==================== modport_fifo
Fig. 1: modport_fifo, met2 routing
Scale bar: 50 um.
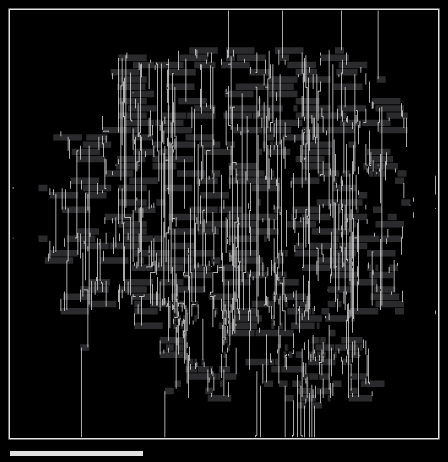
Fig. 2: modport_fifo, the metal 3 layer
Scale bar: 50 um.
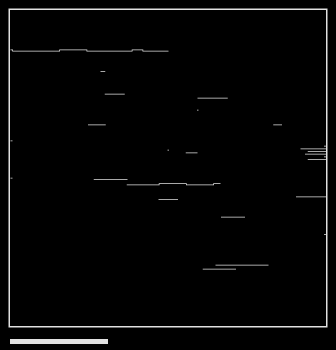
## src/rtl/modport_fifo.sv

```systemverilog
// Synchronous FIFO on a circular array with registered read data.
// The read is launched on the accepting edge, so the popped word is on data_out
// right after that edge and stays there until the next accepted pop.
// rstn is active-high despite its name and clears state asynchronously.
module modport_fifo #(
  parameter int DATA_W = 8,
  parameter int DEPTH  = 16
) (
  input  logic                     clk,
  input  logic                     rstn,
  input  logic                     push,
  input  logic                     pop,
  input  logic [DATA_W-1:0]        data_in,
  output logic [DATA_W-1:0]        data_out,
  output logic [$clog2(DEPTH):0]   count,
  output logic                     fifo_empty,
  output logic                     fifo_full
);

  localparam int AW = $clog2(DEPTH);

  logic [DATA_W-1:0] mem_q [DEPTH];
  logic [AW-1:0]     wr_ptr_q, wr_ptr_d;
  logic [AW-1:0]     rd_ptr_q, rd_ptr_d;
  logic [AW:0]       count_q, count_d;
  logic [DATA_W-1:0] data_out_q, data_out_d;
  logic              wr_en, rd_en;

  assign fifo_empty = (count_q == '0);
  assign fifo_full  = (count_q == (AW+1)'(DEPTH));
  assign count      = count_q;
  assign data_out   = data_out_q;

  // When full, a concurrent pop frees the slot being written, so push is still accepted.
  assign wr_en = push && (!fifo_full || pop);
  assign rd_en = pop && !fifo_empty;

  // Next-state for pointers, occupancy and read data.
  always_comb begin
    wr_ptr_d   = wr_ptr_q;
    rd_ptr_d   = rd_ptr_q;
    count_d    = count_q;
    data_out_d = data_out_q;
    if (wr_en) begin
      wr_ptr_d = wr_ptr_q + AW'(1);
    end
    if (rd_en) begin
      rd_ptr_d   = rd_ptr_q + AW'(1);
      data_out_d = mem_q[rd_ptr_q];
    end
    unique case ({wr_en, rd_en})
      2'b10:   count_d = count_q + (AW+1)'(1);
      2'b01:   count_d = count_q - (AW+1)'(1);
      default: count_d = count_q;
    endcase
  end

  // Control and output registers with asynchronous active-high clear.
  always_ff @(posedge clk or posedge rstn) begin
    if (rstn) begin
      wr_ptr_q   <= '0;
      rd_ptr_q   <= '0;
      count_q    <= '0;
      data_out_q <= '0;
    end else begin
      wr_ptr_q   <= wr_ptr_d;
      rd_ptr_q   <= rd_ptr_d;
      count_q    <= count_d;
      data_out_q <= data_out_d;
    end
  end

  // Storage array; contents survive reset, but pointers make them unreachable.
  always_ff @(posedge clk) begin
    if (wr_en && !rstn) begin
      mem_q[wr_ptr_q] <= data_in;
    end
  end

endmodule

```

## config.mk

```make
export PLATFORM = sky130hd
export DESIGN_NAME = modport_fifo
export DESIGN_NICKNAME = d
export VERILOG_FILES = /design/src/rtl/modport_fifo.sv
export SDC_FILE = /design/constraint.sdc
export NUM_CORES = 1
export LEC_CHECK = 0
export CORE_MARGIN = 10
export CORE_UTILIZATION = 30
export CTS_CLUSTER_DIAMETER = 30
export DETAILED_ROUTE_END_ITERATION = 7
export GPL_TIMING_DRIVEN = 0
export PLACE_DENSITY = 0.42
export SLEW_MARGIN = 20
export SYNTH_ARGS = -nofsm -noshare
export SYNTH_HDL_FRONTEND = slang
export SYNTH_SLANG_ARGS = --single-unit
```

## constraint.sdc

```tcl
create_clock -name clk -period 3.3 [get_ports clk]
set_clock_uncertainty 0.15 [all_clocks]
set_input_delay 0.99 -clock clk [delete_from_list [all_inputs] [get_ports clk]]
set_output_delay 0.99 -clock clk [all_outputs]
set_load 0.005 [all_outputs]
```

==> results.ini <==
[final_layout]
comb_share=0.208
final-clk-cell-share=0.0813
multiInputCombCellCount=145
final_nets=386
largestClassByArea=sequential cells
largest_reg_flops=128
instances_no_fill=642
comb_area_um2=1490
n_all_buffers=41
design_area_um2=7150

[critical_path]
crit_type=reg2out
r2r_end=count[4]
crit_path_end_kind=primary output
r2r_start=count[0]
reg2regPathDepth=10
required_ns=2.16

[logic_synthesis]
yosys.area.top_type=edfxtp_1
synth_area_um2=5940
synth_warnings=0
yosys-stat-area_um2=5940

[cts]
cts.sinks=149
clock.latency.late_pin_ns=0.42
clockRootBuffer=clkbuf_16
postCtsSetupBuffers=1
cts_max_path_buffers=2

[drt]
top_layer_used=met4
wl_per_cell_um=20.6
final_antenna_net_count=0
dr.pass1.iters=4
drc=0
wl_met1_um=6370

[global_routing]
grt_use_total=0.107
grt_pass1_vias=3151
antenna_found_initial=0
grt_max_degree=23
use_met2=0.168

[pwr]
power.density_nw_per_um2=848
ir_drop_v=0.000392

[min_path]
holdPathStages=2

[final_timing]
slew_violations=0
final.setup.worst_slack_ns=0.0800
hold_slack_ns=0.331
layout_min_cycle_time_ns=3.22

[placed_design]
place_ws_ns=-0.766
dp_hpwl_um=8620

[status]
status=finished, final reports clean

[floorplan]
initial_core_util=0.305
row_count=51

About Fig. 1:
main direction: vertical
share of all routed wire: 48%
longest straight run: 86.0 um
wire length on this layer: 6400 um

About Fig. 2:
main direction: horizontal
share of all routed wire: 2.4%
DR vias: 2921
grt met3 use: 0.0266
overall routed net length: 13200 um

## placed cells by master (no fill, tap or decap), types with 6 or more instances in the layout
| cell | instances |
|---|---|
| clkbuf_1 | 6 |
| clkbuf_16 | 17 |
| clkdlybuf4s50_1 | 26 |
| dfrtp_1 | 21 |
| edfxtp_1 | 128 |
| ha_1 | 8 |
| inv_1 | 8 |
| mux2i_1 | 8 |
| mux4_2 | 33 |
| nand2_1 | 31 |
| nor2_1 | 14 |
| o21ai_0 | 11 |
| o221ai_1 | 7 |
| xnor2_1 | 8 |
## cells by family after synthesis
logic type / after synthesis / synth area share
flops: 149 / 0.736
fa+ha+maj: 10 / 0.0223
xor+xnor: 10 / 0.0147
mux: 41 / 0.139
compound gates: 23 / 0.0265
buf+inv: 24 / 0.0181
simple gates: 61 / 0.0440
## report_power, final
| part | internal (W) | leakage (nW) | total [W] | switching, W |
|---|---|---|---|---|
| logic | 0.000849 | 0.699 | 0.00174 | 0.000891 |
| registers | 0.00227 | 1.40 | 0.00241 | 0.000141 |
| clock network | 0.00112 | 0.275 | 0.00191 | 0.000787 |
## worst max-delay path: stages, from the launching register on
cell	delay (ns)
dfrtp_1	0.46
or4_4	0.57
nor2_1	0.11
clkdlybuf4s50_1	0.52

==================== compare_serial_64
### src/rtl/compare_serial_64.sv
// Serial set-less-than unit: scans two XLEN operands one DIGIT per cycle from the
// most significant end and reports the SLT/SLTU result on a valid/ready channel.
module compare_serial_64 #(
  parameter int XLEN  = 64,
  parameter int DIGIT = 8
) (
  input  logic            clk,
  input  logic            rst_n,
  input  logic            in_valid,
  output logic            in_ready,
  input  logic [XLEN-1:0] rs1,
  input  logic [XLEN-1:0] rs2,
  input  logic            is_unsigned,
  output logic            out_valid,
  input  logic            out_ready,
  output logic [XLEN-1:0] result,
  output logic            busy
);

  localparam int NDIG = XLEN / DIGIT;
  localparam int IDXW = (NDIG > 1) ? $clog2(NDIG) : 1;

  typedef enum logic [1:0] {
    IDLE = 2'd0,
    SCAN = 2'd1,
    DONE = 2'd2
  } state_t;

  state_t            state, state_next;
  logic [XLEN-1:0]   a, b;
  logic [IDXW-1:0]   idx;
  logic              lt;
  logic [XLEN-1:0]   sign_mask;
  logic [DIGIT-1:0]  a_dig [NDIG];
  logic [DIGIT-1:0]  b_dig [NDIG];
  logic              digit_lt;
  logic              digit_ne;
  logic              scan_end;

  // Flipping the sign bit maps signed order onto unsigned order.
  assign sign_mask = {~is_unsigned, {(XLEN-1){1'b0}}};

  for (genvar gi = 0; gi < NDIG; gi++) begin : g_digit
    assign a_dig[gi] = a[gi*DIGIT +: DIGIT];
    assign b_dig[gi] = b[gi*DIGIT +: DIGIT];
  end

  assign digit_lt = a_dig[idx] < b_dig[idx];
  assign digit_ne = a_dig[idx] != b_dig[idx];
  assign scan_end = digit_ne || (idx == '0);

  always_comb begin
    state_next = state;
    case (state)
      IDLE:    if (in_valid) state_next = SCAN;
      SCAN:    if (scan_end) state_next = DONE;
      DONE:    if (out_ready) state_next = IDLE;
      default: state_next = IDLE;
    endcase
  end

  always_ff @(posedge clk or negedge rst_n) begin
    if (!rst_n) begin
      state <= IDLE;
    end else begin
      state <= state_next;
    end
  end

  always_ff @(posedge clk or negedge rst_n) begin
    if (!rst_n) begin
      a   <= '0;
      b   <= '0;
      idx <= '0;
      lt  <= 1'b0;
    end else begin
      case (state)
        IDLE: begin
          if (in_valid) begin
            a   <= rs1 ^ sign_mask;
            b   <= rs2 ^ sign_mask;
            idx <= IDXW'(NDIG - 1);
          end
        end
        SCAN: begin
          // On the last digit with equal operands digit_lt is already 0.
          if (scan_end) begin
            lt <= digit_lt;
          end else begin
            idx <= idx - 1'b1;
          end
        end
        default: ;
      endcase
    end
  end

  // lt only changes on DONE entry (or reset), so result is stable through DONE and IDLE.
  assign result    = {{(XLEN-1){1'b0}}, lt};
  assign in_ready  = (state == IDLE);
  assign out_valid = (state == DONE);
  assign busy      = (state != IDLE);

endmodule
### config.mk
export PLATFORM = sky130hd
export DESIGN_NAME = compare_serial_64
export DESIGN_NICKNAME = d
export VERILOG_FILES = /design/src/rtl/compare_serial_64.sv
export SDC_FILE = /design/constraint.sdc
export NUM_CORES = 1
export LEC_CHECK = 0
export ABC_AREA = 1
export CAP_MARGIN = 10
export CORE_ASPECT_RATIO = 2
export CORE_UTILIZATION = 45
export CTS_CLUSTER_DIAMETER = 40
export DETAILED_ROUTE_END_ITERATION = 16
export GPL_TIMING_DRIVEN = 0
export PLACE_DENSITY = 0.73
export SLEW_MARGIN = 0
export SYNTH_ARGS = -nofsm -noshare
export SYNTH_HDL_FRONTEND = slang
export SYNTH_SLANG_ARGS = --single-unit
### constraint.sdc
create_clock -name clk -period 2.4 [get_ports clk]
set_input_delay 0.48 -clock clk [delete_from_list [all_inputs] [get_ports clk]]
set_output_delay 0.48 -clock clk [all_outputs]
set_load 0.01 [all_outputs]
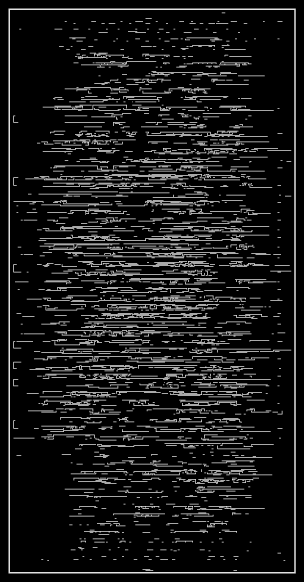
Fig. 3. The metal 1 layer (compare_serial_64).
share of all routed wire: 34%
main direction: horizontal
nets with wire on the layer: 1074
longest straight run: 30.8 um

==> results.ini <==
[final_timing]
slew_headroom=0.649
finalHoldViolCount=12
worst_pin_slew_ns=0.526
hold_slack_ns=-0.00948

[status]
status=finished with violations
violations=negative hold slack

[drt]
final_antenna_net_count=0
vias=6524

[final_layout]
instances_no_fill=1328
area_growth_syn_to_layout_pct=39.1
insertedDiodeCount=0

[logic_synthesis]
ys_ff=134
edf_count=0
yosys.area.top_type=dfrtp_1

[critical_path]
required_ns=2.77

[cts]
postCtsSetupBuffers=1
clock.latency.late_pin_ns=0.43
cts.sinks=134

[pwr]
p_seq_frac=0.330
power.share.clock=0.213
design_power_total_w=0.0124

[global_routing]
grt_use_total=0.273

## registers in the layout, summed over array words and instances, names as in the netlist
signal	count
b	64
idx	3
a	64
state	2
lt	1
## critical path, stage by stage, from the launching register on
cell and delay, ns:
dfrtp_2 0.45, inv_2 0.09, buf_6 0.13, buf_4 0.17, nor2_1 0.05, o22ai_1 0.26
o21ai_1 0.11, ha_1 0.33, nand2_1 0.08, nor2_2 0.15, nand4_1 0.21, nand2_2 0.16
nand2_1 0.07, nand2_1 0.06
## worst max path at each step
stage | startpoint | to | slack, ns | cells past startpoint
floorplan | idx[0] | idx[2] | 0.39 | 13
global placement | rst_n | b[39] | -4.32 | 1
detailed placement | idx[1] | idx[2] | -0.25 | 12
CTS | idx[1] | idx[2] | 0.009 | 12
global route | idx[0] | idx[2] | -0.09 | 13
finish | idx[0] | idx[2] | 0.006 | 13
## logic make-up (layout without fill, tap and decap cells)
kind of cell | Yosys count | in the layout | synth area share
xor+xnor | 2 | 2 | 0.00257
other cells | 1 | 63 | 0.000549
compound gates | 113 | 113 | 0.0906
buf+inv | 123 | 301 | 0.112
fa+ha+maj | 10 | 10 | 0.0183
simple gates | 510 | 510 | 0.285
flops | 134 | 134 | 0.491

==================== bcd_countdown_mmss
Fig. 4: bcd_countdown_mmss, the metal 1 layer
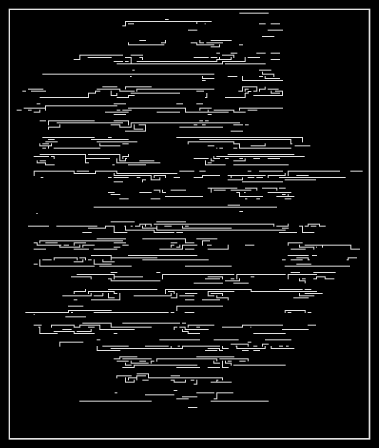
--- src/rtl/bcd_countdown_mmss.sv ---
// Purpose : four-digit BCD MM:SS countdown timer with load, run/pause and optional wrap-reload.
// Latency : every output is registered; a tick, button or load shows on the outputs one clock later.
// Backpress: none; tick and buttons are single-cycle pulses, and they are dropped when the state ignores them.
//
// Ports
//   clk, rst            : system clock, synchronous active-high reset
//   tick                : one-cycle 1 Hz enable; decrements only while running
//   start_pause         : one-pulse button; IDLE->RUN (if non-zero), RUN<->PAUSE
//   load                : one-pulse button; any state -> IDLE with clamped init digits
//   init_min1..init_sec0: switch-selected initial digits (clamped to valid BCD on load)
//   min1..sec0          : current MM:SS digits, BCD
//   running / done      : state flags (RUN / DONE)
//   borrow_min          : one-cycle pulse when the seconds field wraps from 00 to SEC1_MAX9

module bcd_countdown_mmss #(
    parameter int SEC1_MAX = 5,
    parameter int MIN1_MAX = 9,
    parameter bit WRAP     = 1'b0
) (
    input  logic       clk,
    input  logic       rst,
    input  logic       tick,
    input  logic       start_pause,
    input  logic       load,
    input  logic [3:0] init_min1,
    input  logic [3:0] init_min0,
    input  logic [3:0] init_sec1,
    input  logic [3:0] init_sec0,
    output logic [3:0] min1,
    output logic [3:0] min0,
    output logic [3:0] sec1,
    output logic [3:0] sec0,
    output logic       running,
    output logic       done,
    output logic       borrow_min
);

    localparam logic [1:0] ST_IDLE  = 2'd0;
    localparam logic [1:0] ST_RUN   = 2'd1;
    localparam logic [1:0] ST_PAUSE = 2'd2;
    localparam logic [1:0] ST_DONE  = 2'd3;

    localparam logic [3:0] SEC1_MAX_D = SEC1_MAX[3:0];
    localparam logic [3:0] MIN1_MAX_D = MIN1_MAX[3:0];
    localparam logic [3:0] DIGIT_MAX  = 4'd9;

    typedef struct packed {
        logic [3:0] min1;
        logic [3:0] min0;
        logic [3:0] sec1;
        logic [3:0] sec0;
    } mmss_t;

    logic [1:0] state_q, state_d;
    mmss_t      cnt_q, cnt_d;
    mmss_t      init_q, init_d;
    logic       running_q, running_d;
    logic       done_q, done_d;
    logic       borrow_min_q, borrow_min_d;

    mmss_t      init_clamped;
    mmss_t      cnt_dec;
    logic       dec_borrow_sec;
    logic       cnt_is_zero;
    logic       dec_is_zero;

    function automatic logic [3:0] clamp_digit(input logic [3:0] v, input logic [3:0] mx);
        return (v > mx) ? mx : v;
    endfunction

    // The tens limits are applied on top of the plain BCD limit so that a
    // tens maximum configured above 9 still never yields a non-BCD digit.
    always_comb begin
        init_clamped.min1 = clamp_digit(clamp_digit(init_min1, DIGIT_MAX), MIN1_MAX_D);
        init_clamped.min0 = clamp_digit(init_min0, DIGIT_MAX);
        init_clamped.sec1 = clamp_digit(clamp_digit(init_sec1, DIGIT_MAX), SEC1_MAX_D);
        init_clamped.sec0 = clamp_digit(init_sec0, DIGIT_MAX);
    end

    assign cnt_is_zero = (cnt_q == '0);

    // One-second decrement with the borrow rippling from sec0 up to min1.
    // min1 is never decremented below zero because 00:00 is never decremented.
    always_comb begin
        cnt_dec        = cnt_q;
        dec_borrow_sec = 1'b0;
        if (cnt_q.sec0 != 4'd0) begin
            cnt_dec.sec0 = cnt_q.sec0 - 4'd1;
        end else begin
            cnt_dec.sec0 = DIGIT_MAX;
            if (cnt_q.sec1 != 4'd0) begin
                cnt_dec.sec1 = cnt_q.sec1 - 4'd1;
            end else begin
                cnt_dec.sec1   = SEC1_MAX_D;
                dec_borrow_sec = 1'b1;
                if (cnt_q.min0 != 4'd0) begin
                    cnt_dec.min0 = cnt_q.min0 - 4'd1;
                end else begin
                    cnt_dec.min0 = DIGIT_MAX;
                    cnt_dec.min1 = cnt_q.min1 - 4'd1;
                end
            end
        end
    end

    assign dec_is_zero = (cnt_dec == '0);

    // Next-state logic. Priority is load > start_pause > tick; rst is applied
    // in the register block and overrides everything computed here.
    always_comb begin
        state_d      = state_q;
        cnt_d        = cnt_q;
        init_d       = init_q;
        borrow_min_d = 1'b0;

        if (load) begin
            state_d = ST_IDLE;
            cnt_d   = init_clamped;
            init_d  = init_clamped;
        end else if (start_pause) begin
            // A tick in the same cycle is deliberately dropped, so a pause
            // never costs a second and a resume never gains one.
            case (state_q)
                ST_IDLE:  if (!cnt_is_zero) state_d = ST_RUN;
                ST_RUN:   state_d = ST_PAUSE;
                ST_PAUSE: state_d = ST_RUN;
                ST_DONE:  state_d = ST_DONE;
                default:  state_d = ST_IDLE;
            endcase
        end else if (tick && (state_q == ST_RUN)) begin
            borrow_min_d = dec_borrow_sec;
            if (dec_is_zero) begin
                if (WRAP) begin
                    // Reaching zero reloads the stored start value and keeps running.
                    cnt_d = init_q;
                end else begin
                    cnt_d   = cnt_dec;
                    state_d = ST_DONE;
                end
            end else begin
                cnt_d = cnt_dec;
            end
        end
    end

    // Flags are decoded from the next state so they land on the same edge as the state.
    always_comb begin
        running_d = (state_d == ST_RUN);
        done_d    = (state_d == ST_DONE);
    end

    always_ff @(posedge clk) begin
        if (rst) begin
            state_q      <= ST_IDLE;
            cnt_q        <= '0;
            init_q       <= '0;
            running_q    <= 1'b0;
            done_q       <= 1'b0;
            borrow_min_q <= 1'b0;
        end else begin
            state_q      <= state_d;
            cnt_q        <= cnt_d;
            init_q       <= init_d;
            running_q    <= running_d;
            done_q       <= done_d;
            borrow_min_q <= borrow_min_d;
        end
    end

    assign min1       = cnt_q.min1;
    assign min0       = cnt_q.min0;
    assign sec1       = cnt_q.sec1;
    assign sec0       = cnt_q.sec0;
    assign running    = running_q;
    assign done       = done_q;
    assign borrow_min = borrow_min_q;

endmodule

--- config.mk ---
export PLATFORM = sky130hd
export DESIGN_NAME = bcd_countdown_mmss
export DESIGN_NICKNAME = d
export VERILOG_FILES = /design/src/rtl/bcd_countdown_mmss.sv
export SDC_FILE = /design/constraint.sdc
export NUM_CORES = 1
export LEC_CHECK = 0
export ABC_AREA = 1
export ABC_CLOCK_PERIOD_IN_PS = 1800
export CAP_MARGIN = 5
export CORE_ASPECT_RATIO = 1.2
export CORE_UTILIZATION = 35
export CTS_BUF_LIST = sky130_fd_sc_hd__clkbuf_4
export DETAILED_ROUTE_END_ITERATION = 7
export DONT_BUFFER_PORTS = 1
export GPL_TIMING_DRIVEN = 0
export PLACE_DENSITY_LB_ADDON = 0.12
export SLEW_MARGIN = 40
export SYNTH_ARGS = -nofsm -noshare
export SYNTH_HDL_FRONTEND = slang
export SYNTH_SLANG_ARGS = --single-unit
export TNS_END_PERCENT = 30
--- constraint.sdc ---
create_clock -name clk -period 1.8 [get_ports clk]
set_input_delay 0.36 -clock clk [delete_from_list [all_inputs] [get_ports clk]]
set_output_delay 0.36 -clock clk [all_outputs]
set_load 0.02 [all_outputs]
==> results.ini <==
[status]
status=finished with violations
violations=design-rule violations

[cts]
cts_max_path_buffers=2
cts_resized=0

[logic_synthesis]
top_cells_by_count=nand2_1, nor2_1, inv_1, dfxtp_1, o21ai_0
yosys.area.top_type=dfxtp_1

[final_timing]
worst_pin_slew_ns=0.607
slew_violations=0
finalSetupViolations=0
rsz0062_at_grt=no

[floorplan]
chip_area_um2=3990

[global_routing]
grt_pass1_wl_um=5920
grt_pass1_vias=1329

[critical_path]
slowest_stage=dfxtp_1
required_ns=2.07
r2r_start=sec0[1]

[final_layout]
seq_share=0.305
final-clk-cell-share=0.0198

[pwr]
power.share.clock=0.236

[drt]
viasPerCell=5.34
drc=4

[job]
warning_count=27

About Fig. 4:
main direction: horizontal
nets with wire on the layer: 215

[per-stage QoR]
| step | power [W] | hold WS, ns | utilization | cells |
|---|---|---|---|---|
| 6_report | 0.00108 | 0.183 | 0.385 | 246 |
| 3_5_place_dp | 0.000833 | 0.536 | 0.377 | 242 |
| 2_1_floorplan | 0.000774 | 0.514 | - | 203 |
| 3_3_place_gp | 0.000826 | 0.532 | 0.377 | 242 |
| 5_1_grt | 0.00114 | 0.192 | 0.385 | 246 |
| 4_1_cts | 0.00108 | 0.174 | 0.385 | 246 |
[logic make-up (layout without fill, tap and decap cells)]
| family | count (synthesis) | in the layout | share of synthesized area |
|---|---|---|---|
| flip-flops | 21 | 21 | 0.321 |
| adder cells (fa/ha/maj) | 2 | 2 | 0.0191 |
| XOR/XNOR | 2 | 2 | 0.0134 |
| AND-OR/OR-AND | 43 | 43 | 0.193 |
| AND/OR/NAND/NOR | 103 | 103 | 0.358 |
| buffers and inverters | 32 | 36 | 0.0955 |
[state kept, by name, indices dropped and copies added (netlist names)]
name        count
sec1            4
state_q         2
min1            4
min0            4
borrow_min      1
running         1
sec0            4
done            1

==================== dma_streamer
**src/rtl/dma_streamer.sv**
```systemverilog
// dma_streamer: walks one descriptor at a time and breaks it into AXI-style
// bursts. INCR bursts are clipped to MAX_BEATS and never cross a 4 KB page.
// FIXED bursts are clipped to 16 beats. Assumes ADDR_W >= 12.
module dma_streamer #(
    parameter int NUM_DESC  = 2,
    parameter int ADDR_W    = 32,
    parameter int BUS_BYTES = 8,
    parameter int MAX_BEATS = 256
) (
    input  logic                                clk,
    input  logic                                rst,
    input  logic                                str_valid_i,
    input  logic [$clog2(NUM_DESC)-1:0]         str_idx_i,
    input  logic [NUM_DESC-1:0][ADDR_W-1:0]     desc_addr_i,
    input  logic [NUM_DESC-1:0][31:0]           desc_bytes_i,
    input  logic [NUM_DESC-1:0]                 desc_fixed_i,
    output logic                                req_valid_o,
    input  logic                                req_ready_i,
    output logic [ADDR_W-1:0]                   req_addr_o,
    output logic [7:0]                          req_len_o,
    output logic                                req_fixed_o,
    output logic                                done_o,
    output logic                                busy_o
);

    localparam int SH = $clog2(BUS_BYTES);

    typedef enum logic [1:0] {IDLE, CALC, ISSUE, DONE} state_t;

    state_t            state_q, state_d;
    logic [ADDR_W-1:0] addr_q;
    logic [31:0]       rem_q;
    logic [8:0]        beats_q;
    logic              fixed_q;

    logic              load;
    logic              calc;
    logic              hs;
    logic [31:0]       rem_after;

    // Beats needed to move a byte count, rounded up to whole bus words.
    function automatic logic [31:0] ceil_beats(input logic [31:0] bytes);
        logic [31:0] mask;
        mask = 32'(BUS_BYTES - 1);
        ceil_beats = (bytes >> SH) + (((bytes & mask) != 32'd0) ? 32'd1 : 32'd0);
    endfunction

    // Size of the next burst. Unaligned low address bits are ignored when
    // measuring the distance to the next 4 KB page.
    function automatic logic [8:0] burst_beats(input logic [ADDR_W-1:0] a,
                                               input logic [31:0]       rem,
                                               input logic              fx);
        logic [12:0] off;
        logic [12:0] room;
        logic [31:0] lim;
        off  = {1'b0, a[11:0] & ~12'(BUS_BYTES - 1)};
        room = (13'd4096 - off) >> SH;
        if (fx)
            lim = 32'd16;
        else if (32'(room) < 32'(MAX_BEATS))
            lim = 32'(room);
        else
            lim = 32'(MAX_BEATS);
        burst_beats = (rem < lim) ? rem[8:0] : lim[8:0];
    endfunction

    assign rem_after = rem_q - 32'(beats_q);

    // State register.
    always_ff @(posedge clk) begin
        if (rst)
            state_q <= IDLE;
        else
            state_q <= state_d;
    end

    // Next-state decode and control outputs; a falling str_valid_i aborts.
    always_comb begin
        state_d     = state_q;
        load        = 1'b0;
        calc        = 1'b0;
        hs          = 1'b0;
        req_valid_o = 1'b0;
        done_o      = 1'b0;
        busy_o      = 1'b1;
        case (state_q)
            IDLE: begin
                busy_o = 1'b0;
                if (str_valid_i) begin
                    load    = 1'b1;
                    state_d = (desc_bytes_i[str_idx_i] == 32'd0) ? DONE : CALC;
                end
            end
            CALC: begin
                if (!str_valid_i) begin
                    state_d = IDLE;
                end else begin
                    calc    = 1'b1;
                    state_d = ISSUE;
                end
            end
            ISSUE: begin
                req_valid_o = 1'b1;
                if (req_ready_i) begin
                    hs = 1'b1;
                    if (!str_valid_i)
                        state_d = IDLE;
                    else if (rem_after == 32'd0)
                        state_d = DONE;
                    else
                        state_d = CALC;
                end else if (!str_valid_i) begin
                    state_d = IDLE;
                end
            end
            DONE: begin
                done_o  = 1'b1;
                state_d = IDLE;
            end
            default: state_d = IDLE;
        endcase
    end

    // Descriptor working registers: load, size the burst, retire on handshake.
    always_ff @(posedge clk) begin
        if (rst) begin
            addr_q  <= '0;
            rem_q   <= '0;
            beats_q <= '0;
            fixed_q <= 1'b0;
        end else if (load) begin
            addr_q  <= desc_addr_i[str_idx_i];
            rem_q   <= ceil_beats(desc_bytes_i[str_idx_i]);
            fixed_q <= desc_fixed_i[str_idx_i];
            beats_q <= '0;
        end else if (calc) begin
            beats_q <= burst_beats(addr_q, rem_q, fixed_q);
        end else if (hs) begin
            rem_q <= rem_after;
            if (!fixed_q)
                addr_q <= addr_q + (ADDR_W'(beats_q) << SH);
        end
    end

    assign req_addr_o  = addr_q;
    assign req_len_o   = (beats_q == 9'd0) ? 8'd0 : 8'(beats_q - 9'd1);
    assign req_fixed_o = fixed_q;

endmodule

```
**config.mk**
```make
export PLATFORM = sky130hd
export DESIGN_NAME = dma_streamer
export DESIGN_NICKNAME = d
export VERILOG_FILES = /design/src/rtl/dma_streamer.sv
export SDC_FILE = /design/constraint.sdc
export NUM_CORES = 1
export LEC_CHECK = 0
export ABC_CLOCK_PERIOD_IN_PS = 3500
export CORE_ASPECT_RATIO = 0.8
export CORE_MARGIN = 2
export CORE_UTILIZATION = 39
export CTS_CLUSTER_SIZE = 14
export DETAILED_ROUTE_END_ITERATION = 8
export PLACE_DENSITY = 0.77
export SLEW_MARGIN = 20
export SYNTH_ARGS = -nofsm -noshare
export SYNTH_HDL_FRONTEND = slang
export SYNTH_SLANG_ARGS = --single-unit
```
**constraint.sdc**
```tcl
create_clock -name clk -period 3.5 [get_ports clk]
set_input_delay 0.7 -clock clk [delete_from_list [all_inputs] [get_ports clk]]
set_output_delay 0.7 -clock clk [all_outputs]
set_load 0.005 [all_outputs]
```
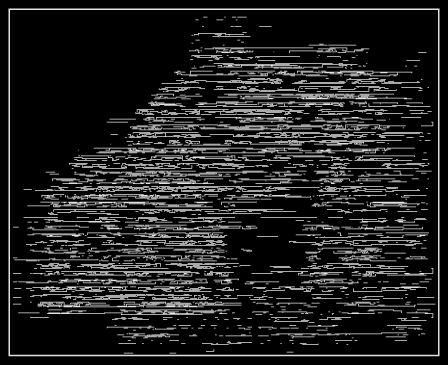
Fig. 5. The metal 1 layer (dma_streamer).
wire length on this layer: 9740 um
main direction: horizontal
DR vias: 7468
overall routed net length: 22200 um
met1 GRT Util: 0.314

==> results.ini <==
[status]
status=finished, final reports clean

[final_layout]
seq_share=0.164

[pwr]
power_sequential_w=0.00102
combPwrFrac=0.347
p_int_w=0.00213
p_comb_w=0.00109

[placed_design]
placed_cell_area_um2=8880

[global_routing]
antenna_found_initial=0
grt_pass1_vias=6894
overflow=0

[cts]
postCtsSetupBuffers=2
cts.sinks=76
cts-buffers-inserted=9

[floorplan]
chip_area_um2=18400
core_um2=17200
row_count=43
pin_count=179

[final_timing]
final.setup.worst_slack_ns=0.185

[logic_synthesis]
yosys.area.top_type=dfxtp_1
yosys-stat-area_um2=6750
ys_seq_share=0.225
edf_count=0

[drt]
top_layer_used=met4
wl_met1_um=9740
final_antenna_net_count=0
dr_wl_met2_um=10100
dr.pass1.iters=5

[critical_path]
crit_path_end_kind=flip-flop
critPathBufInv=2
critPathCapture=beats_q[4]
cp_top_family=AND-OR/OR-AND gates

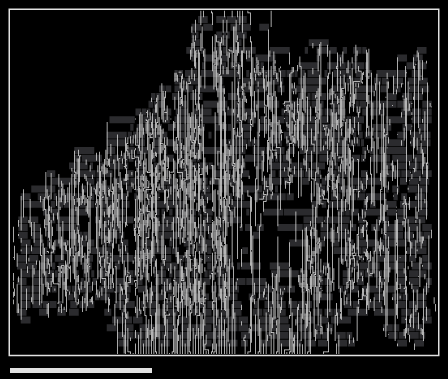
Fig. 6. Met2 routing (dma_streamer).
Scale bar: 50 um.
main direction: vertical
nets with wire on the layer: 1049
wire length on this layer: 10100 um
share of all routed wire: 46%

==> cell usage after synthesis (3+ instances only) <==
master	n
nand2_1	83
nor2_1	78
dfxtp_1	76
a211oi_1	68
a21oi_1	57
mux2i_1	47
xnor2_1	41
inv_1	35
clkbuf_1	34
ha_1	31
nor3_1	28
nand3_1	27
nor2b_1	25
nor4_1	24
or3_1	24
o21ai_0	23
o21ai_1	23
xor2_1	19
and3_1	11
nand2b_1	11
nand4_1	10
a311oi_1	9
buf_2	9
a31oi_1	8
o211ai_1	8
and2_1	7
a21o_1	6
nand3b_1	6
a2111oi_0	5
a221oi_1	4
or4_1	4
a32oi_1	3
buf_1	3
mux2_2	3
nor4_2	3
o31ai_1	3
==> how the worst min path moves through the flow <==
| stage | startpoint | to | slack (ns) | cells after the start |
|---|---|---|---|---|
| final | req_addr_o[0] | req_addr_o[0] | 0.50 | 2 |
| after global routing | req_addr_o[2] | req_addr_o[2] | 0.52 | 2 |
| after CTS | req_addr_o[2] | req_addr_o[2] | 0.50 | 2 |
| after detailed placement | req_addr_o[2] | req_addr_o[2] | 0.49 | 2 |
| after global placement | req_addr_o[2] | req_addr_o[2] | 0.49 | 2 |
| after floorplan | beats_q[4] | beats_q[4] | 0.45 | 2 |

==================== alu_accum_pipe
Fig. 7: alu_accum_pipe, the metal 1 layer
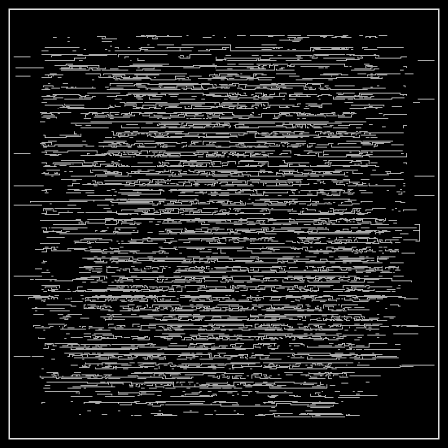
Fig. 8: alu_accum_pipe, met2 routing
Scale bar: 20 um.
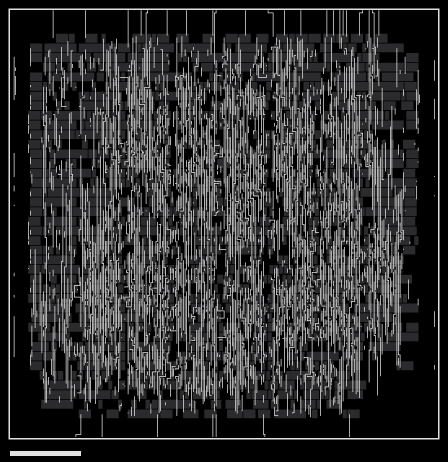
==> src/rtl/alu_accum_pipe.sv <==
// Two-stage pipelined ALU with accumulator, status flags and valid/ready handshake.
// Optional build macro SAT_ARITH_EN: ADD/SUB saturate to signed max/min on overflow.
module alu_accum_pipe #(
  parameter int WIDTH = 16,
  parameter int SHW   = $clog2(WIDTH)
) (
  input  logic             clk,
  input  logic             rst,
  input  logic             in_valid,
  output logic             in_ready,
  input  logic [3:0]       opcode,
  input  logic             use_acc,
  input  logic [WIDTH-1:0] a,
  input  logic [WIDTH-1:0] b,
  output logic             out_valid,
  input  logic             out_ready,
  output logic [WIDTH-1:0] result,
  output logic [4:0]       flags,
  output logic [WIDTH-1:0] acc
);

  localparam logic [3:0] OP_AND  = 4'b0000;
  localparam logic [3:0] OP_OR   = 4'b0001;
  localparam logic [3:0] OP_NOT  = 4'b0010;
  localparam logic [3:0] OP_XOR  = 4'b0011;
  localparam logic [3:0] OP_NAND = 4'b0100;
  localparam logic [3:0] OP_NOR  = 4'b0101;
  localparam logic [3:0] OP_XNOR = 4'b0110;
  localparam logic [3:0] OP_ADD  = 4'b1000;
  localparam logic [3:0] OP_SUB  = 4'b1001;
  localparam logic [3:0] OP_SHR  = 4'b1010;
  localparam logic [3:0] OP_SHL  = 4'b1011;
  localparam logic [3:0] OP_CLR  = 4'b1111;

  logic             s1_valid_r;
  logic [3:0]       s1_op_r;
  logic             s1_use_acc_r;
  logic [WIDTH-1:0] s1_a_r;
  logic [WIDTH-1:0] s1_b_r;

  logic             out_valid_r;
  logic [WIDTH-1:0] result_r;
  logic [4:0]       flags_r;
  logic [WIDTH-1:0] acc_r;

  logic             s2_adv_s;
  logic             s1_adv_s;
  logic             in_ready_s;

  logic [WIDTH-1:0] opa_s;
  logic [SHW-1:0]   sh_s;
  logic [WIDTH:0]   sum_s;
  logic [WIDTH:0]   dif_s;
  logic [WIDTH:0]   shl_s;
  logic [WIDTH:0]   shr_s;
  logic [WIDTH-1:0] res_s;
  logic             carry_s;
  logic             ovf_s;
  logic             ill_s;
  logic             clr_s;
  logic             zero_s;
  logic             neg_s;

  assign s2_adv_s   = !out_valid_r || out_ready;
  assign s1_adv_s   = s1_valid_r && s2_adv_s;
  assign in_ready_s = !s1_valid_r || s2_adv_s;

  assign in_ready  = in_ready_s;
  assign out_valid = out_valid_r;
  assign result    = result_r;
  assign flags     = flags_r;
  assign acc       = acc_r;

  // ALU datapath on the S1 contents; operand A picks up the live accumulator
  always_comb begin
    opa_s   = s1_use_acc_r ? acc_r : s1_a_r;
    sh_s    = s1_b_r[SHW-1:0];
    sum_s   = {1'b0, opa_s} + {1'b0, s1_b_r};
    dif_s   = {1'b0, opa_s} - {1'b0, s1_b_r};
    // Extra bit on each side catches the last bit shifted out; it stays 0 for amount 0
    shl_s   = {1'b0, opa_s} << sh_s;
    shr_s   = {opa_s, 1'b0} >> sh_s;
    res_s   = {WIDTH{1'b0}};
    carry_s = 1'b0;
    ovf_s   = 1'b0;
    ill_s   = 1'b0;
    clr_s   = 1'b0;
    case (s1_op_r)
      OP_AND:  res_s = opa_s & s1_b_r;
      OP_OR:   res_s = opa_s | s1_b_r;
      OP_NOT:  res_s = ~opa_s;
      OP_XOR:  res_s = opa_s ^ s1_b_r;
      OP_NAND: res_s = ~(opa_s & s1_b_r);
      OP_NOR:  res_s = ~(opa_s | s1_b_r);
      OP_XNOR: res_s = ~(opa_s ^ s1_b_r);
      OP_ADD: begin
        res_s   = sum_s[WIDTH-1:0];
        carry_s = sum_s[WIDTH];
        ovf_s   = (opa_s[WIDTH-1] == s1_b_r[WIDTH-1]) && (sum_s[WIDTH-1] != opa_s[WIDTH-1]);
      end
      OP_SUB: begin
        res_s   = dif_s[WIDTH-1:0];
        carry_s = !dif_s[WIDTH];
        ovf_s   = (opa_s[WIDTH-1] != s1_b_r[WIDTH-1]) && (dif_s[WIDTH-1] != opa_s[WIDTH-1]);
      end
      OP_SHR: begin
        res_s   = shr_s[WIDTH:1];
        carry_s = shr_s[0];
      end
      OP_SHL: begin
        res_s   = shl_s[WIDTH-1:0];
        carry_s = shl_s[WIDTH];
      end
      OP_CLR:  clr_s = 1'b1;
      default: ill_s = 1'b1;
    endcase
`ifdef SAT_ARITH_EN
    // Overflow only arises from ADD/SUB; sign of A tells which rail was crossed
    if (ovf_s) begin
      res_s = opa_s[WIDTH-1] ? {1'b1, {(WIDTH-1){1'b0}}} : {1'b0, {(WIDTH-1){1'b1}}};
    end else begin
      res_s = res_s;
    end
`endif
    zero_s = (res_s == {WIDTH{1'b0}});
    neg_s  = res_s[WIDTH-1];
  end

  // Stage 1 operand register with its occupancy flag
  always_ff @(posedge clk or posedge rst) begin
    if (rst) begin
      s1_valid_r   <= 1'b0;
      s1_op_r      <= 4'b0000;
      s1_use_acc_r <= 1'b0;
      s1_a_r       <= {WIDTH{1'b0}};
      s1_b_r       <= {WIDTH{1'b0}};
    end else if (in_valid && in_ready_s) begin
      s1_valid_r   <= 1'b1;
      s1_op_r      <= opcode;
      s1_use_acc_r <= use_acc;
      s1_a_r       <= a;
      s1_b_r       <= b;
    end else if (s1_adv_s) begin
      s1_valid_r   <= 1'b0;
    end
  end

  // Stage 2 result/flags register and accumulator update
  always_ff @(posedge clk or posedge rst) begin
    if (rst) begin
      out_valid_r <= 1'b0;
      result_r    <= {WIDTH{1'b0}};
      flags_r     <= 5'b00000;
      acc_r       <= {WIDTH{1'b0}};
    end else if (s2_adv_s) begin
      out_valid_r <= s1_valid_r;
      if (s1_valid_r) begin
        result_r <= res_s;
        flags_r  <= {ill_s, carry_s, ovf_s, neg_s, zero_s};
        if (clr_s) begin
          acc_r <= {WIDTH{1'b0}};
        end else if (!ill_s) begin
          acc_r <= res_s;
        end
      end
    end
  end

endmodule

==> config.mk <==
export PLATFORM = sky130hd
export DESIGN_NAME = alu_accum_pipe
export DESIGN_NICKNAME = d
export VERILOG_FILES = /design/src/rtl/alu_accum_pipe.sv
export SDC_FILE = /design/constraint.sdc
export NUM_CORES = 1
export LEC_CHECK = 0
export ABC_AREA = 1
export CORE_MARGIN = 5
export CORE_UTILIZATION = 64
export DETAILED_ROUTE_END_ITERATION = 8
export GPL_ROUTABILITY_DRIVEN = 0
export PLACE_DENSITY_LB_ADDON = 0.2
export SLEW_MARGIN = 20
export SYNTH_ARGS = -nofsm -noshare
export SYNTH_HDL_FRONTEND = slang
export SYNTH_SLANG_ARGS = --single-unit
==> constraint.sdc <==
create_clock -name clk -period 4.7 [get_ports clk]
set_input_delay 0.94 -clock clk [delete_from_list [all_inputs] [get_ports clk]]
set_output_delay 0.94 -clock clk [all_outputs]
set_load 0.01 [all_outputs]
==> results.ini <==
[final_timing]
rsz0062_at_grt=no
hold_slack_ns=0.481
slew_violations=0
layout_min_cycle_time_ns=3.47
final.setup.worst_slack_ns=1.23
finalSetupViolations=0
max_freq_mhz=288
worst_pin_slew_ns=1.15

[logic_synthesis]
yosys.cell_count.top_type=nand2_1
fp_nets=1426
ys_cells=1323
yosys-stat-area_um2=7870
yosys.area.top_type=dfrtp_1
edf_count=0
synth_cell_types=40
logic_family=simple AND/OR/NAND/NOR gates
adder_share=0.101
simple_gate_share=0.435
ys_sh_aoi=0.111
syn_avg_cell_area_um2=5.95

[job]
warning_count=70
maxCapViolCount=0

[critical_path]
critPathBufInv=3
cp_data_arrival_time_ns=3.69
cp_top_family=AND-OR/OR-AND gates
crit_path_end_kind=flip-flop
crit_top_cell=nand2_1

[placed_design]
port-buffer-count=79
placed_cell_area_um2=8640

[drt]
final_antenna_net_count=0
drc=0
viasPerCell=6.01
drt_iter0_markers=1425

[final_layout]
insertedDiodeCount=0
final_nets=1475
comb_area_um2=5110
design_area_um2=8940
utilization=0.744

[floorplan]
die_h_um=121
initial_core_util=0.655
die-width_um=121
core_um2=12000
pin_count=80
chip_area_um2=14600

[pwr]
power.share.clock=0.153
p_leak_nw=4.69
power_leader=combinational logic
power_sequential_w=0.000963
power_switching_w=0.00237
power.density_nw_per_um2=510

[cts]
clock.latency.late_pin_ns=0.36
holdBufCountCts=0
path_clk_slew_ns=0.07
cts_resized=0
cts_tree=built

[global_routing]
grt_use_total=0.352
overflow=0
grt_pass1_vias=7923

[status]
status=finished, final reports clean

Notes on Fig. 7 above:
share of all routed wire: 39%
nets with wire on the layer: 1334
overall routed net length: 25900 um
DR vias: 9163

Notes on Fig. 8 above:
nets with wire on the layer: 1169
longest straight run: 77.2 um
share of all routed wire: 41%
wire length on this layer: 10700 um
main direction: vertical
grt met2 use: 0.510

==> registers in the layout, summed over array words and instances (netlist names) <==
register and flops:
s1_valid_r 1, s1_use_acc_r 1, acc 16, s1_op_r 4
out_valid 1, result 15, flags 5, s1_b_r 16
s1_a_r 16
==> layer usage <==
metal	GRT usage	share of wire	vias to the layer above	routed length, um
li1	-	-	4330	-
met2	0.510	0.41	683	10700
met5	0	0	-	0
met1	0.473	0.39	4029	10100
met3	0.0937	0.14	121	3590
met4	0.202	0.058	0	1490
==> layout make-up <==
cell class,instances,area share
multi-input combinational,1035,0.572
inverter,163,0.0692
sequential,75,0.210
clock buffer,9,0.0252
tap,147,0.0206
clock inverter,7,0.00714
timing repair buffer,88,0.0961
==> final timing paths <==
path	start	end	slack (ns)
max	s1_use_acc_r	acc[14]	1.23
min	result[1]	result[1]	0.48
max reg2reg	s1_use_acc_r	acc[14]	1.23
min reg2reg	result[1]	result[1]	0.48
max in group asynchronous	rst	s1_b_r[14]	2.79
min in group asynchronous	rst	s1_a_r[10]	0.97

==================== calc1_unit
--- src/rtl/calc1_unit.sv ---
`default_nettype none
// ============================================================================
// Module   : calc1_unit
// Brief    : Four independent two-cycle 32-bit unsigned calculator channels
//            (ADD, SUB, SHL, SHR) with one-cycle result/response pulses.
//            Optional macro CALC1_RESULT_HOLD_EN keeps out_dataN at the last
//            result after the response cycle.
// Revision : 1.0 - initial release
// ============================================================================
module calc1_unit #(
  parameter int NUM_PORTS = 4,
  parameter int DATA_W    = 32
) (
  input  logic              c_clk,
  input  logic [1:7]        reset,
  input  logic [0:3]        req1_cmd_in,
  input  logic [0:DATA_W-1] req1_data_in,
  input  logic [0:3]        req2_cmd_in,
  input  logic [0:DATA_W-1] req2_data_in,
  input  logic [0:3]        req3_cmd_in,
  input  logic [0:DATA_W-1] req3_data_in,
  input  logic [0:3]        req4_cmd_in,
  input  logic [0:DATA_W-1] req4_data_in,
  output logic [0:DATA_W-1] out_data1,
  output logic [0:1]        out_resp1,
  output logic [0:DATA_W-1] out_data2,
  output logic [0:1]        out_resp2,
  output logic [0:DATA_W-1] out_data3,
  output logic [0:1]        out_resp3,
  output logic [0:DATA_W-1] out_data4,
  output logic [0:1]        out_resp4
);

  localparam logic [3:0] c_cmd_add = 4'd1;
  localparam logic [3:0] c_cmd_sub = 4'd2;
  localparam logic [3:0] c_cmd_shl = 4'd5;
  localparam logic [3:0] c_cmd_shr = 4'd6;

  localparam logic [1:0] c_resp_none = 2'd0;
  localparam logic [1:0] c_resp_ok   = 2'd1;
  localparam logic [1:0] c_resp_err  = 2'd2;

  typedef enum logic [1:0] {
    ST_IDLE = 2'd0,
    ST_OP2  = 2'd1,
    ST_RESP = 2'd2
  } state_t;

  logic              w_rst;
  logic [3:0]        w_cmd [NUM_PORTS];
  logic [DATA_W-1:0] w_din [NUM_PORTS];

  // Any reset bit clears the whole block.
  assign w_rst = |reset;

  assign w_cmd[0] = req1_cmd_in;
  assign w_cmd[1] = req2_cmd_in;
  assign w_cmd[2] = req3_cmd_in;
  assign w_cmd[3] = req4_cmd_in;
  assign w_din[0] = req1_data_in;
  assign w_din[1] = req2_data_in;
  assign w_din[2] = req3_data_in;
  assign w_din[3] = req4_data_in;

  for (genvar gi = 0; gi < NUM_PORTS; gi++) begin : g_chan
    state_t            r_state;
    logic [3:0]        r_cmd;
    logic [DATA_W-1:0] r_op1;
    logic [DATA_W-1:0] r_data;
    logic [1:0]        r_resp;
    logic [DATA_W:0]   w_sum;
    logic [DATA_W-1:0] w_result;
    logic [1:0]        w_resp;

    assign w_sum = {1'b0, r_op1} + {1'b0, w_din[gi]};

    // Operand 2 is taken straight from the input in the OP2 cycle.
    always_comb begin
      w_result = '0;
      w_resp   = c_resp_err;
      case (r_cmd)
        c_cmd_add: begin
          if (!w_sum[DATA_W]) begin
            w_result = w_sum[DATA_W-1:0];
            w_resp   = c_resp_ok;
          end
        end
        c_cmd_sub: begin
          if (w_din[gi] <= r_op1) begin
            w_result = r_op1 - w_din[gi];
            w_resp   = c_resp_ok;
          end
        end
        c_cmd_shl: begin
          w_result = r_op1 << w_din[gi][4:0];
          w_resp   = c_resp_ok;
        end
        c_cmd_shr: begin
          w_result = r_op1 >> w_din[gi][4:0];
          w_resp   = c_resp_ok;
        end
        default: begin
          w_result = '0;
          w_resp   = c_resp_err;
        end
      endcase
    end

    always_ff @(posedge c_clk or posedge w_rst) begin
      if (w_rst) begin
        r_state <= ST_IDLE;
        r_cmd   <= '0;
        r_op1   <= '0;
        r_data  <= '0;
        r_resp  <= c_resp_none;
      end else begin
        case (r_state)
          ST_OP2: begin
            r_data  <= w_result;
            r_resp  <= w_resp;
            r_state <= ST_RESP;
          end
          default: begin
            // RESP behaves as IDLE so a command can follow back-to-back.
            r_resp <= c_resp_none;
`ifndef CALC1_RESULT_HOLD_EN
            r_data <= '0;
`endif
            if (w_cmd[gi] != 4'd0) begin
              r_cmd   <= w_cmd[gi];
              r_op1   <= w_din[gi];
              r_state <= ST_OP2;
            end else begin
              r_state <= ST_IDLE;
            end
          end
        endcase
      end
    end
  end

  assign out_data1 = g_chan[0].r_data;
  assign out_resp1 = g_chan[0].r_resp;
  assign out_data2 = g_chan[1].r_data;
  assign out_resp2 = g_chan[1].r_resp;
  assign out_data3 = g_chan[2].r_data;
  assign out_resp3 = g_chan[2].r_resp;
  assign out_data4 = g_chan[3].r_data;
  assign out_resp4 = g_chan[3].r_resp;

endmodule
`default_nettype wire

--- config.mk ---
export PLATFORM = sky130hd
export DESIGN_NAME = calc1_unit
export DESIGN_NICKNAME = d
export VERILOG_FILES = /design/src/rtl/calc1_unit.sv
export SDC_FILE = /design/constraint.sdc
export NUM_CORES = 2
export LEC_CHECK = 0
export CAP_MARGIN = 20
export CORE_ASPECT_RATIO = 1.2
export CORE_MARGIN = 8
export CORE_UTILIZATION = 24
export DETAILED_ROUTE_END_ITERATION = 16
export PLACE_DENSITY = 0.37
export REMOVE_ABC_BUFFERS = 1
export SYNTH_ARGS = -nofsm -noshare
export SYNTH_HDL_FRONTEND = slang
export SYNTH_SLANG_ARGS = --single-unit
--- constraint.sdc ---
create_clock -name c_clk -period 71.7 [get_ports c_clk]
set_clock_uncertainty 0.15 [all_clocks]
set_input_delay 14.34 -clock c_clk [delete_from_list [all_inputs] [get_ports c_clk]]
set_output_delay 14.34 -clock c_clk [all_outputs]
set_load 0.01 [all_outputs]
==> results.ini <==
[cts]
clock.latency.late_pin_ns=0.65
postCtsSetupBuffers=0
clockRootBuffer=clkbuf_16
cts-buffers-inserted=44

[critical_path]
crit_start=req2_data_in[28]
crit_chain=buf_2 > buf_4 > clkinv_1 > ha_1 > o21ai_0 > a21oi_1 > nor4_1 > o31ai_1 > nor3_1 > or4_1 > o211ai_1 > nand3_1 > o221a_2 > nor2_1 > o31a_1
required_ns=72.11

[pwr]
ir_drop_v=0.0000146

[floorplan]
die-width_um=375
core_um2=154000

[status]
status=finished, final reports clean

[final_timing]
worst_pin_slew_ns=1.14
max_freq_mhz=50.7
layout_min_cycle_time_ns=19.74

[drt]
drt_iter0_markers=3432
drc=0

[final_layout]
final_cell_mix=nor2_1, a21oi_1, nand2_1
final_nets=5463
final_common_cell=nor2_1

[logic_synthesis]
syn_inst=4995
async_reset_ff_frac=1.00
yosys.area.top_type=dfrtp_1
synth_cell_types=89
simple_gate_share=0.188
edf_count=0

[min_path]
hold_path.class=reg2reg

[job]
warning_count=160

-- worst max-delay path: cells and delay by family --
kind	cells	cell delay, ns
compound gates	6	1.74
fa+ha+maj	1	0.83
simple gates	5	1.60
buf+inv	3	1.55
-- per-stage QoR --
stage / std cells / setup slack (ns) / hold WS [ns]
detailed placement: 6995 / 51.41 / 0.365
finish: 7079 / 51.96 / 0.388
global route: 7074 / 51.70 / 0.419
CTS: 7071 / 52.12 / 0.387
floorplan: 4634 / 17.25 / 0.331
global placement: 6993 / 51.57 / 0.363
-- area by class of cell --
| class | instances | area share |
|---|---|---|
| Antenna cell | 6 | 0.000349 |
| Clock buffer | 64 | 0.0304 |
| Clock inverter | 12 | 0.00215 |
| Inverter | 275 | 0.0240 |
| Multi-Input combinational cell | 4071 | 0.638 |
| Sequential cell | 288 | 0.168 |
| Tap cell | 2000 | 0.0582 |
| Timing Repair Buffer | 363 | 0.0793 |
-- where the power goes --
part,internal [W],switching [W],leakage [nW]
Combinational,0.000129,0.000216,12.9
Sequential,0.000177,0.0000247,3.77
Clock,0.000129,0.0000962,0.689
Total,0.000435,0.000337,17.4
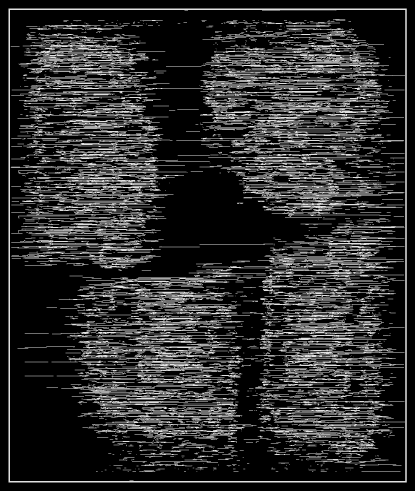
Fig. 9. The metal 1 layer (calc1_unit).
nets with wire on the layer: 5056
main direction: horizontal
share of all routed wire: 41%
wire length on this layer: 78.7 mm
DR vias: 39243
met1 GRT Util: 0.264
overall routed net length: 191000 um

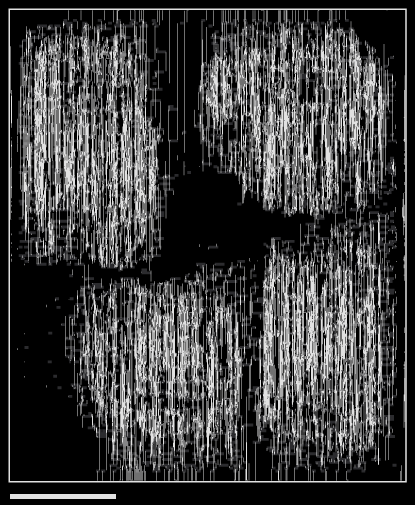
Fig. 10. Met2 routing (calc1_unit).
Scale bar: 100 um.
wire length on this layer: 94.4 mm
share of all routed wire: 49%


==================== keypad_key_reader
Fig. 11: keypad_key_reader, the metal 1 layer
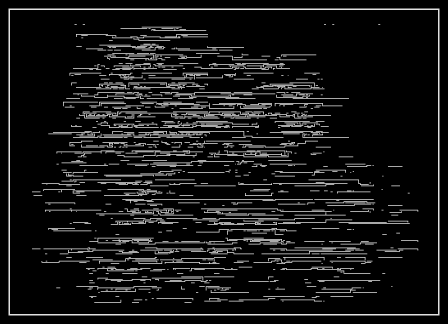
Fig. 12: keypad_key_reader, met2 routing
Scale bar: 20 um.
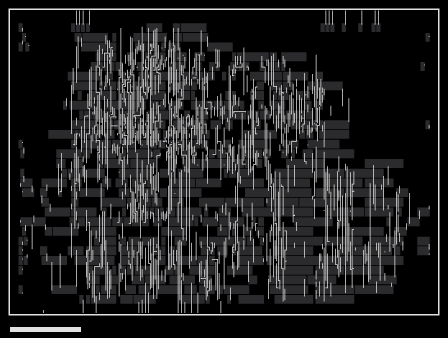
Fig. 13: keypad_key_reader, the metal 3 layer
Scale bar: 20 um.
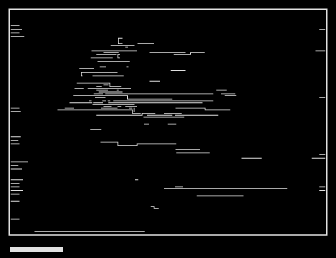
$ cat src/rtl/keypad_pkg.sv
// keypad_pkg: shared definitions for the keypad key reader.
//   - key-code constants used by the scanner link
//   - debounce FSM state type
//   - is_valid_key(): true for the digit/'*'/'#' codes 0..11
//   - max_int(): elaboration-time helper for sizing counters
package keypad_pkg;

  localparam logic [3:0] KEY_STAR      = 4'd10;
  localparam logic [3:0] KEY_HASH      = 4'd11;
  localparam logic [3:0] KEY_SCAN_HOLD = 4'd13;
  localparam logic [3:0] KEY_NONE      = 4'd15;

  typedef enum logic [1:0] {
    IDLE       = 2'd0,
    PRESS_DB   = 2'd1,
    HELD       = 2'd2,
    RELEASE_DB = 2'd3
  } kr_state_e;

  function automatic logic is_valid_key(input logic [3:0] code);
    return code <= KEY_HASH;
  endfunction

  function automatic int max_int(input int a, input int b);
    return (a > b) ? a : b;
  endfunction

endpackage

$ cat src/rtl/keypad_key_reader_fifo.sv
// key_fifo: parameterised synchronous FIFO holding accepted key codes.
// Ports:
//   clk_i, rst_i        clock, synchronous active-high reset
//   push_i, data_i      write request and data (dropped when full unless a pop frees a slot)
//   pop_i               read request (ignored when empty)
//   head_o              head entry, EMPTY_VAL when empty
//   empty_o, full_o     occupancy flags
//   count_o             current occupancy, 0..DEPTH
// DEPTH must be a power of two (>= 2) so the pointers wrap naturally.
module key_fifo #(
  parameter int              DEPTH     = 8,
  parameter int              WIDTH     = 4,
  parameter logic [WIDTH-1:0] EMPTY_VAL = '1
) (
  input  logic                   clk_i,
  input  logic                   rst_i,
  input  logic                   push_i,
  input  logic [WIDTH-1:0]       data_i,
  input  logic                   pop_i,
  output logic [WIDTH-1:0]       head_o,
  output logic                   empty_o,
  output logic                   full_o,
  output logic [$clog2(DEPTH):0] count_o
);
  localparam int AW = $clog2(DEPTH);

  logic [WIDTH-1:0] mem_q [DEPTH];
  logic [AW-1:0]    rd_q, wr_q;
  logic [AW:0]      cnt_q;
  logic             do_pop, do_push;

  assign empty_o = (cnt_q == '0);
  assign full_o  = (cnt_q == (AW+1)'(DEPTH));
  assign do_pop  = pop_i && !empty_o;
  // A simultaneous pop makes room, so a push into a full FIFO still lands.
  assign do_push = push_i && (!full_o || do_pop);

  always_ff @(posedge clk_i) begin
    if (rst_i) begin
      rd_q  <= '0;
      wr_q  <= '0;
      cnt_q <= '0;
    end else begin
      if (do_push) wr_q <= wr_q + 1'b1;
      if (do_pop)  rd_q <= rd_q + 1'b1;
      case ({do_push, do_pop})
        2'b10:   cnt_q <= cnt_q + 1'b1;
        2'b01:   cnt_q <= cnt_q - 1'b1;
        default: cnt_q <= cnt_q;
      endcase
    end
  end

  // Storage needs no reset; occupancy alone decides what is visible.
  always_ff @(posedge clk_i) begin
    if (do_push) mem_q[wr_q] <= data_i;
  end

  assign head_o  = empty_o ? EMPTY_VAL : mem_q[rd_q];
  assign count_o = cnt_q;

endmodule

$ cat src/rtl/keypad_key_reader.sv
// keypad_key_reader: consumer end of the keypad scanner link.
// Synchronises the scanner code, debounces press and release, queues one
// event per press in key_fifo and acknowledges each stored key.
// Ports:
//   clock, reset        clock, synchronous active-high reset
//   buttonPressed       async scanner code (0..11 keys, 12..15 no key)
//   key_pop             pop FIFO head
//   clr_overflow        clear sticky overflow
//   key_valid/key_code  FIFO head view (key_code = 4'hF when empty)
//   key_count           FIFO occupancy
//   overflow            sticky: a key was dropped on a full FIFO
//   acknowledgeKey      bit0 pulses one cycle per stored key
// Optional feature macro: KEYPAD_AUTOREPEAT_EN (auto-repeat while held).
//
// state      | meaning
// IDLE       | no key, waiting for a valid sample
// PRESS_DB   | counting identical samples of cand
// HELD       | key accepted, waiting for release
// RELEASE_DB | counting no-key samples before re-arming
module keypad_key_reader
  import keypad_pkg::*;
#(
  parameter int STABLE_CYCLES  = 500000,
  parameter int RELEASE_CYCLES = 500000,
  parameter int DEPTH          = 8,
  parameter int REPEAT_DELAY   = 50000000,
  parameter int REPEAT_PERIOD  = 10000000
) (
  input  logic                   clock,
  input  logic                   reset,
  input  logic [3:0]             buttonPressed,
  input  logic                   key_pop,
  input  logic                   clr_overflow,
  output logic                   key_valid,
  output logic [3:0]             key_code,
  output logic [$clog2(DEPTH):0] key_count,
  output logic                   overflow,
  output logic [31:0]            acknowledgeKey
);
  localparam int CNT_MAX = max_int(max_int(STABLE_CYCLES, RELEASE_CYCLES),
                                   max_int(REPEAT_DELAY, REPEAT_PERIOD));
  localparam int CW = $clog2(CNT_MAX) + 1;
  localparam logic [CW-1:0] STABLE_C  = CW'(STABLE_CYCLES);
  localparam logic [CW-1:0] RELEASE_C = CW'(RELEASE_CYCLES);

  logic [3:0]  sync1_q, sync2_q, sample;
  logic        sample_valid;
  kr_state_e   state_q, state_d;
  logic [CW-1:0] cnt_q, cnt_d, cnt_inc;
  logic [3:0]  cand_q, cand_d;
  logic        press_push, rep_push, push;
  logic        fifo_empty, fifo_full, stored;
  logic        ack_q, ovf_q;

  assign sample       = sync2_q;
  assign sample_valid = is_valid_key(sample);
  assign cnt_inc      = (cnt_q == '1) ? cnt_q : cnt_q + 1'b1;

  // State register
  always_ff @(posedge clock) begin
    if (reset) begin
      sync1_q <= KEY_NONE;
      sync2_q <= KEY_NONE;
      state_q <= IDLE;
      cnt_q   <= '0;
      cand_q  <= KEY_NONE;
    end else begin
      sync1_q <= buttonPressed;
      sync2_q <= sync1_q;
      state_q <= state_d;
      cnt_q   <= cnt_d;
      cand_q  <= cand_d;
    end
  end

  // Next-state logic
  always_comb begin
    state_d = state_q;
    cnt_d   = cnt_q;
    cand_d  = cand_q;
    case (state_q)
      IDLE: begin
        if (sample_valid) begin
          state_d = PRESS_DB;
          cand_d  = sample;
          cnt_d   = CW'(1);
        end
      end
      PRESS_DB: begin
        if (sample != cand_q) begin
          state_d = IDLE;
          cnt_d   = '0;
        end else if (cnt_inc >= STABLE_C) begin
          state_d = HELD;
          cnt_d   = '0;
        end else begin
          cnt_d = cnt_inc;
        end
      end
      HELD: begin
        if (!sample_valid) begin
          state_d = RELEASE_DB;
          cnt_d   = CW'(1);
        end
      end
      RELEASE_DB: begin
        if (sample_valid) begin
          state_d = HELD;
          cnt_d   = '0;
        end else if (cnt_inc >= RELEASE_C) begin
          state_d = IDLE;
          cnt_d   = '0;
        end else begin
          cnt_d = cnt_inc;
        end
      end
      default: begin
        state_d = IDLE;
        cnt_d   = '0;
      end
    endcase
  end

  // Output logic
  always_comb begin
    press_push = (state_q == PRESS_DB) && (sample == cand_q) && (cnt_inc >= STABLE_C);
  end

`ifdef KEYPAD_AUTOREPEAT_EN
  localparam logic [CW-1:0] REP_DELAY_C  = CW'(REPEAT_DELAY);
  localparam logic [CW-1:0] REP_PERIOD_C = CW'(REPEAT_PERIOD);
  logic [CW-1:0] rep_cnt_q, rep_cnt_d;
  logic          rep_first_q, rep_first_d;

  // rep_cnt holds the number of HELD cycles elapsed since entry or last repeat.
  always_comb begin
    rep_cnt_d   = rep_cnt_q;
    rep_first_d = rep_first_q;
    rep_push    = 1'b0;
    if (state_q != HELD && state_d == HELD) begin
      rep_cnt_d   = CW'(1);
      rep_first_d = 1'b1;
    end else if (state_q == HELD && state_d == HELD) begin
      if (rep_cnt_q == (rep_first_q ? REP_DELAY_C : REP_PERIOD_C)) begin
        rep_push    = 1'b1;
        rep_cnt_d   = CW'(1);
        rep_first_d = 1'b0;
      end else begin
        rep_cnt_d = (rep_cnt_q == '1) ? rep_cnt_q : rep_cnt_q + 1'b1;
      end
    end
  end

  always_ff @(posedge clock) begin
    if (reset) begin
      rep_cnt_q   <= '0;
      rep_first_q <= 1'b1;
    end else begin
      rep_cnt_q   <= rep_cnt_d;
      rep_first_q <= rep_first_d;
    end
  end
`else
  assign rep_push = 1'b0;
`endif

  assign push   = press_push || rep_push;
  assign stored = push && (!fifo_full || (key_pop && !fifo_empty));

  key_fifo #(
    .DEPTH     (DEPTH),
    .WIDTH     (4),
    .EMPTY_VAL (KEY_NONE)
  ) u_fifo (
    .clk_i   (clock),
    .rst_i   (reset),
    .push_i  (push),
    .data_i  (cand_q),
    .pop_i   (key_pop),
    .head_o  (key_code),
    .empty_o (fifo_empty),
    .full_o  (fifo_full),
    .count_o (key_count)
  );

  always_ff @(posedge clock) begin
    if (reset) begin
      ack_q <= 1'b0;
      ovf_q <= 1'b0;
    end else begin
      ack_q <= stored;
      if (push && !stored) ovf_q <= 1'b1;
      else if (clr_overflow) ovf_q <= 1'b0;
    end
  end

  assign key_valid      = !fifo_empty;
  assign overflow       = ovf_q;
  assign acknowledgeKey = {31'b0, ack_q};

endmodule

$ cat config.mk
export PLATFORM = sky130hd
export DESIGN_NAME = keypad_key_reader
export DESIGN_NICKNAME = d
export VERILOG_FILES = /design/src/rtl/keypad_pkg.sv /design/src/rtl/keypad_key_reader_fifo.sv /design/src/rtl/keypad_key_reader.sv
export SDC_FILE = /design/constraint.sdc
export NUM_CORES = 1
export LEC_CHECK = 0
export CAP_MARGIN = 0
export CORE_ASPECT_RATIO = 0.7
export CORE_MARGIN = 2
export CORE_UTILIZATION = 50
export DETAILED_ROUTE_END_ITERATION = 16
export PLACE_DENSITY = 0.75
export SLEW_MARGIN = 0
export SYNTH_ARGS = -nofsm -noshare
export SYNTH_HDL_FRONTEND = slang
export SYNTH_HIERARCHICAL = 1
export SYNTH_SLANG_ARGS = --single-unit
$ cat constraint.sdc
create_clock -name clock -period 12.25 [get_ports clock]
set_input_delay 2.45 -clock clock [delete_from_list [all_inputs] [get_ports clock]]
set_output_delay 2.45 -clock clock [all_outputs]
set_load 0.005 [all_outputs]
==> results.ini <==
[status]
status=finished, final reports clean

[final_layout]
final_cell_mix=dfxtp_1, nor2_1, nand2_1
layout-drive-gt1-share=0.114
final_common_cell=dfxtp_1
area_growth_syn_to_layout_pct=7.79
insertedDiodeCount=0

[critical_path]
required_ns=12.48
path_max_fanout=10
crit_path_end_kind=flip-flop
cp_data_arrival_time_ns=5.03
critical_path.max_stage_delay_ns=0.75
rrSetupSlack_ns=7.52
critPathCapture=u_fifo/count_o[3]
crit_type=in2reg
critPathBufInv=2

[global_routing]
grt_max_degree=33

[placed_design]
globalplace.congestion=0.923
port-buffer-count=18
dp_hpwl_um=6480

[final_timing]
layout_min_cycle_time_ns=4.80
final.setup.worst_slack_ns=7.45
fin_skew_ns=0.0108
slew_headroom=0.337
tns_ns=0
slew_violations=0
worst_pin_slew_ns=0.985

[floorplan]
initial_core_util=0.517
row_count=29
pin_count=50
die-width_um=120

[logic_synthesis]
async_reset_ff_frac=0
area_leaders=dfxtp_1, edfxtp_1, buf_4
ys.flop_type=dfxtp_1
simple_gate_share=0.225
synth_cell_types=71
syn_avg_cell_area_um2=9.81
logic_family=simple AND/OR/NAND/NOR gates
xor_share=0.0223
synth_warnings=6
yosys-stat-area_um2=4710
yosys.area.top_type_share=0.238

[job]
maxCapViolCount=0

[cts]
holdBufCountCts=0
clock.latency.late_pin_ns=0.34

[drt]
drc=0
viasPerCell=5.79
final_antenna_net_count=0

[pwr]
p_leak_nw=1.81
power_sequential_w=0.000331
combPwrFrac=0.150
power_leader=registers
power.share.clock=0.380
design_power_total_w=0.000704
p_clk_w=0.000268

About Fig. 11:
share of all routed wire: 47%
wire length on this layer: 4380 um

About Fig. 12:
main direction: vertical
wire length on this layer: 4070 um
nets with wire on the layer: 393
longest straight run: 35.4 um
DR vias: 3503
overall routed net length: 9420 um

About Fig. 13:
wire length on this layer: 806 um
nets with wire on the layer: 75
grt met3 use: 0.0511

[flip-flops by register name (all words and copies together) (netlist names), named ones only]
name / cells
u_fifo/rd_q: 3
sync1_q: 4
overflow: 1
cand_q: 4
ack_q: 1
state_q: 2
u_fifo/mem_q: 32
u_fifo/wr_q: 3
cnt_q: 27
u_fifo/count_o: 4
sample: 4
[worst min path at each step]
| stage | startpoint | endpoint | slack (ns) | cells after the start |
|---|---|---|---|---|
| final | sync1_q[0] | sample[0] | 0.41 | 1 |
| after global routing | sync1_q[0] | sample[0] | 0.42 | 1 |
| after CTS | sync1_q[0] | sample[0] | 0.41 | 1 |
| after detailed placement | sync1_q[0] | sample[0] | 0.40 | 1 |
| after global placement | sync1_q[2] | sample[2] | 0.39 | 1 |
| after floorplan | sync1_q[0] | sample[0] | 0.39 | 1 |
[area by class of cell]
cell class	instances	share of cell area
sequential	88	0.410
multi-input combinational	340	0.449
tap	124	0.0306
timing repair buffer	21	0.0399
clock inverter	7	0.0141
clock buffer	9	0.0444
inverter	16	0.0118
[metal layers]
metal  vias up  share of wire  global-route usage
met5         -              0                   0
met4         0          0.017              0.0578
met3        23          0.086              0.0511
met2       157           0.43               0.287
met1      1623           0.47               0.273
li1       1700              -                   -

==================== dac_out_gate
## src/rtl/dac_out_gate.sv

```systemverilog
// dac_out_gate: trigger-started, delay/width gated DAC output stage.
// Adds a signed offset with 16-bit saturation to the gain-multiplier product,
// emits it only inside the programmed window, and counts multiplier overflows
// seen inside the window with an optional trip that zeroes the output.
module dac_out_gate #(
    parameter int DLY_W = 8,
    parameter int WIN_W = 10,
    parameter int CNT_W = 4
) (
    input  logic             clk,
    input  logic             rst,
    input  logic             trig,
    input  logic [DLY_W-1:0] delay,
    input  logic [WIN_W-1:0] width,
    input  logic [15:0]      din,
    input  logic             oflowIn,
    input  logic [15:0]      dacOffset,
    input  logic             tripEn,
    input  logic [CNT_W-1:0] oflowLimit,
    output logic [15:0]      dout,
    output logic             gateActive,
    output logic             busy,
    output logic             tripped,
    output logic [CNT_W-1:0] oflowCount
);

    typedef enum logic [1:0] {
        ST_IDLE   = 2'd0,
        ST_DELAY  = 2'd1,
        ST_ACTIVE = 2'd2
    } state_t;

    localparam logic [DLY_W-1:0] DLY_ZERO = {DLY_W{1'b0}};
    localparam logic [DLY_W-1:0] DLY_ONE  = {{(DLY_W-1){1'b0}}, 1'b1};
    localparam logic [WIN_W-1:0] WIN_ZERO = {WIN_W{1'b0}};
    localparam logic [WIN_W-1:0] WIN_ONE  = {{(WIN_W-1){1'b0}}, 1'b1};
    localparam logic [CNT_W-1:0] CNT_ZERO = {CNT_W{1'b0}};
    localparam logic [CNT_W-1:0] CNT_ONE  = {{(CNT_W-1){1'b0}}, 1'b1};
    localparam logic [CNT_W-1:0] CNT_MAX  = {CNT_W{1'b1}};

    state_t           state_r;
    state_t           state_s;
    logic [DLY_W-1:0] dly_cnt_r;
    logic [DLY_W-1:0] dly_cnt_s;
    logic [WIN_W-1:0] win_cnt_r;
    logic [WIN_W-1:0] win_cnt_s;
    logic [15:0]      dout_s;
    logic             gate_s;
    logic             tripped_s;
    logic [CNT_W-1:0] oflow_cnt_s;
    logic [CNT_W-1:0] oflow_inc_s;

    // Signed 16-bit add evaluated at 17 bits, clamped to the 16-bit range.
    function automatic logic [15:0] sat_add16(input logic [15:0] a, input logic [15:0] b);
        logic [16:0] sum;
        sum = {a[15], a} + {b[15], b};
        if (sum[16] != sum[15]) begin
            sat_add16 = sum[16] ? 16'h8000 : 16'h7FFF;
        end else begin
            sat_add16 = sum[15:0];
        end
    endfunction

    // Overflow count incremented by one, holding at all-ones.
    function automatic logic [CNT_W-1:0] sat_inc(input logic [CNT_W-1:0] c);
        if (c == CNT_MAX) begin
            sat_inc = c;
        end else begin
            sat_inc = c + CNT_ONE;
        end
    endfunction

    assign busy = (state_r != ST_IDLE);

    // Window sequencing, data path select and overflow/trip bookkeeping.
    always_comb begin
        state_s     = state_r;
        dly_cnt_s   = dly_cnt_r;
        win_cnt_s   = win_cnt_r;
        dout_s      = 16'h0000;
        gate_s      = 1'b0;
        tripped_s   = tripped;
        oflow_cnt_s = oflowCount;
        oflow_inc_s = sat_inc(oflowCount);
        case (state_r)
            ST_IDLE: begin
                if (trig) begin
                    // A zero-width trigger still clears the trip status.
                    tripped_s   = 1'b0;
                    oflow_cnt_s = CNT_ZERO;
                    win_cnt_s   = width;
                    dly_cnt_s   = delay;
                    if (width == WIN_ZERO) begin
                        state_s = ST_IDLE;
                    end else if (delay == DLY_ZERO) begin
                        state_s = ST_ACTIVE;
                    end else begin
                        state_s = ST_DELAY;
                    end
                end else begin
                    state_s = ST_IDLE;
                end
            end
            ST_DELAY: begin
                if (dly_cnt_r <= DLY_ONE) begin
                    state_s   = ST_ACTIVE;
                    dly_cnt_s = DLY_ZERO;
                end else begin
                    dly_cnt_s = dly_cnt_r - DLY_ONE;
                end
            end
            ST_ACTIVE: begin
                // Trip state before this edge decides output, so the tripping sample is still sent.
                if (!tripped) begin
                    dout_s = sat_add16(din, dacOffset);
                    gate_s = 1'b1;
                end else begin
                    dout_s = 16'h0000;
                    gate_s = 1'b0;
                end
                if (oflowIn) begin
                    oflow_cnt_s = oflow_inc_s;
                    if (tripEn && (oflowLimit != CNT_ZERO) && (oflow_inc_s >= oflowLimit)) begin
                        tripped_s = 1'b1;
                    end else begin
                        tripped_s = tripped;
                    end
                end else begin
                    oflow_cnt_s = oflowCount;
                end
                if (win_cnt_r <= WIN_ONE) begin
                    state_s   = ST_IDLE;
                    win_cnt_s = WIN_ZERO;
                end else begin
                    win_cnt_s = win_cnt_r - WIN_ONE;
                end
            end
            default: begin
                state_s   = ST_IDLE;
                dly_cnt_s = DLY_ZERO;
                win_cnt_s = WIN_ZERO;
            end
        endcase
    end

    // State, counters and registered outputs.
    always_ff @(posedge clk or posedge rst) begin
        if (rst) begin
            state_r    <= ST_IDLE;
            dly_cnt_r  <= DLY_ZERO;
            win_cnt_r  <= WIN_ZERO;
            dout       <= 16'h0000;
            gateActive <= 1'b0;
            tripped    <= 1'b0;
            oflowCount <= CNT_ZERO;
        end else begin
            state_r    <= state_s;
            dly_cnt_r  <= dly_cnt_s;
            win_cnt_r  <= win_cnt_s;
            dout       <= dout_s;
            gateActive <= gate_s;
            tripped    <= tripped_s;
            oflowCount <= oflow_cnt_s;
        end
    end

endmodule

```

## config.mk

```make
export PLATFORM = sky130hd
export DESIGN_NAME = dac_out_gate
export DESIGN_NICKNAME = d
export VERILOG_FILES = /design/src/rtl/dac_out_gate.sv
export SDC_FILE = /design/constraint.sdc
export NUM_CORES = 1
export LEC_CHECK = 0
export CELL_PAD_IN_SITES_DETAIL_PLACEMENT = 1
export CELL_PAD_IN_SITES_GLOBAL_PLACEMENT = 1
export CORE_MARGIN = 8
export CORE_UTILIZATION = 40
export DETAILED_ROUTE_END_ITERATION = 8
export HOLD_SLACK_MARGIN = 0.05
export PLACE_DENSITY = 0.91
export SLEW_MARGIN = 25
export SYNTH_ARGS = -nofsm -noshare
export SYNTH_HDL_FRONTEND = slang
export SYNTH_SLANG_ARGS = --single-unit
```

## constraint.sdc

```tcl
create_clock -name clk -period 3.4 [get_ports clk]
set_input_delay 0.68 -clock clk [delete_from_list [all_inputs] [get_ports clk]]
set_output_delay 0.68 -clock clk [all_outputs]
set_load 0.05 [all_outputs]
```

==> results.ini <==
[placed_design]
dp_hpwl_um=8130
globalplace.congestion=0.848

[final_layout]
design_area_um2=4210
seqCellArea_um2=1050
area_growth_syn_to_layout_pct=31.7
instances_no_fill=546
final_common_cell=clkdlybuf4s50_1

[logic_synthesis]
ys_seq_share=0.329
ys_cells=362
fp_nets=447
syn_inst=362
yosys-stat-area_um2=3200
edf_count=0
simple_gate_share=0.174
ys.flop_type=dfrtp_1
synth_warnings=0

[min_path]
hold_path.class=reg2reg

[cts]
cts_tree=built
path_clk_slew_ns=0.10
cts.sinks=42

[final_timing]
rsz0062_at_grt=no
fin_skew_ns=0.0128
slew_violations=0
max_freq_mhz=317

[pwr]
power_leader=combinational logic
power.density_nw_per_um2=734
power_sequential_w=0.000896
p_clk_w=0.000419
p_seq_frac=0.290
p_sw_frac=0.478
power.share.clock=0.135

[critical_path]
required_ns=3.62
r2r_end=tripped
path_max_fanout=17
crit_cells=8
critical_path.max_stage_delay_ns=0.71
reg2regPathDepth=9
cp_data_arrival_time_ns=3.37
crit_type=in2reg
crit_start=din[9]
critPathBufInv=1
rrSetupSlack_ns=1.01

[drt]
wl_per_cell_um=18.7
viasPerCell=5.72
drt_iter0_markers=90
drc=0

[global_routing]
grt_pass1_vias=3464
antenna_found_initial=0

[job]
warning_count=28

[status]
status=finished, final reports clean

[floorplan]
core_um2=7730

## metal layers
| layer | vias to the layer above | track usage | wire length [um] |
|---|---|---|---|
| met1 | 1552 | 0.200 | 4260 |
| met2 | 66 | 0.339 | 5370 |
| li1 | 1494 | - | - |
| met3 | 12 | 0.0463 | 457 |
| met5 | - | 0 | 0 |
| met4 | 0 | 0.0510 | 129 |
## metrics by stage
step,worst slack [ns],utilization,total power (W)
floorplan,0.742,-,0.00211
global placement,0.0794,0.529,0.00257
detailed placement,-0.0392,0.529,0.00266
CTS,0.247,0.545,0.00311
global route,0.0154,0.545,0.00329
finish,0.247,0.545,0.00309
## registers in the layout (all words and copies together) (netlist names)
signal	flops
dout	16
win_cnt_r	10
dly_cnt_r	8
oflowCount	4
state_r	2
gateActive	1
tripped	1
## logic make-up after synthesis
group | after synthesis
AOI/OAI and AO/OA | 129
xor gates and xnor gates | 20
adders and majority gates | 26
buffers and inverters | 30
DFF | 42
muxes | 5
and+or+nand+nor | 110
## final cells by class
cell class,instances,area share
clock inverter,3,0.0116
inverter,19,0.0169
timing repair buffer,85,0.203
clock buffer,5,0.0163
multi-input combinational,290,0.472
tap,102,0.0303
sequential,42,0.250
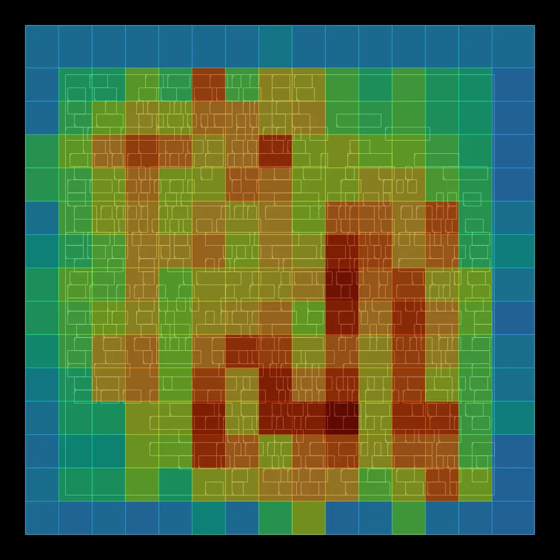
Fig. 14. Routing congestion (dac_out_gate).
layer with the highest usage: met2
grt met3 use: 0.0463
grt met2 use: 0.339

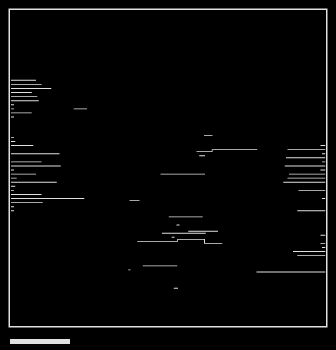
Fig. 15. The metal 3 layer (dac_out_gate).
Scale bar: 20 um.
share of all routed wire: 4.5%
main direction: horizontal
wire length on this layer: 458 um
overall routed net length: 10200 um
DR vias: 3124

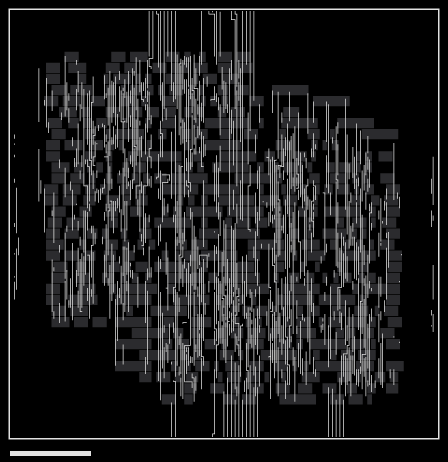
Fig. 16. Met2 routing (dac_out_gate).
Scale bar: 20 um.
main direction: vertical
nets with wire on the layer: 485
longest straight run: 51.5 um
share of all routed wire: 53%
wire length on this layer: 5370 um


==================== uart_cmd_decoder
Fig. 17: uart_cmd_decoder, the metal 1 layer
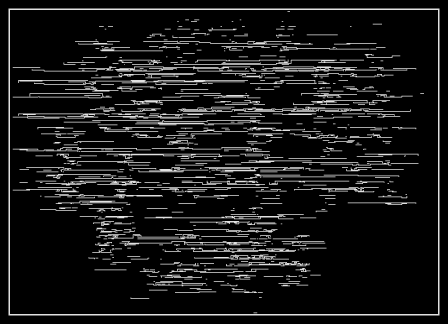
Fig. 18: uart_cmd_decoder, met2 routing
Scale bar: 50 um.
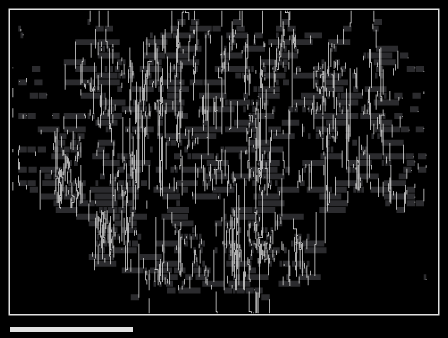
[config.mk]
export PLATFORM = sky130hd
export DESIGN_NAME = uart_cmd_decoder
export DESIGN_NICKNAME = d
export VERILOG_FILES = /design/src/rtl/uart_cmd_decoder.sv
export SDC_FILE = /design/constraint.sdc
export NUM_CORES = 1
export LEC_CHECK = 0
export ABC_AREA = 1
export CORE_ASPECT_RATIO = 0.7
export CORE_MARGIN = 3
export CORE_UTILIZATION = 26
export DETAILED_ROUTE_END_ITERATION = 10
export PLACE_DENSITY = 0.41
export SYNTH_ARGS = -nofsm -noshare
export SYNTH_HDL_FRONTEND = slang
export SYNTH_SLANG_ARGS = --single-unit
[constraint.sdc]
create_clock -name sys_clk -period 2.12 [get_ports sys_clk]
set_clock_uncertainty 0.2 [all_clocks]
set_input_delay 0.53 -clock sys_clk [delete_from_list [all_inputs] [get_ports sys_clk]]
set_output_delay 0.53 -clock sys_clk [all_outputs]
set_load 0.005 [all_outputs]
[src/rtl/uart_cmd_decoder.sv]
// uart_cmd_decoder: turns 7-byte host frames (AA ADDR D3 D2 D1 D0 CHK) into DDS register writes plus an ACK/NAK byte.
// Latency: CHK byte strobed in cycle N -> reg_wr/err_chk/tx_en pulse in cycle N+1; reg_addr/reg_wdata valid from N+1.
// Backpressure: none; every rx_done byte is consumed, and a partial frame is dropped after a TIMEOUT_BYTES idle gap.
module uart_cmd_decoder #(
  parameter int FREQ          = 50000000,
  parameter int BPS           = 9600,
  parameter int TIMEOUT_BYTES = 3
) (
  input  logic        sys_clk,
  input  logic        sys_rst_n,
  input  logic [7:0]  uart_data,
  input  logic        rx_done,
  output logic        reg_wr,
  output logic [7:0]  reg_addr,
  output logic [31:0] reg_wdata,
  output logic [7:0]  tx_data,
  output logic        tx_en,
  output logic        err_chk,
  output logic        err_timeout
);

  // One byte time is 10 bit times (start + 8 data + stop).
  localparam int               TIMEOUT_CYC = (FREQ / BPS) * 10 * TIMEOUT_BYTES;
  localparam int               CNT_W       = $clog2(TIMEOUT_CYC + 1);
  localparam logic [CNT_W-1:0] CNT_TERM    = CNT_W'(TIMEOUT_CYC - 1);
  localparam logic [CNT_W-1:0] CNT_ONE     = CNT_W'(1);

  localparam logic [7:0] SOF_BYTE = 8'hAA;
  localparam logic [7:0] ACK_BYTE = 8'h06;
  localparam logic [7:0] NAK_BYTE = 8'h15;

  typedef enum logic [2:0] {
    S_IDLE = 3'd0,
    S_ADDR = 3'd1,
    S_D3   = 3'd2,
    S_D2   = 3'd3,
    S_D1   = 3'd4,
    S_D0   = 3'd5,
    S_CHK  = 3'd6
  } state_t;

  state_t            r_state;
  state_t            w_state_nxt;

  logic [CNT_W-1:0]  r_cnt;
  logic [CNT_W-1:0]  w_cnt_nxt;

  // Shadow copy of the frame being received; only promoted to the outputs on a good checksum.
  logic [7:0]        r_addr_s;
  logic [7:0]        w_addr_s_nxt;
  logic [31:0]       r_data_s;
  logic [31:0]       w_data_s_nxt;
  logic [7:0]        r_xor;
  logic [7:0]        w_xor_nxt;

  logic              r_reg_wr;
  logic              w_reg_wr_nxt;
  logic [7:0]        r_reg_addr;
  logic [7:0]        w_reg_addr_nxt;
  logic [31:0]       r_reg_wdata;
  logic [31:0]       w_reg_wdata_nxt;
  logic [7:0]        r_tx_data;
  logic [7:0]        w_tx_data_nxt;
  logic              r_tx_en;
  logic              w_tx_en_nxt;
  logic              r_err_chk;
  logic              w_err_chk_nxt;
  logic              r_err_timeout;
  logic              w_err_timeout_nxt;

  // A byte landing on the terminal count wins over the timeout.
  logic              w_expire;
  assign w_expire = (r_state != S_IDLE) && (r_cnt == CNT_TERM) && !rx_done;

  assign reg_wr      = r_reg_wr;
  assign reg_addr    = r_reg_addr;
  assign reg_wdata   = r_reg_wdata;
  assign tx_data     = r_tx_data;
  assign tx_en       = r_tx_en;
  assign err_chk     = r_err_chk;
  assign err_timeout = r_err_timeout;

  // Frame state register.
  always_ff @(posedge sys_clk or negedge sys_rst_n) begin
    if (!sys_rst_n) begin
      r_state <= S_IDLE;
    end else begin
      r_state <= w_state_nxt;
    end
  end

  // Next-state, shadow capture, running checksum, gap counter and output strobes.
  always_comb begin
    w_state_nxt       = r_state;
    w_cnt_nxt         = r_cnt;
    w_addr_s_nxt      = r_addr_s;
    w_data_s_nxt      = r_data_s;
    w_xor_nxt         = r_xor;
    w_reg_addr_nxt    = r_reg_addr;
    w_reg_wdata_nxt   = r_reg_wdata;
    w_tx_data_nxt     = r_tx_data;
    w_reg_wr_nxt      = 1'b0;
    w_tx_en_nxt       = 1'b0;
    w_err_chk_nxt     = 1'b0;
    w_err_timeout_nxt = 1'b0;

    // Gap counter only runs while a frame is open; the expiry itself returns us to IDLE.
    if (rx_done || (r_state == S_IDLE) || w_expire) begin
      w_cnt_nxt = '0;
    end else begin
      w_cnt_nxt = r_cnt + CNT_ONE;
    end

    if (rx_done) begin
      case (r_state)
        S_IDLE: begin
          if (uart_data == SOF_BYTE) begin
            w_state_nxt = S_ADDR;
          end
        end
        S_ADDR: begin
          w_addr_s_nxt = uart_data;
          w_xor_nxt    = uart_data;
          w_state_nxt  = S_D3;
        end
        S_D3: begin
          w_data_s_nxt = {r_data_s[23:0], uart_data};
          w_xor_nxt    = r_xor ^ uart_data;
          w_state_nxt  = S_D2;
        end
        S_D2: begin
          w_data_s_nxt = {r_data_s[23:0], uart_data};
          w_xor_nxt    = r_xor ^ uart_data;
          w_state_nxt  = S_D1;
        end
        S_D1: begin
          w_data_s_nxt = {r_data_s[23:0], uart_data};
          w_xor_nxt    = r_xor ^ uart_data;
          w_state_nxt  = S_D0;
        end
        S_D0: begin
          w_data_s_nxt = {r_data_s[23:0], uart_data};
          w_xor_nxt    = r_xor ^ uart_data;
          w_state_nxt  = S_CHK;
        end
        S_CHK: begin
          w_tx_en_nxt = 1'b1;
          if (uart_data == r_xor) begin
            w_reg_addr_nxt  = r_addr_s;
            w_reg_wdata_nxt = r_data_s;
            w_reg_wr_nxt    = 1'b1;
            w_tx_data_nxt   = ACK_BYTE;
          end else begin
            w_err_chk_nxt   = 1'b1;
            w_tx_data_nxt   = NAK_BYTE;
          end
          w_state_nxt = S_IDLE;
        end
        default: begin
          w_state_nxt = S_IDLE;
        end
      endcase
    end else if (w_expire) begin
      w_err_timeout_nxt = 1'b1;
      w_state_nxt       = S_IDLE;
    end
  end

  // Datapath and registered outputs.
  always_ff @(posedge sys_clk or negedge sys_rst_n) begin
    if (!sys_rst_n) begin
      r_cnt         <= '0;
      r_addr_s      <= '0;
      r_data_s      <= '0;
      r_xor         <= '0;
      r_reg_wr      <= 1'b0;
      r_reg_addr    <= '0;
      r_reg_wdata   <= '0;
      r_tx_data     <= '0;
      r_tx_en       <= 1'b0;
      r_err_chk     <= 1'b0;
      r_err_timeout <= 1'b0;
    end else begin
      r_cnt         <= w_cnt_nxt;
      r_addr_s      <= w_addr_s_nxt;
      r_data_s      <= w_data_s_nxt;
      r_xor         <= w_xor_nxt;
      r_reg_wr      <= w_reg_wr_nxt;
      r_reg_addr    <= w_reg_addr_nxt;
      r_reg_wdata   <= w_reg_wdata_nxt;
      r_tx_data     <= w_tx_data_nxt;
      r_tx_en       <= w_tx_en_nxt;
      r_err_chk     <= w_err_chk_nxt;
      r_err_timeout <= w_err_timeout_nxt;
    end
  end

endmodule

==> results.ini <==
[global_routing]
overflow=0
grt_use_total=0.126

[critical_path]
rrSetupSlack_ns=0.17
critical_path.max_stage_delay_ns=0.52
worstSetupStartpointType=flip-flop
cp_top_family=buffers and inverters
reg2regPathDepth=5

[final_timing]
period_used_share=0.966
max_freq_mhz=489
finalSetupViolations=0
tns_ns=0

[job]
warning_count=27

[pwr]
ir_drop_v=0.000466
p_sw_frac=0.295
power_switching_w=0.00241
p_seq_frac=0.384

[logic_synthesis]
synth_warnings=0
ys_cells=544
logic_family=simple AND/OR/NAND/NOR gates
syn_avg_cell_area_um2=9.37
xor_share=0.0513
ys_seq_share=0.569
yosys-stat-area_um2=5100

[final_layout]
instances_no_fill=905
utilization=0.359
flops=116
area_growth_syn_to_layout_pct=34.4
final-clk-cell-share=0.0933

[floorplan]
initial_core_util=0.267
row_count=42

[status]
status=finished, final reports clean

[min_path]
holdPathStages=2

[placed_design]
dp_hpwl_um=8530

[drt]
final_antenna_net_count=0

[cts]
clockRootBuffer=clkbuf_16

About Fig. 17:
wire length on this layer: 6960 um
share of all routed wire: 55%
main direction: horizontal
nets with wire on the layer: 562

About Fig. 18:
nets with wire on the layer: 496
main direction: vertical
wire length on this layer: 4810 um
longest straight run: 45.2 um
share of all routed wire: 38%
grt met2 use: 0.163
overall routed net length: 12600 um
DR vias: 3854

-- through the flow --
step	hold slack, ns	total power (W)	setup WS, ns	area [um^2]
2_1_floorplan	0.0344	0.00438	0.244	5110
3_5_place_dp	0.246	0.00512	-0.156	6210
4_1_cts	0.271	0.00829	0.0420	6850
3_3_place_gp	0.245	0.00507	-0.162	6210
6_report	0.268	0.00819	0.0731	6850
5_1_grt	0.288	0.00869	0.0236	6850
-- routing by layer --
layer	up-vias	routed length [um]	part of all wire	GRT usage
met1	1839	6960	0.55	0.191
met4	0	240	0.019	0.0567
met3	16	609	0.048	0.0362
met5	-	0	0	0
li1	1921	-	-	-
met2	78	4810	0.38	0.163
-- cell families (layout without fill, tap and decap cells) --
kind of cell    count (synthesis)  count (layout)
simple gates                  286             286
flops                         116             116
buf+inv                        61             155
compound gates                 40              40
xor+xnor                       29              29
mux                             8               8
fa+ha+maj                       3               3
other cells                     1               4
-- Yosys cell counts, types with 5 or more instances --
cell type,number
a21oi_1,12
buf_2,19
buf_4,6
dfrtp_1,116
inv_1,30
mux2_4,8
nand2_1,163
nand3_1,9
nand3_2,5
nand4_1,43
nor2_1,55
o21ai_0,10
o21ai_1,16
xnor2_1,11
xor2_1,17

==================== clock_divide_nch
Fig. 19: clock_divide_nch, met2 routing
Scale bar: 50 um.
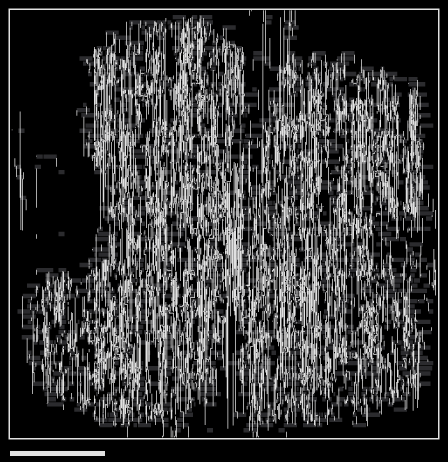
`src/rtl/clock_divide_nch.sv`:
```
// Multi-channel programmable clock divider. Each channel produces a square
// wave and a start-of-period tick, and accepts divisor updates at period boundaries.
module clock_divide_nch #(
    parameter int unsigned CH      = 4,
    parameter int unsigned W       = 24,
    parameter int unsigned DEF_DIV = 120000,
    parameter int unsigned CW      = 2
) (
    input  logic          clk_in,
    input  logic          rst,
    input  logic [CH-1:0] ch_en,
    input  logic          sync,
    input  logic          wr_en,
    input  logic [CW-1:0] wr_ch,
    input  logic [W-1:0]  wr_div,
    output logic          wr_ack,
    output logic [CH-1:0] pending,
    output logic [CH-1:0] clk_out,
    output logic [CH-1:0] tick
);

    typedef enum logic {
        ST_IDLE = 1'b0,
        ST_RUN  = 1'b1
    } ch_state_e;

    localparam logic [CW:0] CH_LIM = (CW+1)'(CH);

    ch_state_e            state_q [CH];
    ch_state_e            state_d [CH];
    logic [CH-1:0][W-1:0] div_q, div_d;
    logic [CH-1:0][W-1:0] pdiv_q, pdiv_d;
    logic [CH-1:0][W-1:0] cnt_q, cnt_d;
    logic [CH-1:0]        pend_q, pend_d;
    logic [CH-1:0]        clk_q, clk_d;
    logic [CH-1:0]        tick_q, tick_d;
    logic                 wr_ack_q, wr_ack_d;

    logic                 wr_ok;
    logic [CH-1:0]        wsel;
    logic [CH-1:0][W-1:0] idle_div;
    logic [CH-1:0][W-1:0] next_div;
    logic [CH-1:0][W-1:0] cnt_inc;

    assign wr_ok = wr_en && ({1'b0, wr_ch} < CH_LIM);

    always_comb begin
        wr_ack_d = wr_ok;
        for (int unsigned i = 0; i < CH; i++) begin
            wsel[i]     = wr_ok && (wr_ch == CW'(i));
            idle_div[i] = wsel[i] ? wr_div : div_q[i];
            // A same-cycle write outranks the older pending value.
            next_div[i] = wsel[i] ? wr_div : (pend_q[i] ? pdiv_q[i] : div_q[i]);
            cnt_inc[i]  = cnt_q[i] + W'(1);

            state_d[i] = state_q[i];
            div_d[i]   = div_q[i];
            pdiv_d[i]  = pdiv_q[i];
            cnt_d[i]   = cnt_q[i];
            pend_d[i]  = pend_q[i];
            clk_d[i]   = 1'b0;
            tick_d[i]  = 1'b0;

            case (state_q[i])
                ST_IDLE: begin
                    cnt_d[i] = '0;
                    div_d[i] = idle_div[i];
                    if (ch_en[i] && (idle_div[i] != '0)) begin
                        state_d[i] = ST_RUN;
                        tick_d[i]  = 1'b1;
                        clk_d[i]   = (idle_div[i] >= W'(2));
                    end
                end
                ST_RUN: begin
                    if (!ch_en[i]) begin
                        state_d[i] = ST_IDLE;
                        cnt_d[i]   = '0;
                        div_d[i]   = next_div[i];
                        pend_d[i]  = 1'b0;
                    end else if (sync || (cnt_q[i] == div_q[i] - W'(1))) begin
                        div_d[i]  = next_div[i];
                        pend_d[i] = 1'b0;
                        cnt_d[i]  = '0;
                        if (next_div[i] == '0) begin
                            state_d[i] = ST_IDLE;
                        end else begin
                            tick_d[i] = 1'b1;
                            clk_d[i]  = (next_div[i] >= W'(2));
                        end
                    end else begin
                        cnt_d[i] = cnt_inc[i];
                        clk_d[i] = (cnt_inc[i] < (div_q[i] >> 1));
                        if (wsel[i]) begin
                            pdiv_d[i] = wr_div;
                            pend_d[i] = 1'b1;
                        end
                    end
                end
                default: state_d[i] = ST_IDLE;
            endcase
        end
    end

    always_ff @(posedge clk_in) begin
        if (rst) begin
            for (int unsigned i = 0; i < CH; i++) begin
                state_q[i] <= ST_IDLE;
                div_q[i]   <= W'(DEF_DIV);
                pdiv_q[i]  <= '0;
                cnt_q[i]   <= '0;
            end
            pend_q   <= '0;
            clk_q    <= '0;
            tick_q   <= '0;
            wr_ack_q <= 1'b0;
        end else begin
            for (int unsigned i = 0; i < CH; i++) begin
                state_q[i] <= state_d[i];
            end
            div_q    <= div_d;
            pdiv_q   <= pdiv_d;
            cnt_q    <= cnt_d;
            pend_q   <= pend_d;
            clk_q    <= clk_d;
            tick_q   <= tick_d;
            wr_ack_q <= wr_ack_d;
        end
    end

    assign wr_ack  = wr_ack_q;
    assign pending = pend_q;
    assign clk_out = clk_q;
    assign tick    = tick_q;

endmodule

```
`config.mk`:
```
export PLATFORM = sky130hd
export DESIGN_NAME = clock_divide_nch
export DESIGN_NICKNAME = d
export VERILOG_FILES = /design/src/rtl/clock_divide_nch.sv
export SDC_FILE = /design/constraint.sdc
export NUM_CORES = 1
export LEC_CHECK = 0
export CORE_MARGIN = 2
export CORE_UTILIZATION = 40
export DETAILED_ROUTE_END_ITERATION = 12
export GPL_ROUTABILITY_DRIVEN = 0
export PLACE_DENSITY = 0.57
export SYNTH_ARGS = -nofsm -noshare
export SYNTH_HDL_FRONTEND = slang
export SYNTH_SLANG_ARGS = --single-unit
```
`constraint.sdc`:
```
create_clock -name clk_in -period 3.95 [get_ports clk_in]
set_input_delay 0.79 -clock clk_in [delete_from_list [all_inputs] [get_ports clk_in]]
set_output_delay 0.79 -clock clk_in [all_outputs]
set_load 0.05 [all_outputs]
```
==> results.ini <==
[status]
status=finished, final reports clean

[logic_synthesis]
synth_warnings=0
fp_nets=2477
yosys.cell_count.top_type=dfxtp_1
syn_avg_cell_area_um2=8.36
yosys-stat-area_um2=19600
synth_cell_types=95
yosys.area.top_type_share=0.311
adder_share=0.0612
synth_area_um2=19600
ys_cells=2347
syn_inst=2347
top_cells_by_count=dfxtp_1, nand2_1, nor2_1, nor4_1, xnor2_1
ys.flop_type=dfxtp_1
ys_seq_share=0.311
logic_family=simple AND/OR/NAND/NOR gates

[floorplan]
chip_area_um2=50800
core_um2=48600
row_count=81
initial_core_util=0.403
pin_count=47

[final_layout]
final_common_cell=dfxtp_1
instances_no_fill=2998
utilization=0.453
area_growth_syn_to_layout_pct=12.4
final_nets=2483
seqCellArea_um2=6110
nFillCells=4789
insertedDiodeCount=0

[final_timing]
period_used_share=0.941
slew_violations=0
rsz0062_at_grt=no
final.setup.worst_slack_ns=0.233
tns_ns=0
finalHoldViolCount=0
hold_slack_ns=0.477
max_freq_mhz=269
finalSetupViolations=0

[cts]
cts_max_path_buffers=3
cts-buffers-inserted=39
postCtsSetupBuffers=0
path_clk_slew_ns=0.06
cts_resized=0

[placed_design]
place_ws_ns=0.170
placed_cell_area_um2=20800
place_inst=2933
port-buffer-count=46
dp_hpwl_um=48200

[job]
maxCapViolCount=0

[pwr]
power_switching_w=0.00222
design_power_total_w=0.00783
p_sw_frac=0.284
power.density_nw_per_um2=355
power.share.clock=0.449

[critical_path]
r2r_end=pdiv_q[15]
crit_path_end_kind=flip-flop
crit_chain=inv_1 > ha_1 > or3b_1 > nor4_4 > nand2_1 > o311ai_0 > o2bb2ai_1 > or4_1 > nand3_2 > a31o_2
cp_top_family=simple AND/OR/NAND/NOR gates
rrSetupSlack_ns=0.23
reg2regPathDepth=10
worstSetupStartpointType=flip-flop

[global_routing]
antenna_found_initial=0
overflow=0

[min_path]
holdPathEnd=pdiv_q[77]
hold_path.class=reg2reg

[drt]
routed_wl_um=66400
final_antenna_net_count=0

## Picture notes: Fig. 19
share of all routed wire: 44%
longest straight run: 85.3 um
nets with wire on the layer: 2087

-- cell type report --
class                      instances  share of cell area
clock inverter                    12             0.00579
tap                              622              0.0353
inverter                         114              0.0195
multi-input combinational       1760               0.561
sequential                       305               0.277
timing repair buffer             133              0.0515
clock buffer                      52              0.0497
-- power by group through the flow --
stage / clock network [W] / registers [W] / logic, W
global placement: 0 / 0.00335 / 0.000987
CTS: 0.00357 / 0.00329 / 0.00100
detailed placement: 0 / 0.00335 / 0.000994
finish: 0.00351 / 0.00329 / 0.00102
floorplan: 0 / 0.00331 / 0.000660
global route: 0.00369 / 0.00330 / 0.00110
-- metal layers --
layer | part of all wire | up-vias | global-route usage | routed length [um]
met1 | 0.46 | 8997 | 0.357 | 30300
met3 | 0.072 | 112 | 0.0420 | 4770
li1 | - | 8712 | - | -
met2 | 0.44 | 691 | 0.401 | 29500
met4 | 0.029 | 0 | 0.0844 | 1920
met5 | 0 | - | 0 | 0
-- flip-flops by register name, summed over array words and instances, names as in the netlist --
| name | cells |
|---|---|
| pdiv_q | 96 |
| cnt_q | 96 |
| div_q | 96 |
| state_q | 4 |
| pending | 4 |
| clk_out | 4 |
| tick | 4 |
| wr_ack | 1 |

==================== zion_basic_circuit_lib_rsp_skid_slice
`src/rtl/zion_basic_circuit_lib_pkg.sv`:
```
// ----------------------------------------------------------------------------
// zion_basic_circuit_lib_pkg
//   Shared types and constants for the basic circuit library.
//   - skid_st_e       : state encoding of the response skid slice
//   - SKID_DEPTH      : number of beats the skid slice can hold
//   - skid_occupancy  : maps a skid slice state to its beat count
// ----------------------------------------------------------------------------
package zion_basic_circuit_lib_pkg;

    typedef enum logic [1:0] {
        EMPTY = 2'd0,
        BUSY  = 2'd1,
        FULL  = 2'd2
    } skid_st_e;

    localparam int SKID_DEPTH = 2;

    // Beats held in each state; FULL means both main and skid are occupied.
    function automatic logic [1:0] skid_occupancy(input skid_st_e st);
        logic [1:0] cnt;
        cnt = 2'd0;
        case (st)
            EMPTY:   cnt = 2'd0;
            BUSY:    cnt = 2'd1;
            FULL:    cnt = 2'(SKID_DEPTH);
            default: cnt = 2'd0;
        endcase
        return cnt;
    endfunction

endpackage

```
`src/rtl/zion_basic_circuit_lib_rsp_en_dff.sv`:
```
// ----------------------------------------------------------------------------
// zion_basic_circuit_lib_rsp_en_dff
//   Data register with load enable and synchronous active-high reset.
//   Ports:
//     clk : clock, updates on posedge
//     rst : synchronous reset, loads INI_DATA
//     en  : load enable
//     d   : data in
//     q   : registered data out
// ----------------------------------------------------------------------------
module zion_basic_circuit_lib_rsp_en_dff #(
    parameter int                 WIDTH    = 8,
    parameter logic [WIDTH-1:0]   INI_DATA = '0
) (
    input  logic             clk,
    input  logic             rst,
    input  logic             en,
    input  logic [WIDTH-1:0] d,
    output logic [WIDTH-1:0] q
);

    // NOTE: data registers are reset here so oDat shows a defined INI_DATA
    // after reset; sequential state always uses non-blocking assignments.
    always_ff @(posedge clk) begin
        if (rst) begin
            q <= INI_DATA;
        end else if (en) begin
            q <= d;
        end
    end

endmodule

```
`src/rtl/zion_basic_circuit_lib_rsp_skid_slice.sv`:
```
// ----------------------------------------------------------------------------
// zion_basic_circuit_lib_rsp_skid_slice
//   Valid/ready register slice with a main and a skid data register. oRdy and
//   oVld are pure decodes of the state register, so neither direction has a
//   combinational path through the slice.
//   Ports:
//     clk    : clock, updates on posedge
//     rst    : synchronous active-high reset (priority over everything)
//     iVld   : upstream valid          oRdy : ready to upstream (registered)
//     iDat   : upstream data           oVld : downstream valid (registered)
//     iRdy   : downstream ready        oDat : downstream data (main register)
//     iFlush : drop all held beats     oCnt : beats held (0..2)
// ----------------------------------------------------------------------------
module zion_basic_circuit_lib_rsp_skid_slice
    import zion_basic_circuit_lib_pkg::*;
#(
    parameter int                    WIDTH_IN  = 8,
    parameter int                    WIDTH_OUT = 8,
    parameter logic [WIDTH_IN-1:0]   INI_DATA  = '0
) (
    input  logic                 clk,
    input  logic                 rst,
    input  logic                 iVld,
    output logic                 oRdy,
    input  logic [WIDTH_IN-1:0]  iDat,
    output logic                 oVld,
    input  logic                 iRdy,
    output logic [WIDTH_OUT-1:0] oDat,
    input  logic                 iFlush,
    output logic [1:0]           oCnt
);

    // Width mismatch is caught at elaboration time.
    if (WIDTH_IN != WIDTH_OUT) begin : g_width_err
`ifdef CHECK_ERR_EXIT
        $fatal(1, "Parameter Error: skid slice IO width mismatch!!");
`else
        $error("Parameter Error: skid slice IO width mismatch!!");
`endif
    end

    skid_st_e            st;
    skid_st_e            st_nxt;
    logic                main_en;
    logic                main_from_skid;
    logic                skid_en;
    logic [WIDTH_IN-1:0] main_d;
    logic [WIDTH_IN-1:0] main_q;
    logic [WIDTH_IN-1:0] skid_q;

    always_ff @(posedge clk) begin
        if (rst) begin
            st <= EMPTY;
        end else begin
            st <= st_nxt;
        end
    end

    // NOTE: every signal gets a default before the case so no latch is
    // inferred on paths that leave it unassigned.
    always_comb begin
        st_nxt         = st;
        main_en        = 1'b0;
        main_from_skid = 1'b0;
        skid_en        = 1'b0;
        case (st)
            EMPTY: begin
                if (iVld) begin
                    main_en = 1'b1;
                    st_nxt  = BUSY;
                end
            end
            BUSY: begin
                if (iVld && iRdy) begin
                    main_en = 1'b1;
                end else if (iVld) begin
                    // Downstream stalled: park the new beat behind main.
                    skid_en = 1'b1;
                    st_nxt  = FULL;
                end else if (iRdy) begin
                    st_nxt  = EMPTY;
                end
            end
            FULL: begin
                // oRdy is low here, so iVld cannot be accepted.
                if (iRdy) begin
                    main_en        = 1'b1;
                    main_from_skid = 1'b1;
                    st_nxt         = BUSY;
                end
            end
            default: st_nxt = EMPTY;
        endcase

        // Flush wins over accept and deliver; data registers keep contents.
        if (iFlush) begin
            st_nxt  = EMPTY;
            main_en = 1'b0;
            skid_en = 1'b0;
        end
    end

    assign main_d = main_from_skid ? skid_q : iDat;

    zion_basic_circuit_lib_rsp_en_dff #(
        .WIDTH    (WIDTH_IN),
        .INI_DATA (INI_DATA)
    ) u_main (
        .clk (clk),
        .rst (rst),
        .en  (main_en),
        .d   (main_d),
        .q   (main_q)
    );

    zion_basic_circuit_lib_rsp_en_dff #(
        .WIDTH    (WIDTH_IN),
        .INI_DATA (INI_DATA)
    ) u_skid (
        .clk (clk),
        .rst (rst),
        .en  (skid_en),
        .d   (iDat),
        .q   (skid_q)
    );

    always_comb begin
        oVld = 1'b0;
        oRdy = 1'b1;
        case (st)
            EMPTY:   begin oVld = 1'b0; oRdy = 1'b1; end
            BUSY:    begin oVld = 1'b1; oRdy = 1'b1; end
            FULL:    begin oVld = 1'b1; oRdy = 1'b0; end
            default: begin oVld = 1'b0; oRdy = 1'b1; end
        endcase
    end

    assign oCnt = skid_occupancy(st);
    assign oDat = main_q;

`ifndef SYNTHESIS
    a_st_legal : assert property (@(posedge clk) disable iff (rst)
        st inside {EMPTY, BUSY, FULL})
        else $error("skid slice: illegal state encoding");

    a_rdy_cnt : assert property (@(posedge clk) disable iff (rst)
        !oRdy |-> (oCnt == 2'(SKID_DEPTH)))
        else $error("skid slice: oRdy low while not full");
`endif

endmodule

```
`config.mk`:
```
export PLATFORM = sky130hd
export DESIGN_NAME = zion_basic_circuit_lib_rsp_skid_slice
export DESIGN_NICKNAME = d
export VERILOG_FILES = /design/src/rtl/zion_basic_circuit_lib_pkg.sv /design/src/rtl/zion_basic_circuit_lib_rsp_en_dff.sv /design/src/rtl/zion_basic_circuit_lib_rsp_skid_slice.sv
export SDC_FILE = /design/constraint.sdc
export NUM_CORES = 1
export LEC_CHECK = 0
export CAP_MARGIN = 20
export CELL_PAD_IN_SITES_DETAIL_PLACEMENT = 1
export CELL_PAD_IN_SITES_GLOBAL_PLACEMENT = 2
export CORE_UTILIZATION = 29
export CTS_CLUSTER_SIZE = 8
export DETAILED_ROUTE_END_ITERATION = 8
export PLACE_DENSITY = 0.85
export RECOVER_POWER = 50
export SETUP_SLACK_MARGIN = 0.02
export SLEW_MARGIN = 15
export SYNTH_ARGS = -nofsm -noshare
export SYNTH_HDL_FRONTEND = slang
export SYNTH_SLANG_ARGS = --single-unit
```
`constraint.sdc`:
```
create_clock -name clk -period 2.9 [get_ports clk]
set_input_delay 0.87 -clock clk [delete_from_list [all_inputs] [get_ports clk]]
set_output_delay 0.87 -clock clk [all_outputs]
set_load 0.005 [all_outputs]
```
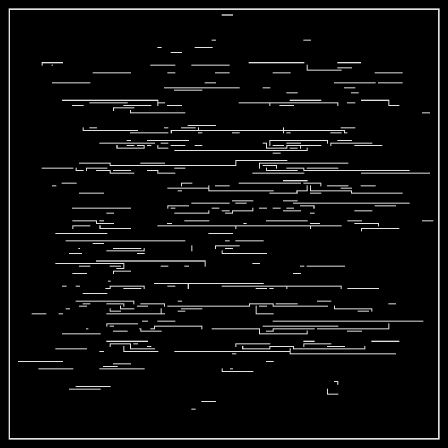
Fig. 20. The metal 1 layer (zion_basic_circuit_lib_rsp_skid_slice).
nets with wire on the layer: 124
longest straight run: 24.8 um
main direction: horizontal
overall routed net length: 2310 um
met1 GRT Util: 0.190
DR vias: 817

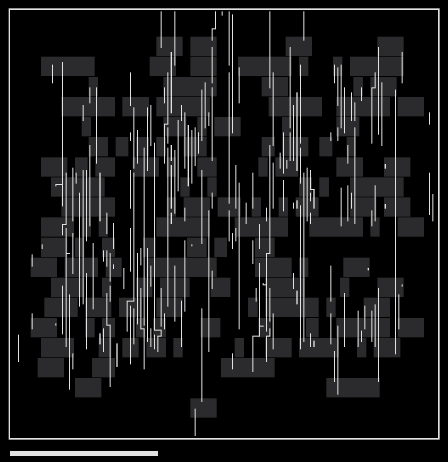
Fig. 21. Met2 routing (zion_basic_circuit_lib_rsp_skid_slice).
Scale bar: 20 um.
share of all routed wire: 50%
longest straight run: 35.7 um
wire length on this layer: 1160 um
main direction: vertical
grt met2 use: 0.268

[worst max-delay path by stage]
stage          slack, ns   from          end
2_1_floorplan       0.92   iRdy  u_main.q[0]
3_3_place_gp        0.38   iRdy        st[0]
3_5_place_dp        0.33   iRdy  u_main.q[2]
4_1_cts             0.38  st[0]         oRdy
5_1_grt             0.28   iVld  u_skid.q[7]
6_report            0.40   iVld  u_skid.q[2]
[flip-flops by register name, summed over array words and instances, names as in the netlist]
name	count
st	2
u_skid.q	8
u_main.q	8
[layout by cell type (no fill, tap or decap)]
master,Yosys,layout
a211oi_1,1,1
a21oi_1,2,2
a221oi_1,1,1
a311oi_1,6,6
a311oi_2,2,2
a311oi_4,1,1
buf_4,1,4
clkbuf_1,4,1
clkbuf_4,0,3
clkbuf_8,0,1
clkdlybuf4s50_1,0,15
dfxtp_1,18,18
dlygate4sd3_1,0,9
ha_1,5,5
inv_1,5,5
mux2i_1,9,9
nand2_1,9,9
nand2_2,1,1
nand2_4,1,1
nand3_1,9,9
nor2_1,16,16
nor2b_1,1,1
nor3_1,2,2
nor4bb_1,1,1
o21ai_0,1,1
o22ai_1,1,1
xnor2_1,1,1
==> results.ini <==
[status]
status=finished with violations
violations=design-rule violations

[final_layout]
multiInputCombCellCount=70
instances_no_fill=157
n_all_buffers=29
nFillCells=338
insertedDiodeCount=0
comb_share=0.402
final-clk-cell-share=0.0298

[drt]
dr_wl_met3_um=114
drc=1

[critical_path]
cp_top_family=buffers and inverters
required_ns=3.06
reg2regPathDepth=6
slowest_stage=dlygate4sd3_1
worstSetupStartpointType=primary input
cp_data_arrival_time_ns=2.66
crit_path_end_kind=flip-flop
r2r_start=st[1]
crit_chain=dlygate4sd3_1 > nor4bb_1 > clkbuf_1 > mux2i_1 > nor2_1

[floorplan]
initial_core_util=0.318
die-width_um=58.0
chip_area_um2=3360

[logic_synthesis]
yosys-stat-area_um2=908
ys_cells=100
yosys.cell_count.top_type=dfxtp_1
top_cells_by_count=dfxtp_1, nor2_1, mux2i_1, nand2_1, nand3_1
async_reset_ff_frac=0

[final_timing]
hold_slack_ns=0.504
finalSetupViolations=0

[cts]
cts_resized=0
cts_htree_levels=1

[job]
maxCapViolCount=0

[global_routing]
grt_use_met3=0.0313
antenna_found_initial=0

[min_path]
holdPathEnd=u_skid.q[0]

[pwr]
power_switching_w=0.000126
combPwrFrac=0.182

[placed_design]
dp_hpwl_um=1730


==================== accum_stream_source
--- src/rtl/accum_stream_source.sv ---
// Framed stream source: a DEPTH-word FIFO that is drained in len x frames word
// transfers, with a registered output stage and a one-cycle done pulse.
module accum_stream_source #(
  parameter int FRAC_WIDTH = 24,
  parameter int EXP_WIDTH  = 8,
  parameter int DEPTH      = 16,
  parameter int LEN_WIDTH  = 16,
  localparam int DATA_WIDTH = FRAC_WIDTH + EXP_WIDTH
) (
  input  logic                  clkIn,
  input  logic                  rstIn,
  input  logic [DATA_WIDTH-1:0] wrDataIn,
  input  logic                  wrValidIn,
  output logic                  wrReadyOut,
  input  logic [LEN_WIDTH-1:0]  lenIn,
  input  logic [LEN_WIDTH-1:0]  framesIn,
  input  logic                  startIn,
  output logic [DATA_WIDTH-1:0] dataOut,
  output logic                  validOut,
  output logic                  lastOut,
  output logic                  busyOut,
  output logic                  doneOut
);

  localparam int AW = $clog2(DEPTH);

  typedef enum logic [1:0] {IDLE, STREAM, DONE} state_t;
  state_t state, nextState;

  logic [DATA_WIDTH-1:0] mem [DEPTH];
  logic [AW-1:0]         wrPtr, rdPtr;
  logic [AW:0]           count;
  logic [LEN_WIDTH-1:0]  lenReg, framesReg, wordCnt, frameCnt;
  logic                  wrEn, pop, wordLast, frameLast;

  assign wrReadyOut = (count < (AW+1)'(DEPTH));
  assign wrEn       = wrValidIn & wrReadyOut;
  assign pop        = (state == STREAM) && (count != '0);
  assign wordLast   = (wordCnt == lenReg - LEN_WIDTH'(1));
  assign frameLast  = (frameCnt == framesReg - LEN_WIDTH'(1));

  always_ff @(posedge clkIn) begin
    if (wrEn) mem[wrPtr] <= wrDataIn;
  end

  always_ff @(posedge clkIn) begin
    if (!rstIn) begin
      wrPtr <= '0;
      rdPtr <= '0;
      count <= '0;
    end else begin
      if (wrEn) wrPtr <= wrPtr + AW'(1);
      if (pop)  rdPtr <= rdPtr + AW'(1);
      case ({wrEn, pop})
        2'b10:   count <= count + (AW+1)'(1);
        2'b01:   count <= count - (AW+1)'(1);
        default: count <= count;
      endcase
    end
  end

  always_ff @(posedge clkIn) begin
    if (!rstIn) state <= IDLE;
    else        state <= nextState;
  end

  always_comb begin
    nextState = state;
    case (state)
      IDLE: begin
        if (startIn) begin
          if (lenIn != '0 && framesIn != '0) nextState = STREAM;
          else                               nextState = DONE;
        end
      end
      STREAM:  if (pop && wordLast && frameLast) nextState = DONE;
      DONE:    nextState = IDLE;
      default: nextState = IDLE;
    endcase
  end

  always_comb begin
    busyOut = (state == STREAM);
    doneOut = (state == DONE);
  end

  // Counters only advance on a pop, so empty-FIFO bubbles leave them untouched.
  always_ff @(posedge clkIn) begin
    if (!rstIn) begin
      lenReg    <= '0;
      framesReg <= '0;
      wordCnt   <= '0;
      frameCnt  <= '0;
    end else if (state == IDLE && startIn) begin
      lenReg    <= lenIn;
      framesReg <= framesIn;
      wordCnt   <= '0;
      frameCnt  <= '0;
    end else if (pop) begin
      if (wordLast) begin
        wordCnt  <= '0;
        frameCnt <= frameCnt + LEN_WIDTH'(1);
      end else begin
        wordCnt  <= wordCnt + LEN_WIDTH'(1);
      end
    end
  end

  always_ff @(posedge clkIn) begin
    if (!rstIn) begin
      dataOut  <= '0;
      validOut <= 1'b0;
      lastOut  <= 1'b0;
    end else begin
      if (pop) dataOut <= mem[rdPtr];
      validOut <= pop;
      lastOut  <= pop & wordLast;
    end
  end

endmodule

--- config.mk ---
export PLATFORM = sky130hd
export DESIGN_NAME = accum_stream_source
export DESIGN_NICKNAME = d
export VERILOG_FILES = /design/src/rtl/accum_stream_source.sv
export SDC_FILE = /design/constraint.sdc
export NUM_CORES = 1
export LEC_CHECK = 0
export CAP_MARGIN = 20
export CORE_UTILIZATION = 45
export CTS_CLUSTER_DIAMETER = 40
export DETAILED_ROUTE_END_ITERATION = 6
export SETUP_SLACK_MARGIN = 0.3
export SLEW_MARGIN = 40
export SYNTH_ARGS = -nofsm -noshare
export SYNTH_HDL_FRONTEND = slang
export SYNTH_SLANG_ARGS = --single-unit
--- constraint.sdc ---
create_clock -name clkIn -period 5.35 [get_ports clkIn]
set_input_delay 1.07 -clock clkIn [delete_from_list [all_inputs] [get_ports clkIn]]
set_output_delay 1.07 -clock clkIn [all_outputs]
set_load 0.01 [all_outputs]
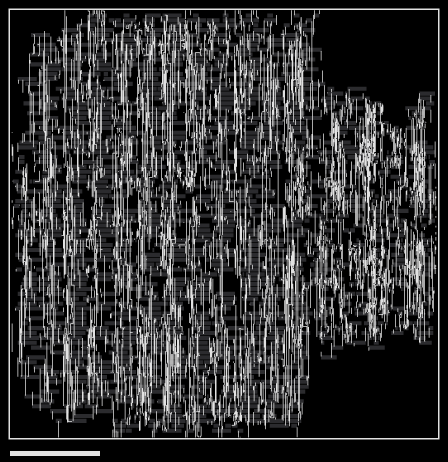
Fig. 22. Met2 routing (accum_stream_source).
Scale bar: 50 um.
share of all routed wire: 45%
wire length on this layer: 25.7 mm
DR vias: 13818
overall routed net length: 57800 um
grt met2 use: 0.303

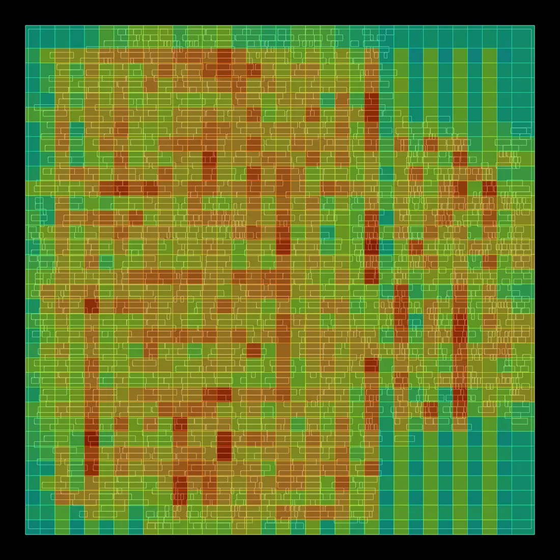
Fig. 23. Routing congestion (accum_stream_source).
grt met3 use: 0.0486
Avg WL per Cell: 23.6 um
met1 GRT Util: 0.318
layer with the highest usage: met1
Total GRT Usage: 0.209

==> results.ini <==
[status]
status=finished, final reports clean

[final_timing]
finalHoldViolCount=0
max_freq_mhz=304
finalSetupViolations=0
slew_headroom=0.470
period_used_share=0.615
layout_min_cycle_time_ns=3.29
rsz0062_at_grt=no
tns_ns=0
hold_slack_ns=0.454
fin_skew_ns=0.0384

[min_path]
holdPathStages=2
hold_path.class=reg2reg

[drt]
viasPerCell=5.64
drc=0
dr.pass1.iters=5
drt_iter0_markers=1237
final_antenna_net_count=0

[floorplan]
row_count=86
core_um2=55100
die-width_um=238
pin_count=105
chip_area_um2=56800

[final_layout]
comb_area_um2=7220
top_regs=mem (512), dataOut (32)
design_area_um2=30500

[critical_path]
critical_path.max_stage_delay_ns=0.61
worstSetupStartpointType=flip-flop
reg2regPathDepth=9
crit_cells=9
slowest_stage=nor3b_1

[pwr]
ir_drop_v=0.000285
p_int_w=0.00999
power_switching_w=0.00313

[logic_synthesis]
yosys-stat-area_um2=25100
synth_warnings=0
syn_avg_cell_area_um2=17.0
xor_share=0.0225
edf_count=512
simple_gate_share=0.0734
yosys.cell_count.top_type=edfxtp_1

[cts]
holdBufCountCts=0
cts-buffers-inserted=91
cts_resized=0
clockRootBuffer=clkbuf_16
cts.sinks=625
cts_max_path_buffers=3

[global_routing]
overflow=0
grt_max_degree=62

[placed_design]
dp_hpwl_um=36900
port-buffer-count=104

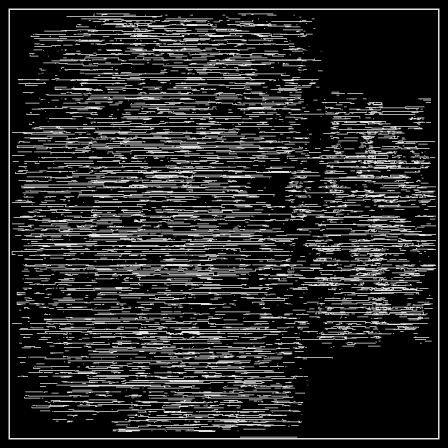
Fig. 24. The metal 1 layer (accum_stream_source).
wire length on this layer: 26.9 mm
main direction: horizontal
share of all routed wire: 47%
longest straight run: 85.1 um

==> cell type report <==
| class | count | area share |
|---|---|---|
| repair buffers | 144 | 0.0484 |
| inverters | 17 | 0.00225 |
| well taps | 748 | 0.0306 |
| clock inverters | 58 | 0.0253 |
| flip-flops and latches | 625 | 0.578 |
| multi-input cells | 750 | 0.237 |
| clock buffers | 109 | 0.0788 |
==> metal layers <==
layer | up-vias | routed length [um] | track usage
li1 | 6127 | - | -
met1 | 7127 | 26900 | 0.318
met2 | 483 | 25700 | 0.303
met3 | 81 | 4100 | 0.0486
met4 | 0 | 1040 | 0.0528
met5 | - | 0 | 0
==> cells in the final DEF (no fill, tap or decap), drive strengths merged, types with 13 or more instances in the layout <==
cell type      instances
a21oi                 77
buf                   40
bufinv                13
clkbuf               109
clkdlybuf4s50        104
clkinv                22
dfxtp                113
edfxtp               512
ha                    13
inv                   32
mux2i                 14
mux4                 160
nand2                172
nand3                 16
nand4                 21
nor2                  64
nor3                  13
nor4                  20
or3                   20
xnor2                 27
xor2                  35
==> per-stage QoR <==
stage               instances  setup slack [ns]
floorplan                1475              1.05
global placement         2277              1.82
CTS                      2451              2.07
detailed placement       2284              1.83
global route             2451              1.69
finish                   2451              2.06


==> screenshots <==
The metal 4 layer.
(a)
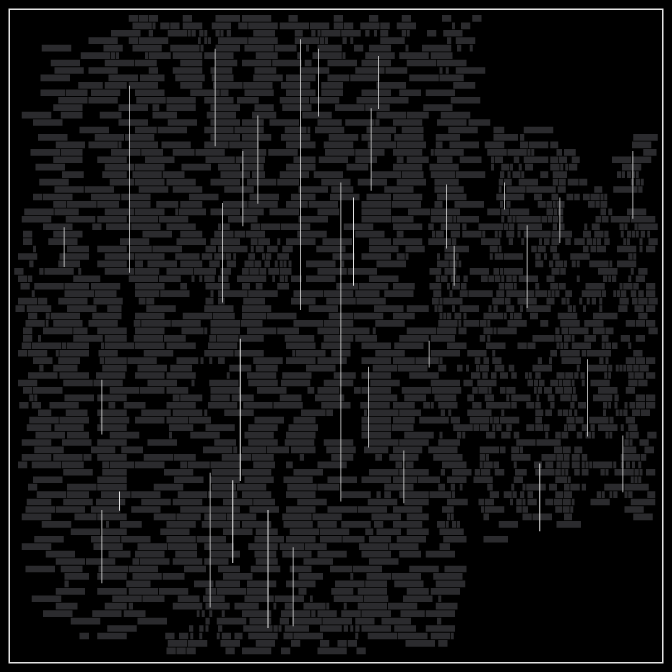
(b)
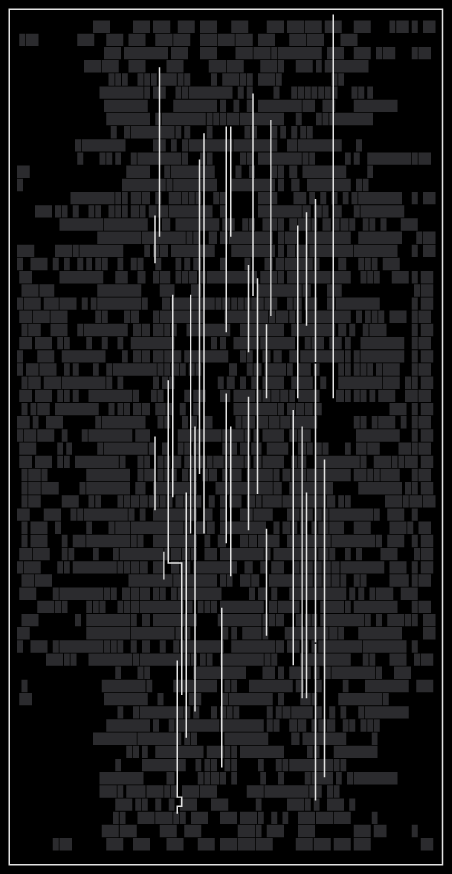
(c)
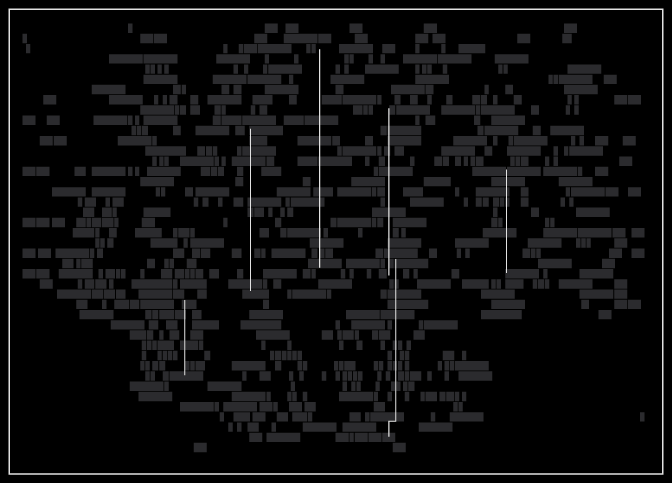
(d)
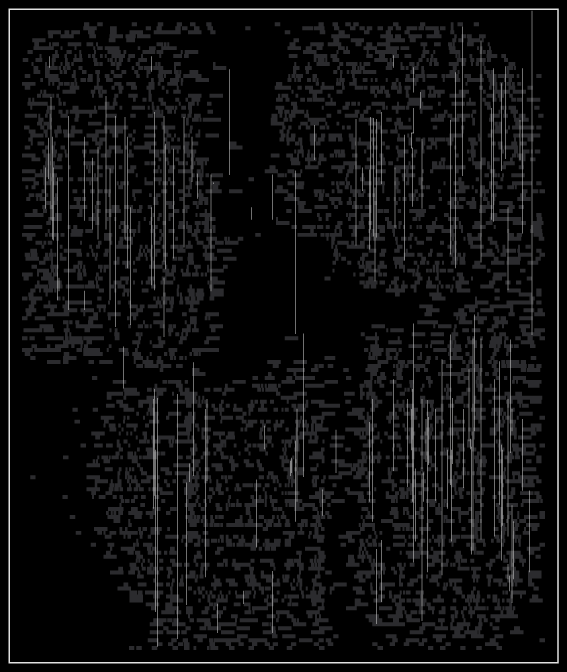
(e)
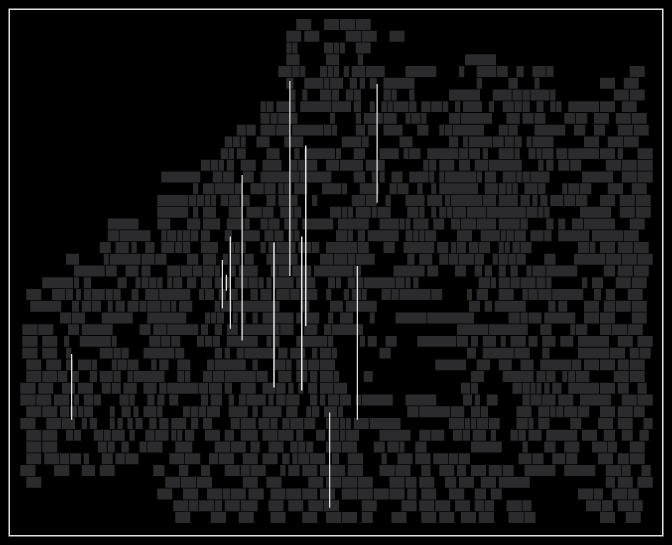
(f)
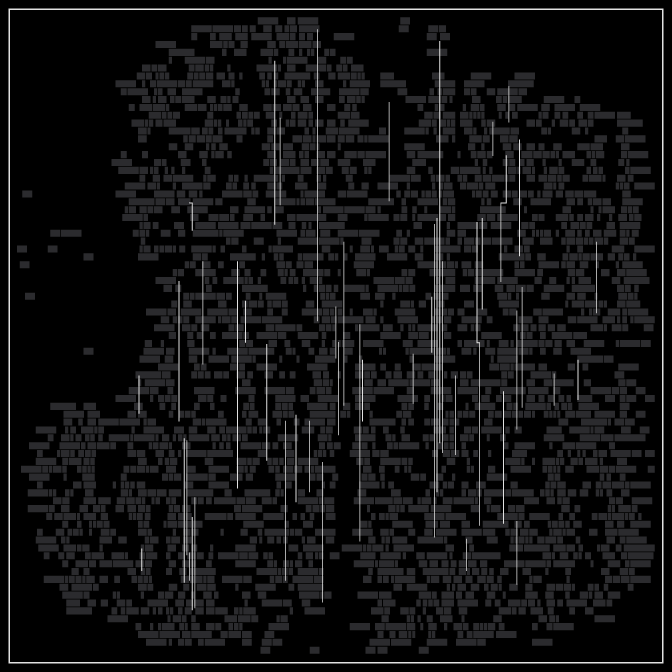
accum_stream_source: (a)
uart_cmd_decoder: (c)
clock_divide_nch: (f)
compare_serial_64: (b)
dma_streamer: (e)
calc1_unit: (d)

Key to (b):
wire length on this layer: 1350 um
nets with wire on the layer: 30
longest straight run: 82.3 um


==> layout pictures side by side <==
The metal 3 layer.
shot_01.png
Scale bar: 50 um.
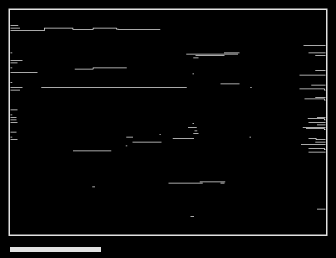
shot_02.png
Scale bar: 50 um.
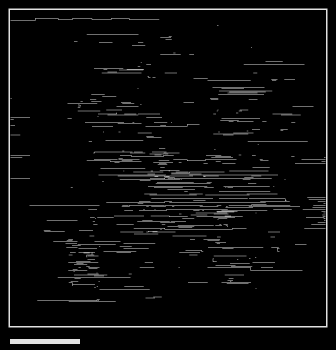
shot_03.png
Scale bar: 20 um.
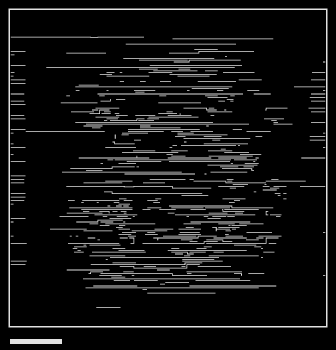
shot_04.png
Scale bar: 50 um.
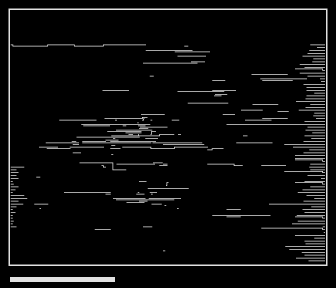
shot_05.png
Scale bar: 20 um.
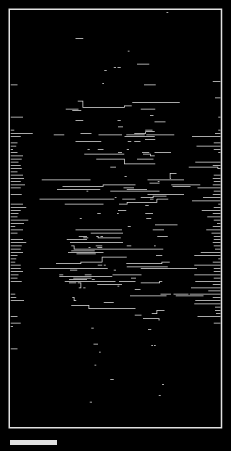
shot_06.png
Scale bar: 20 um.
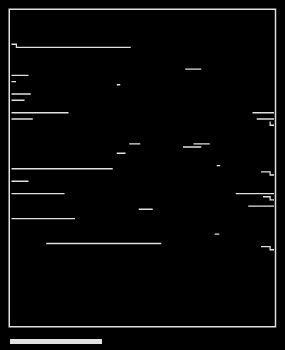
shot_02.png is clock_divide_nch.
shot_05.png is compare_serial_64.
shot_04.png is dma_streamer.
shot_01.png is uart_cmd_decoder.
shot_03.png is alu_accum_pipe.
shot_06.png is bcd_countdown_mmss.
Of these, smallest die: shot_06.png
Of these, largest die: shot_02.png

Power and IR drop assume default switching activity.
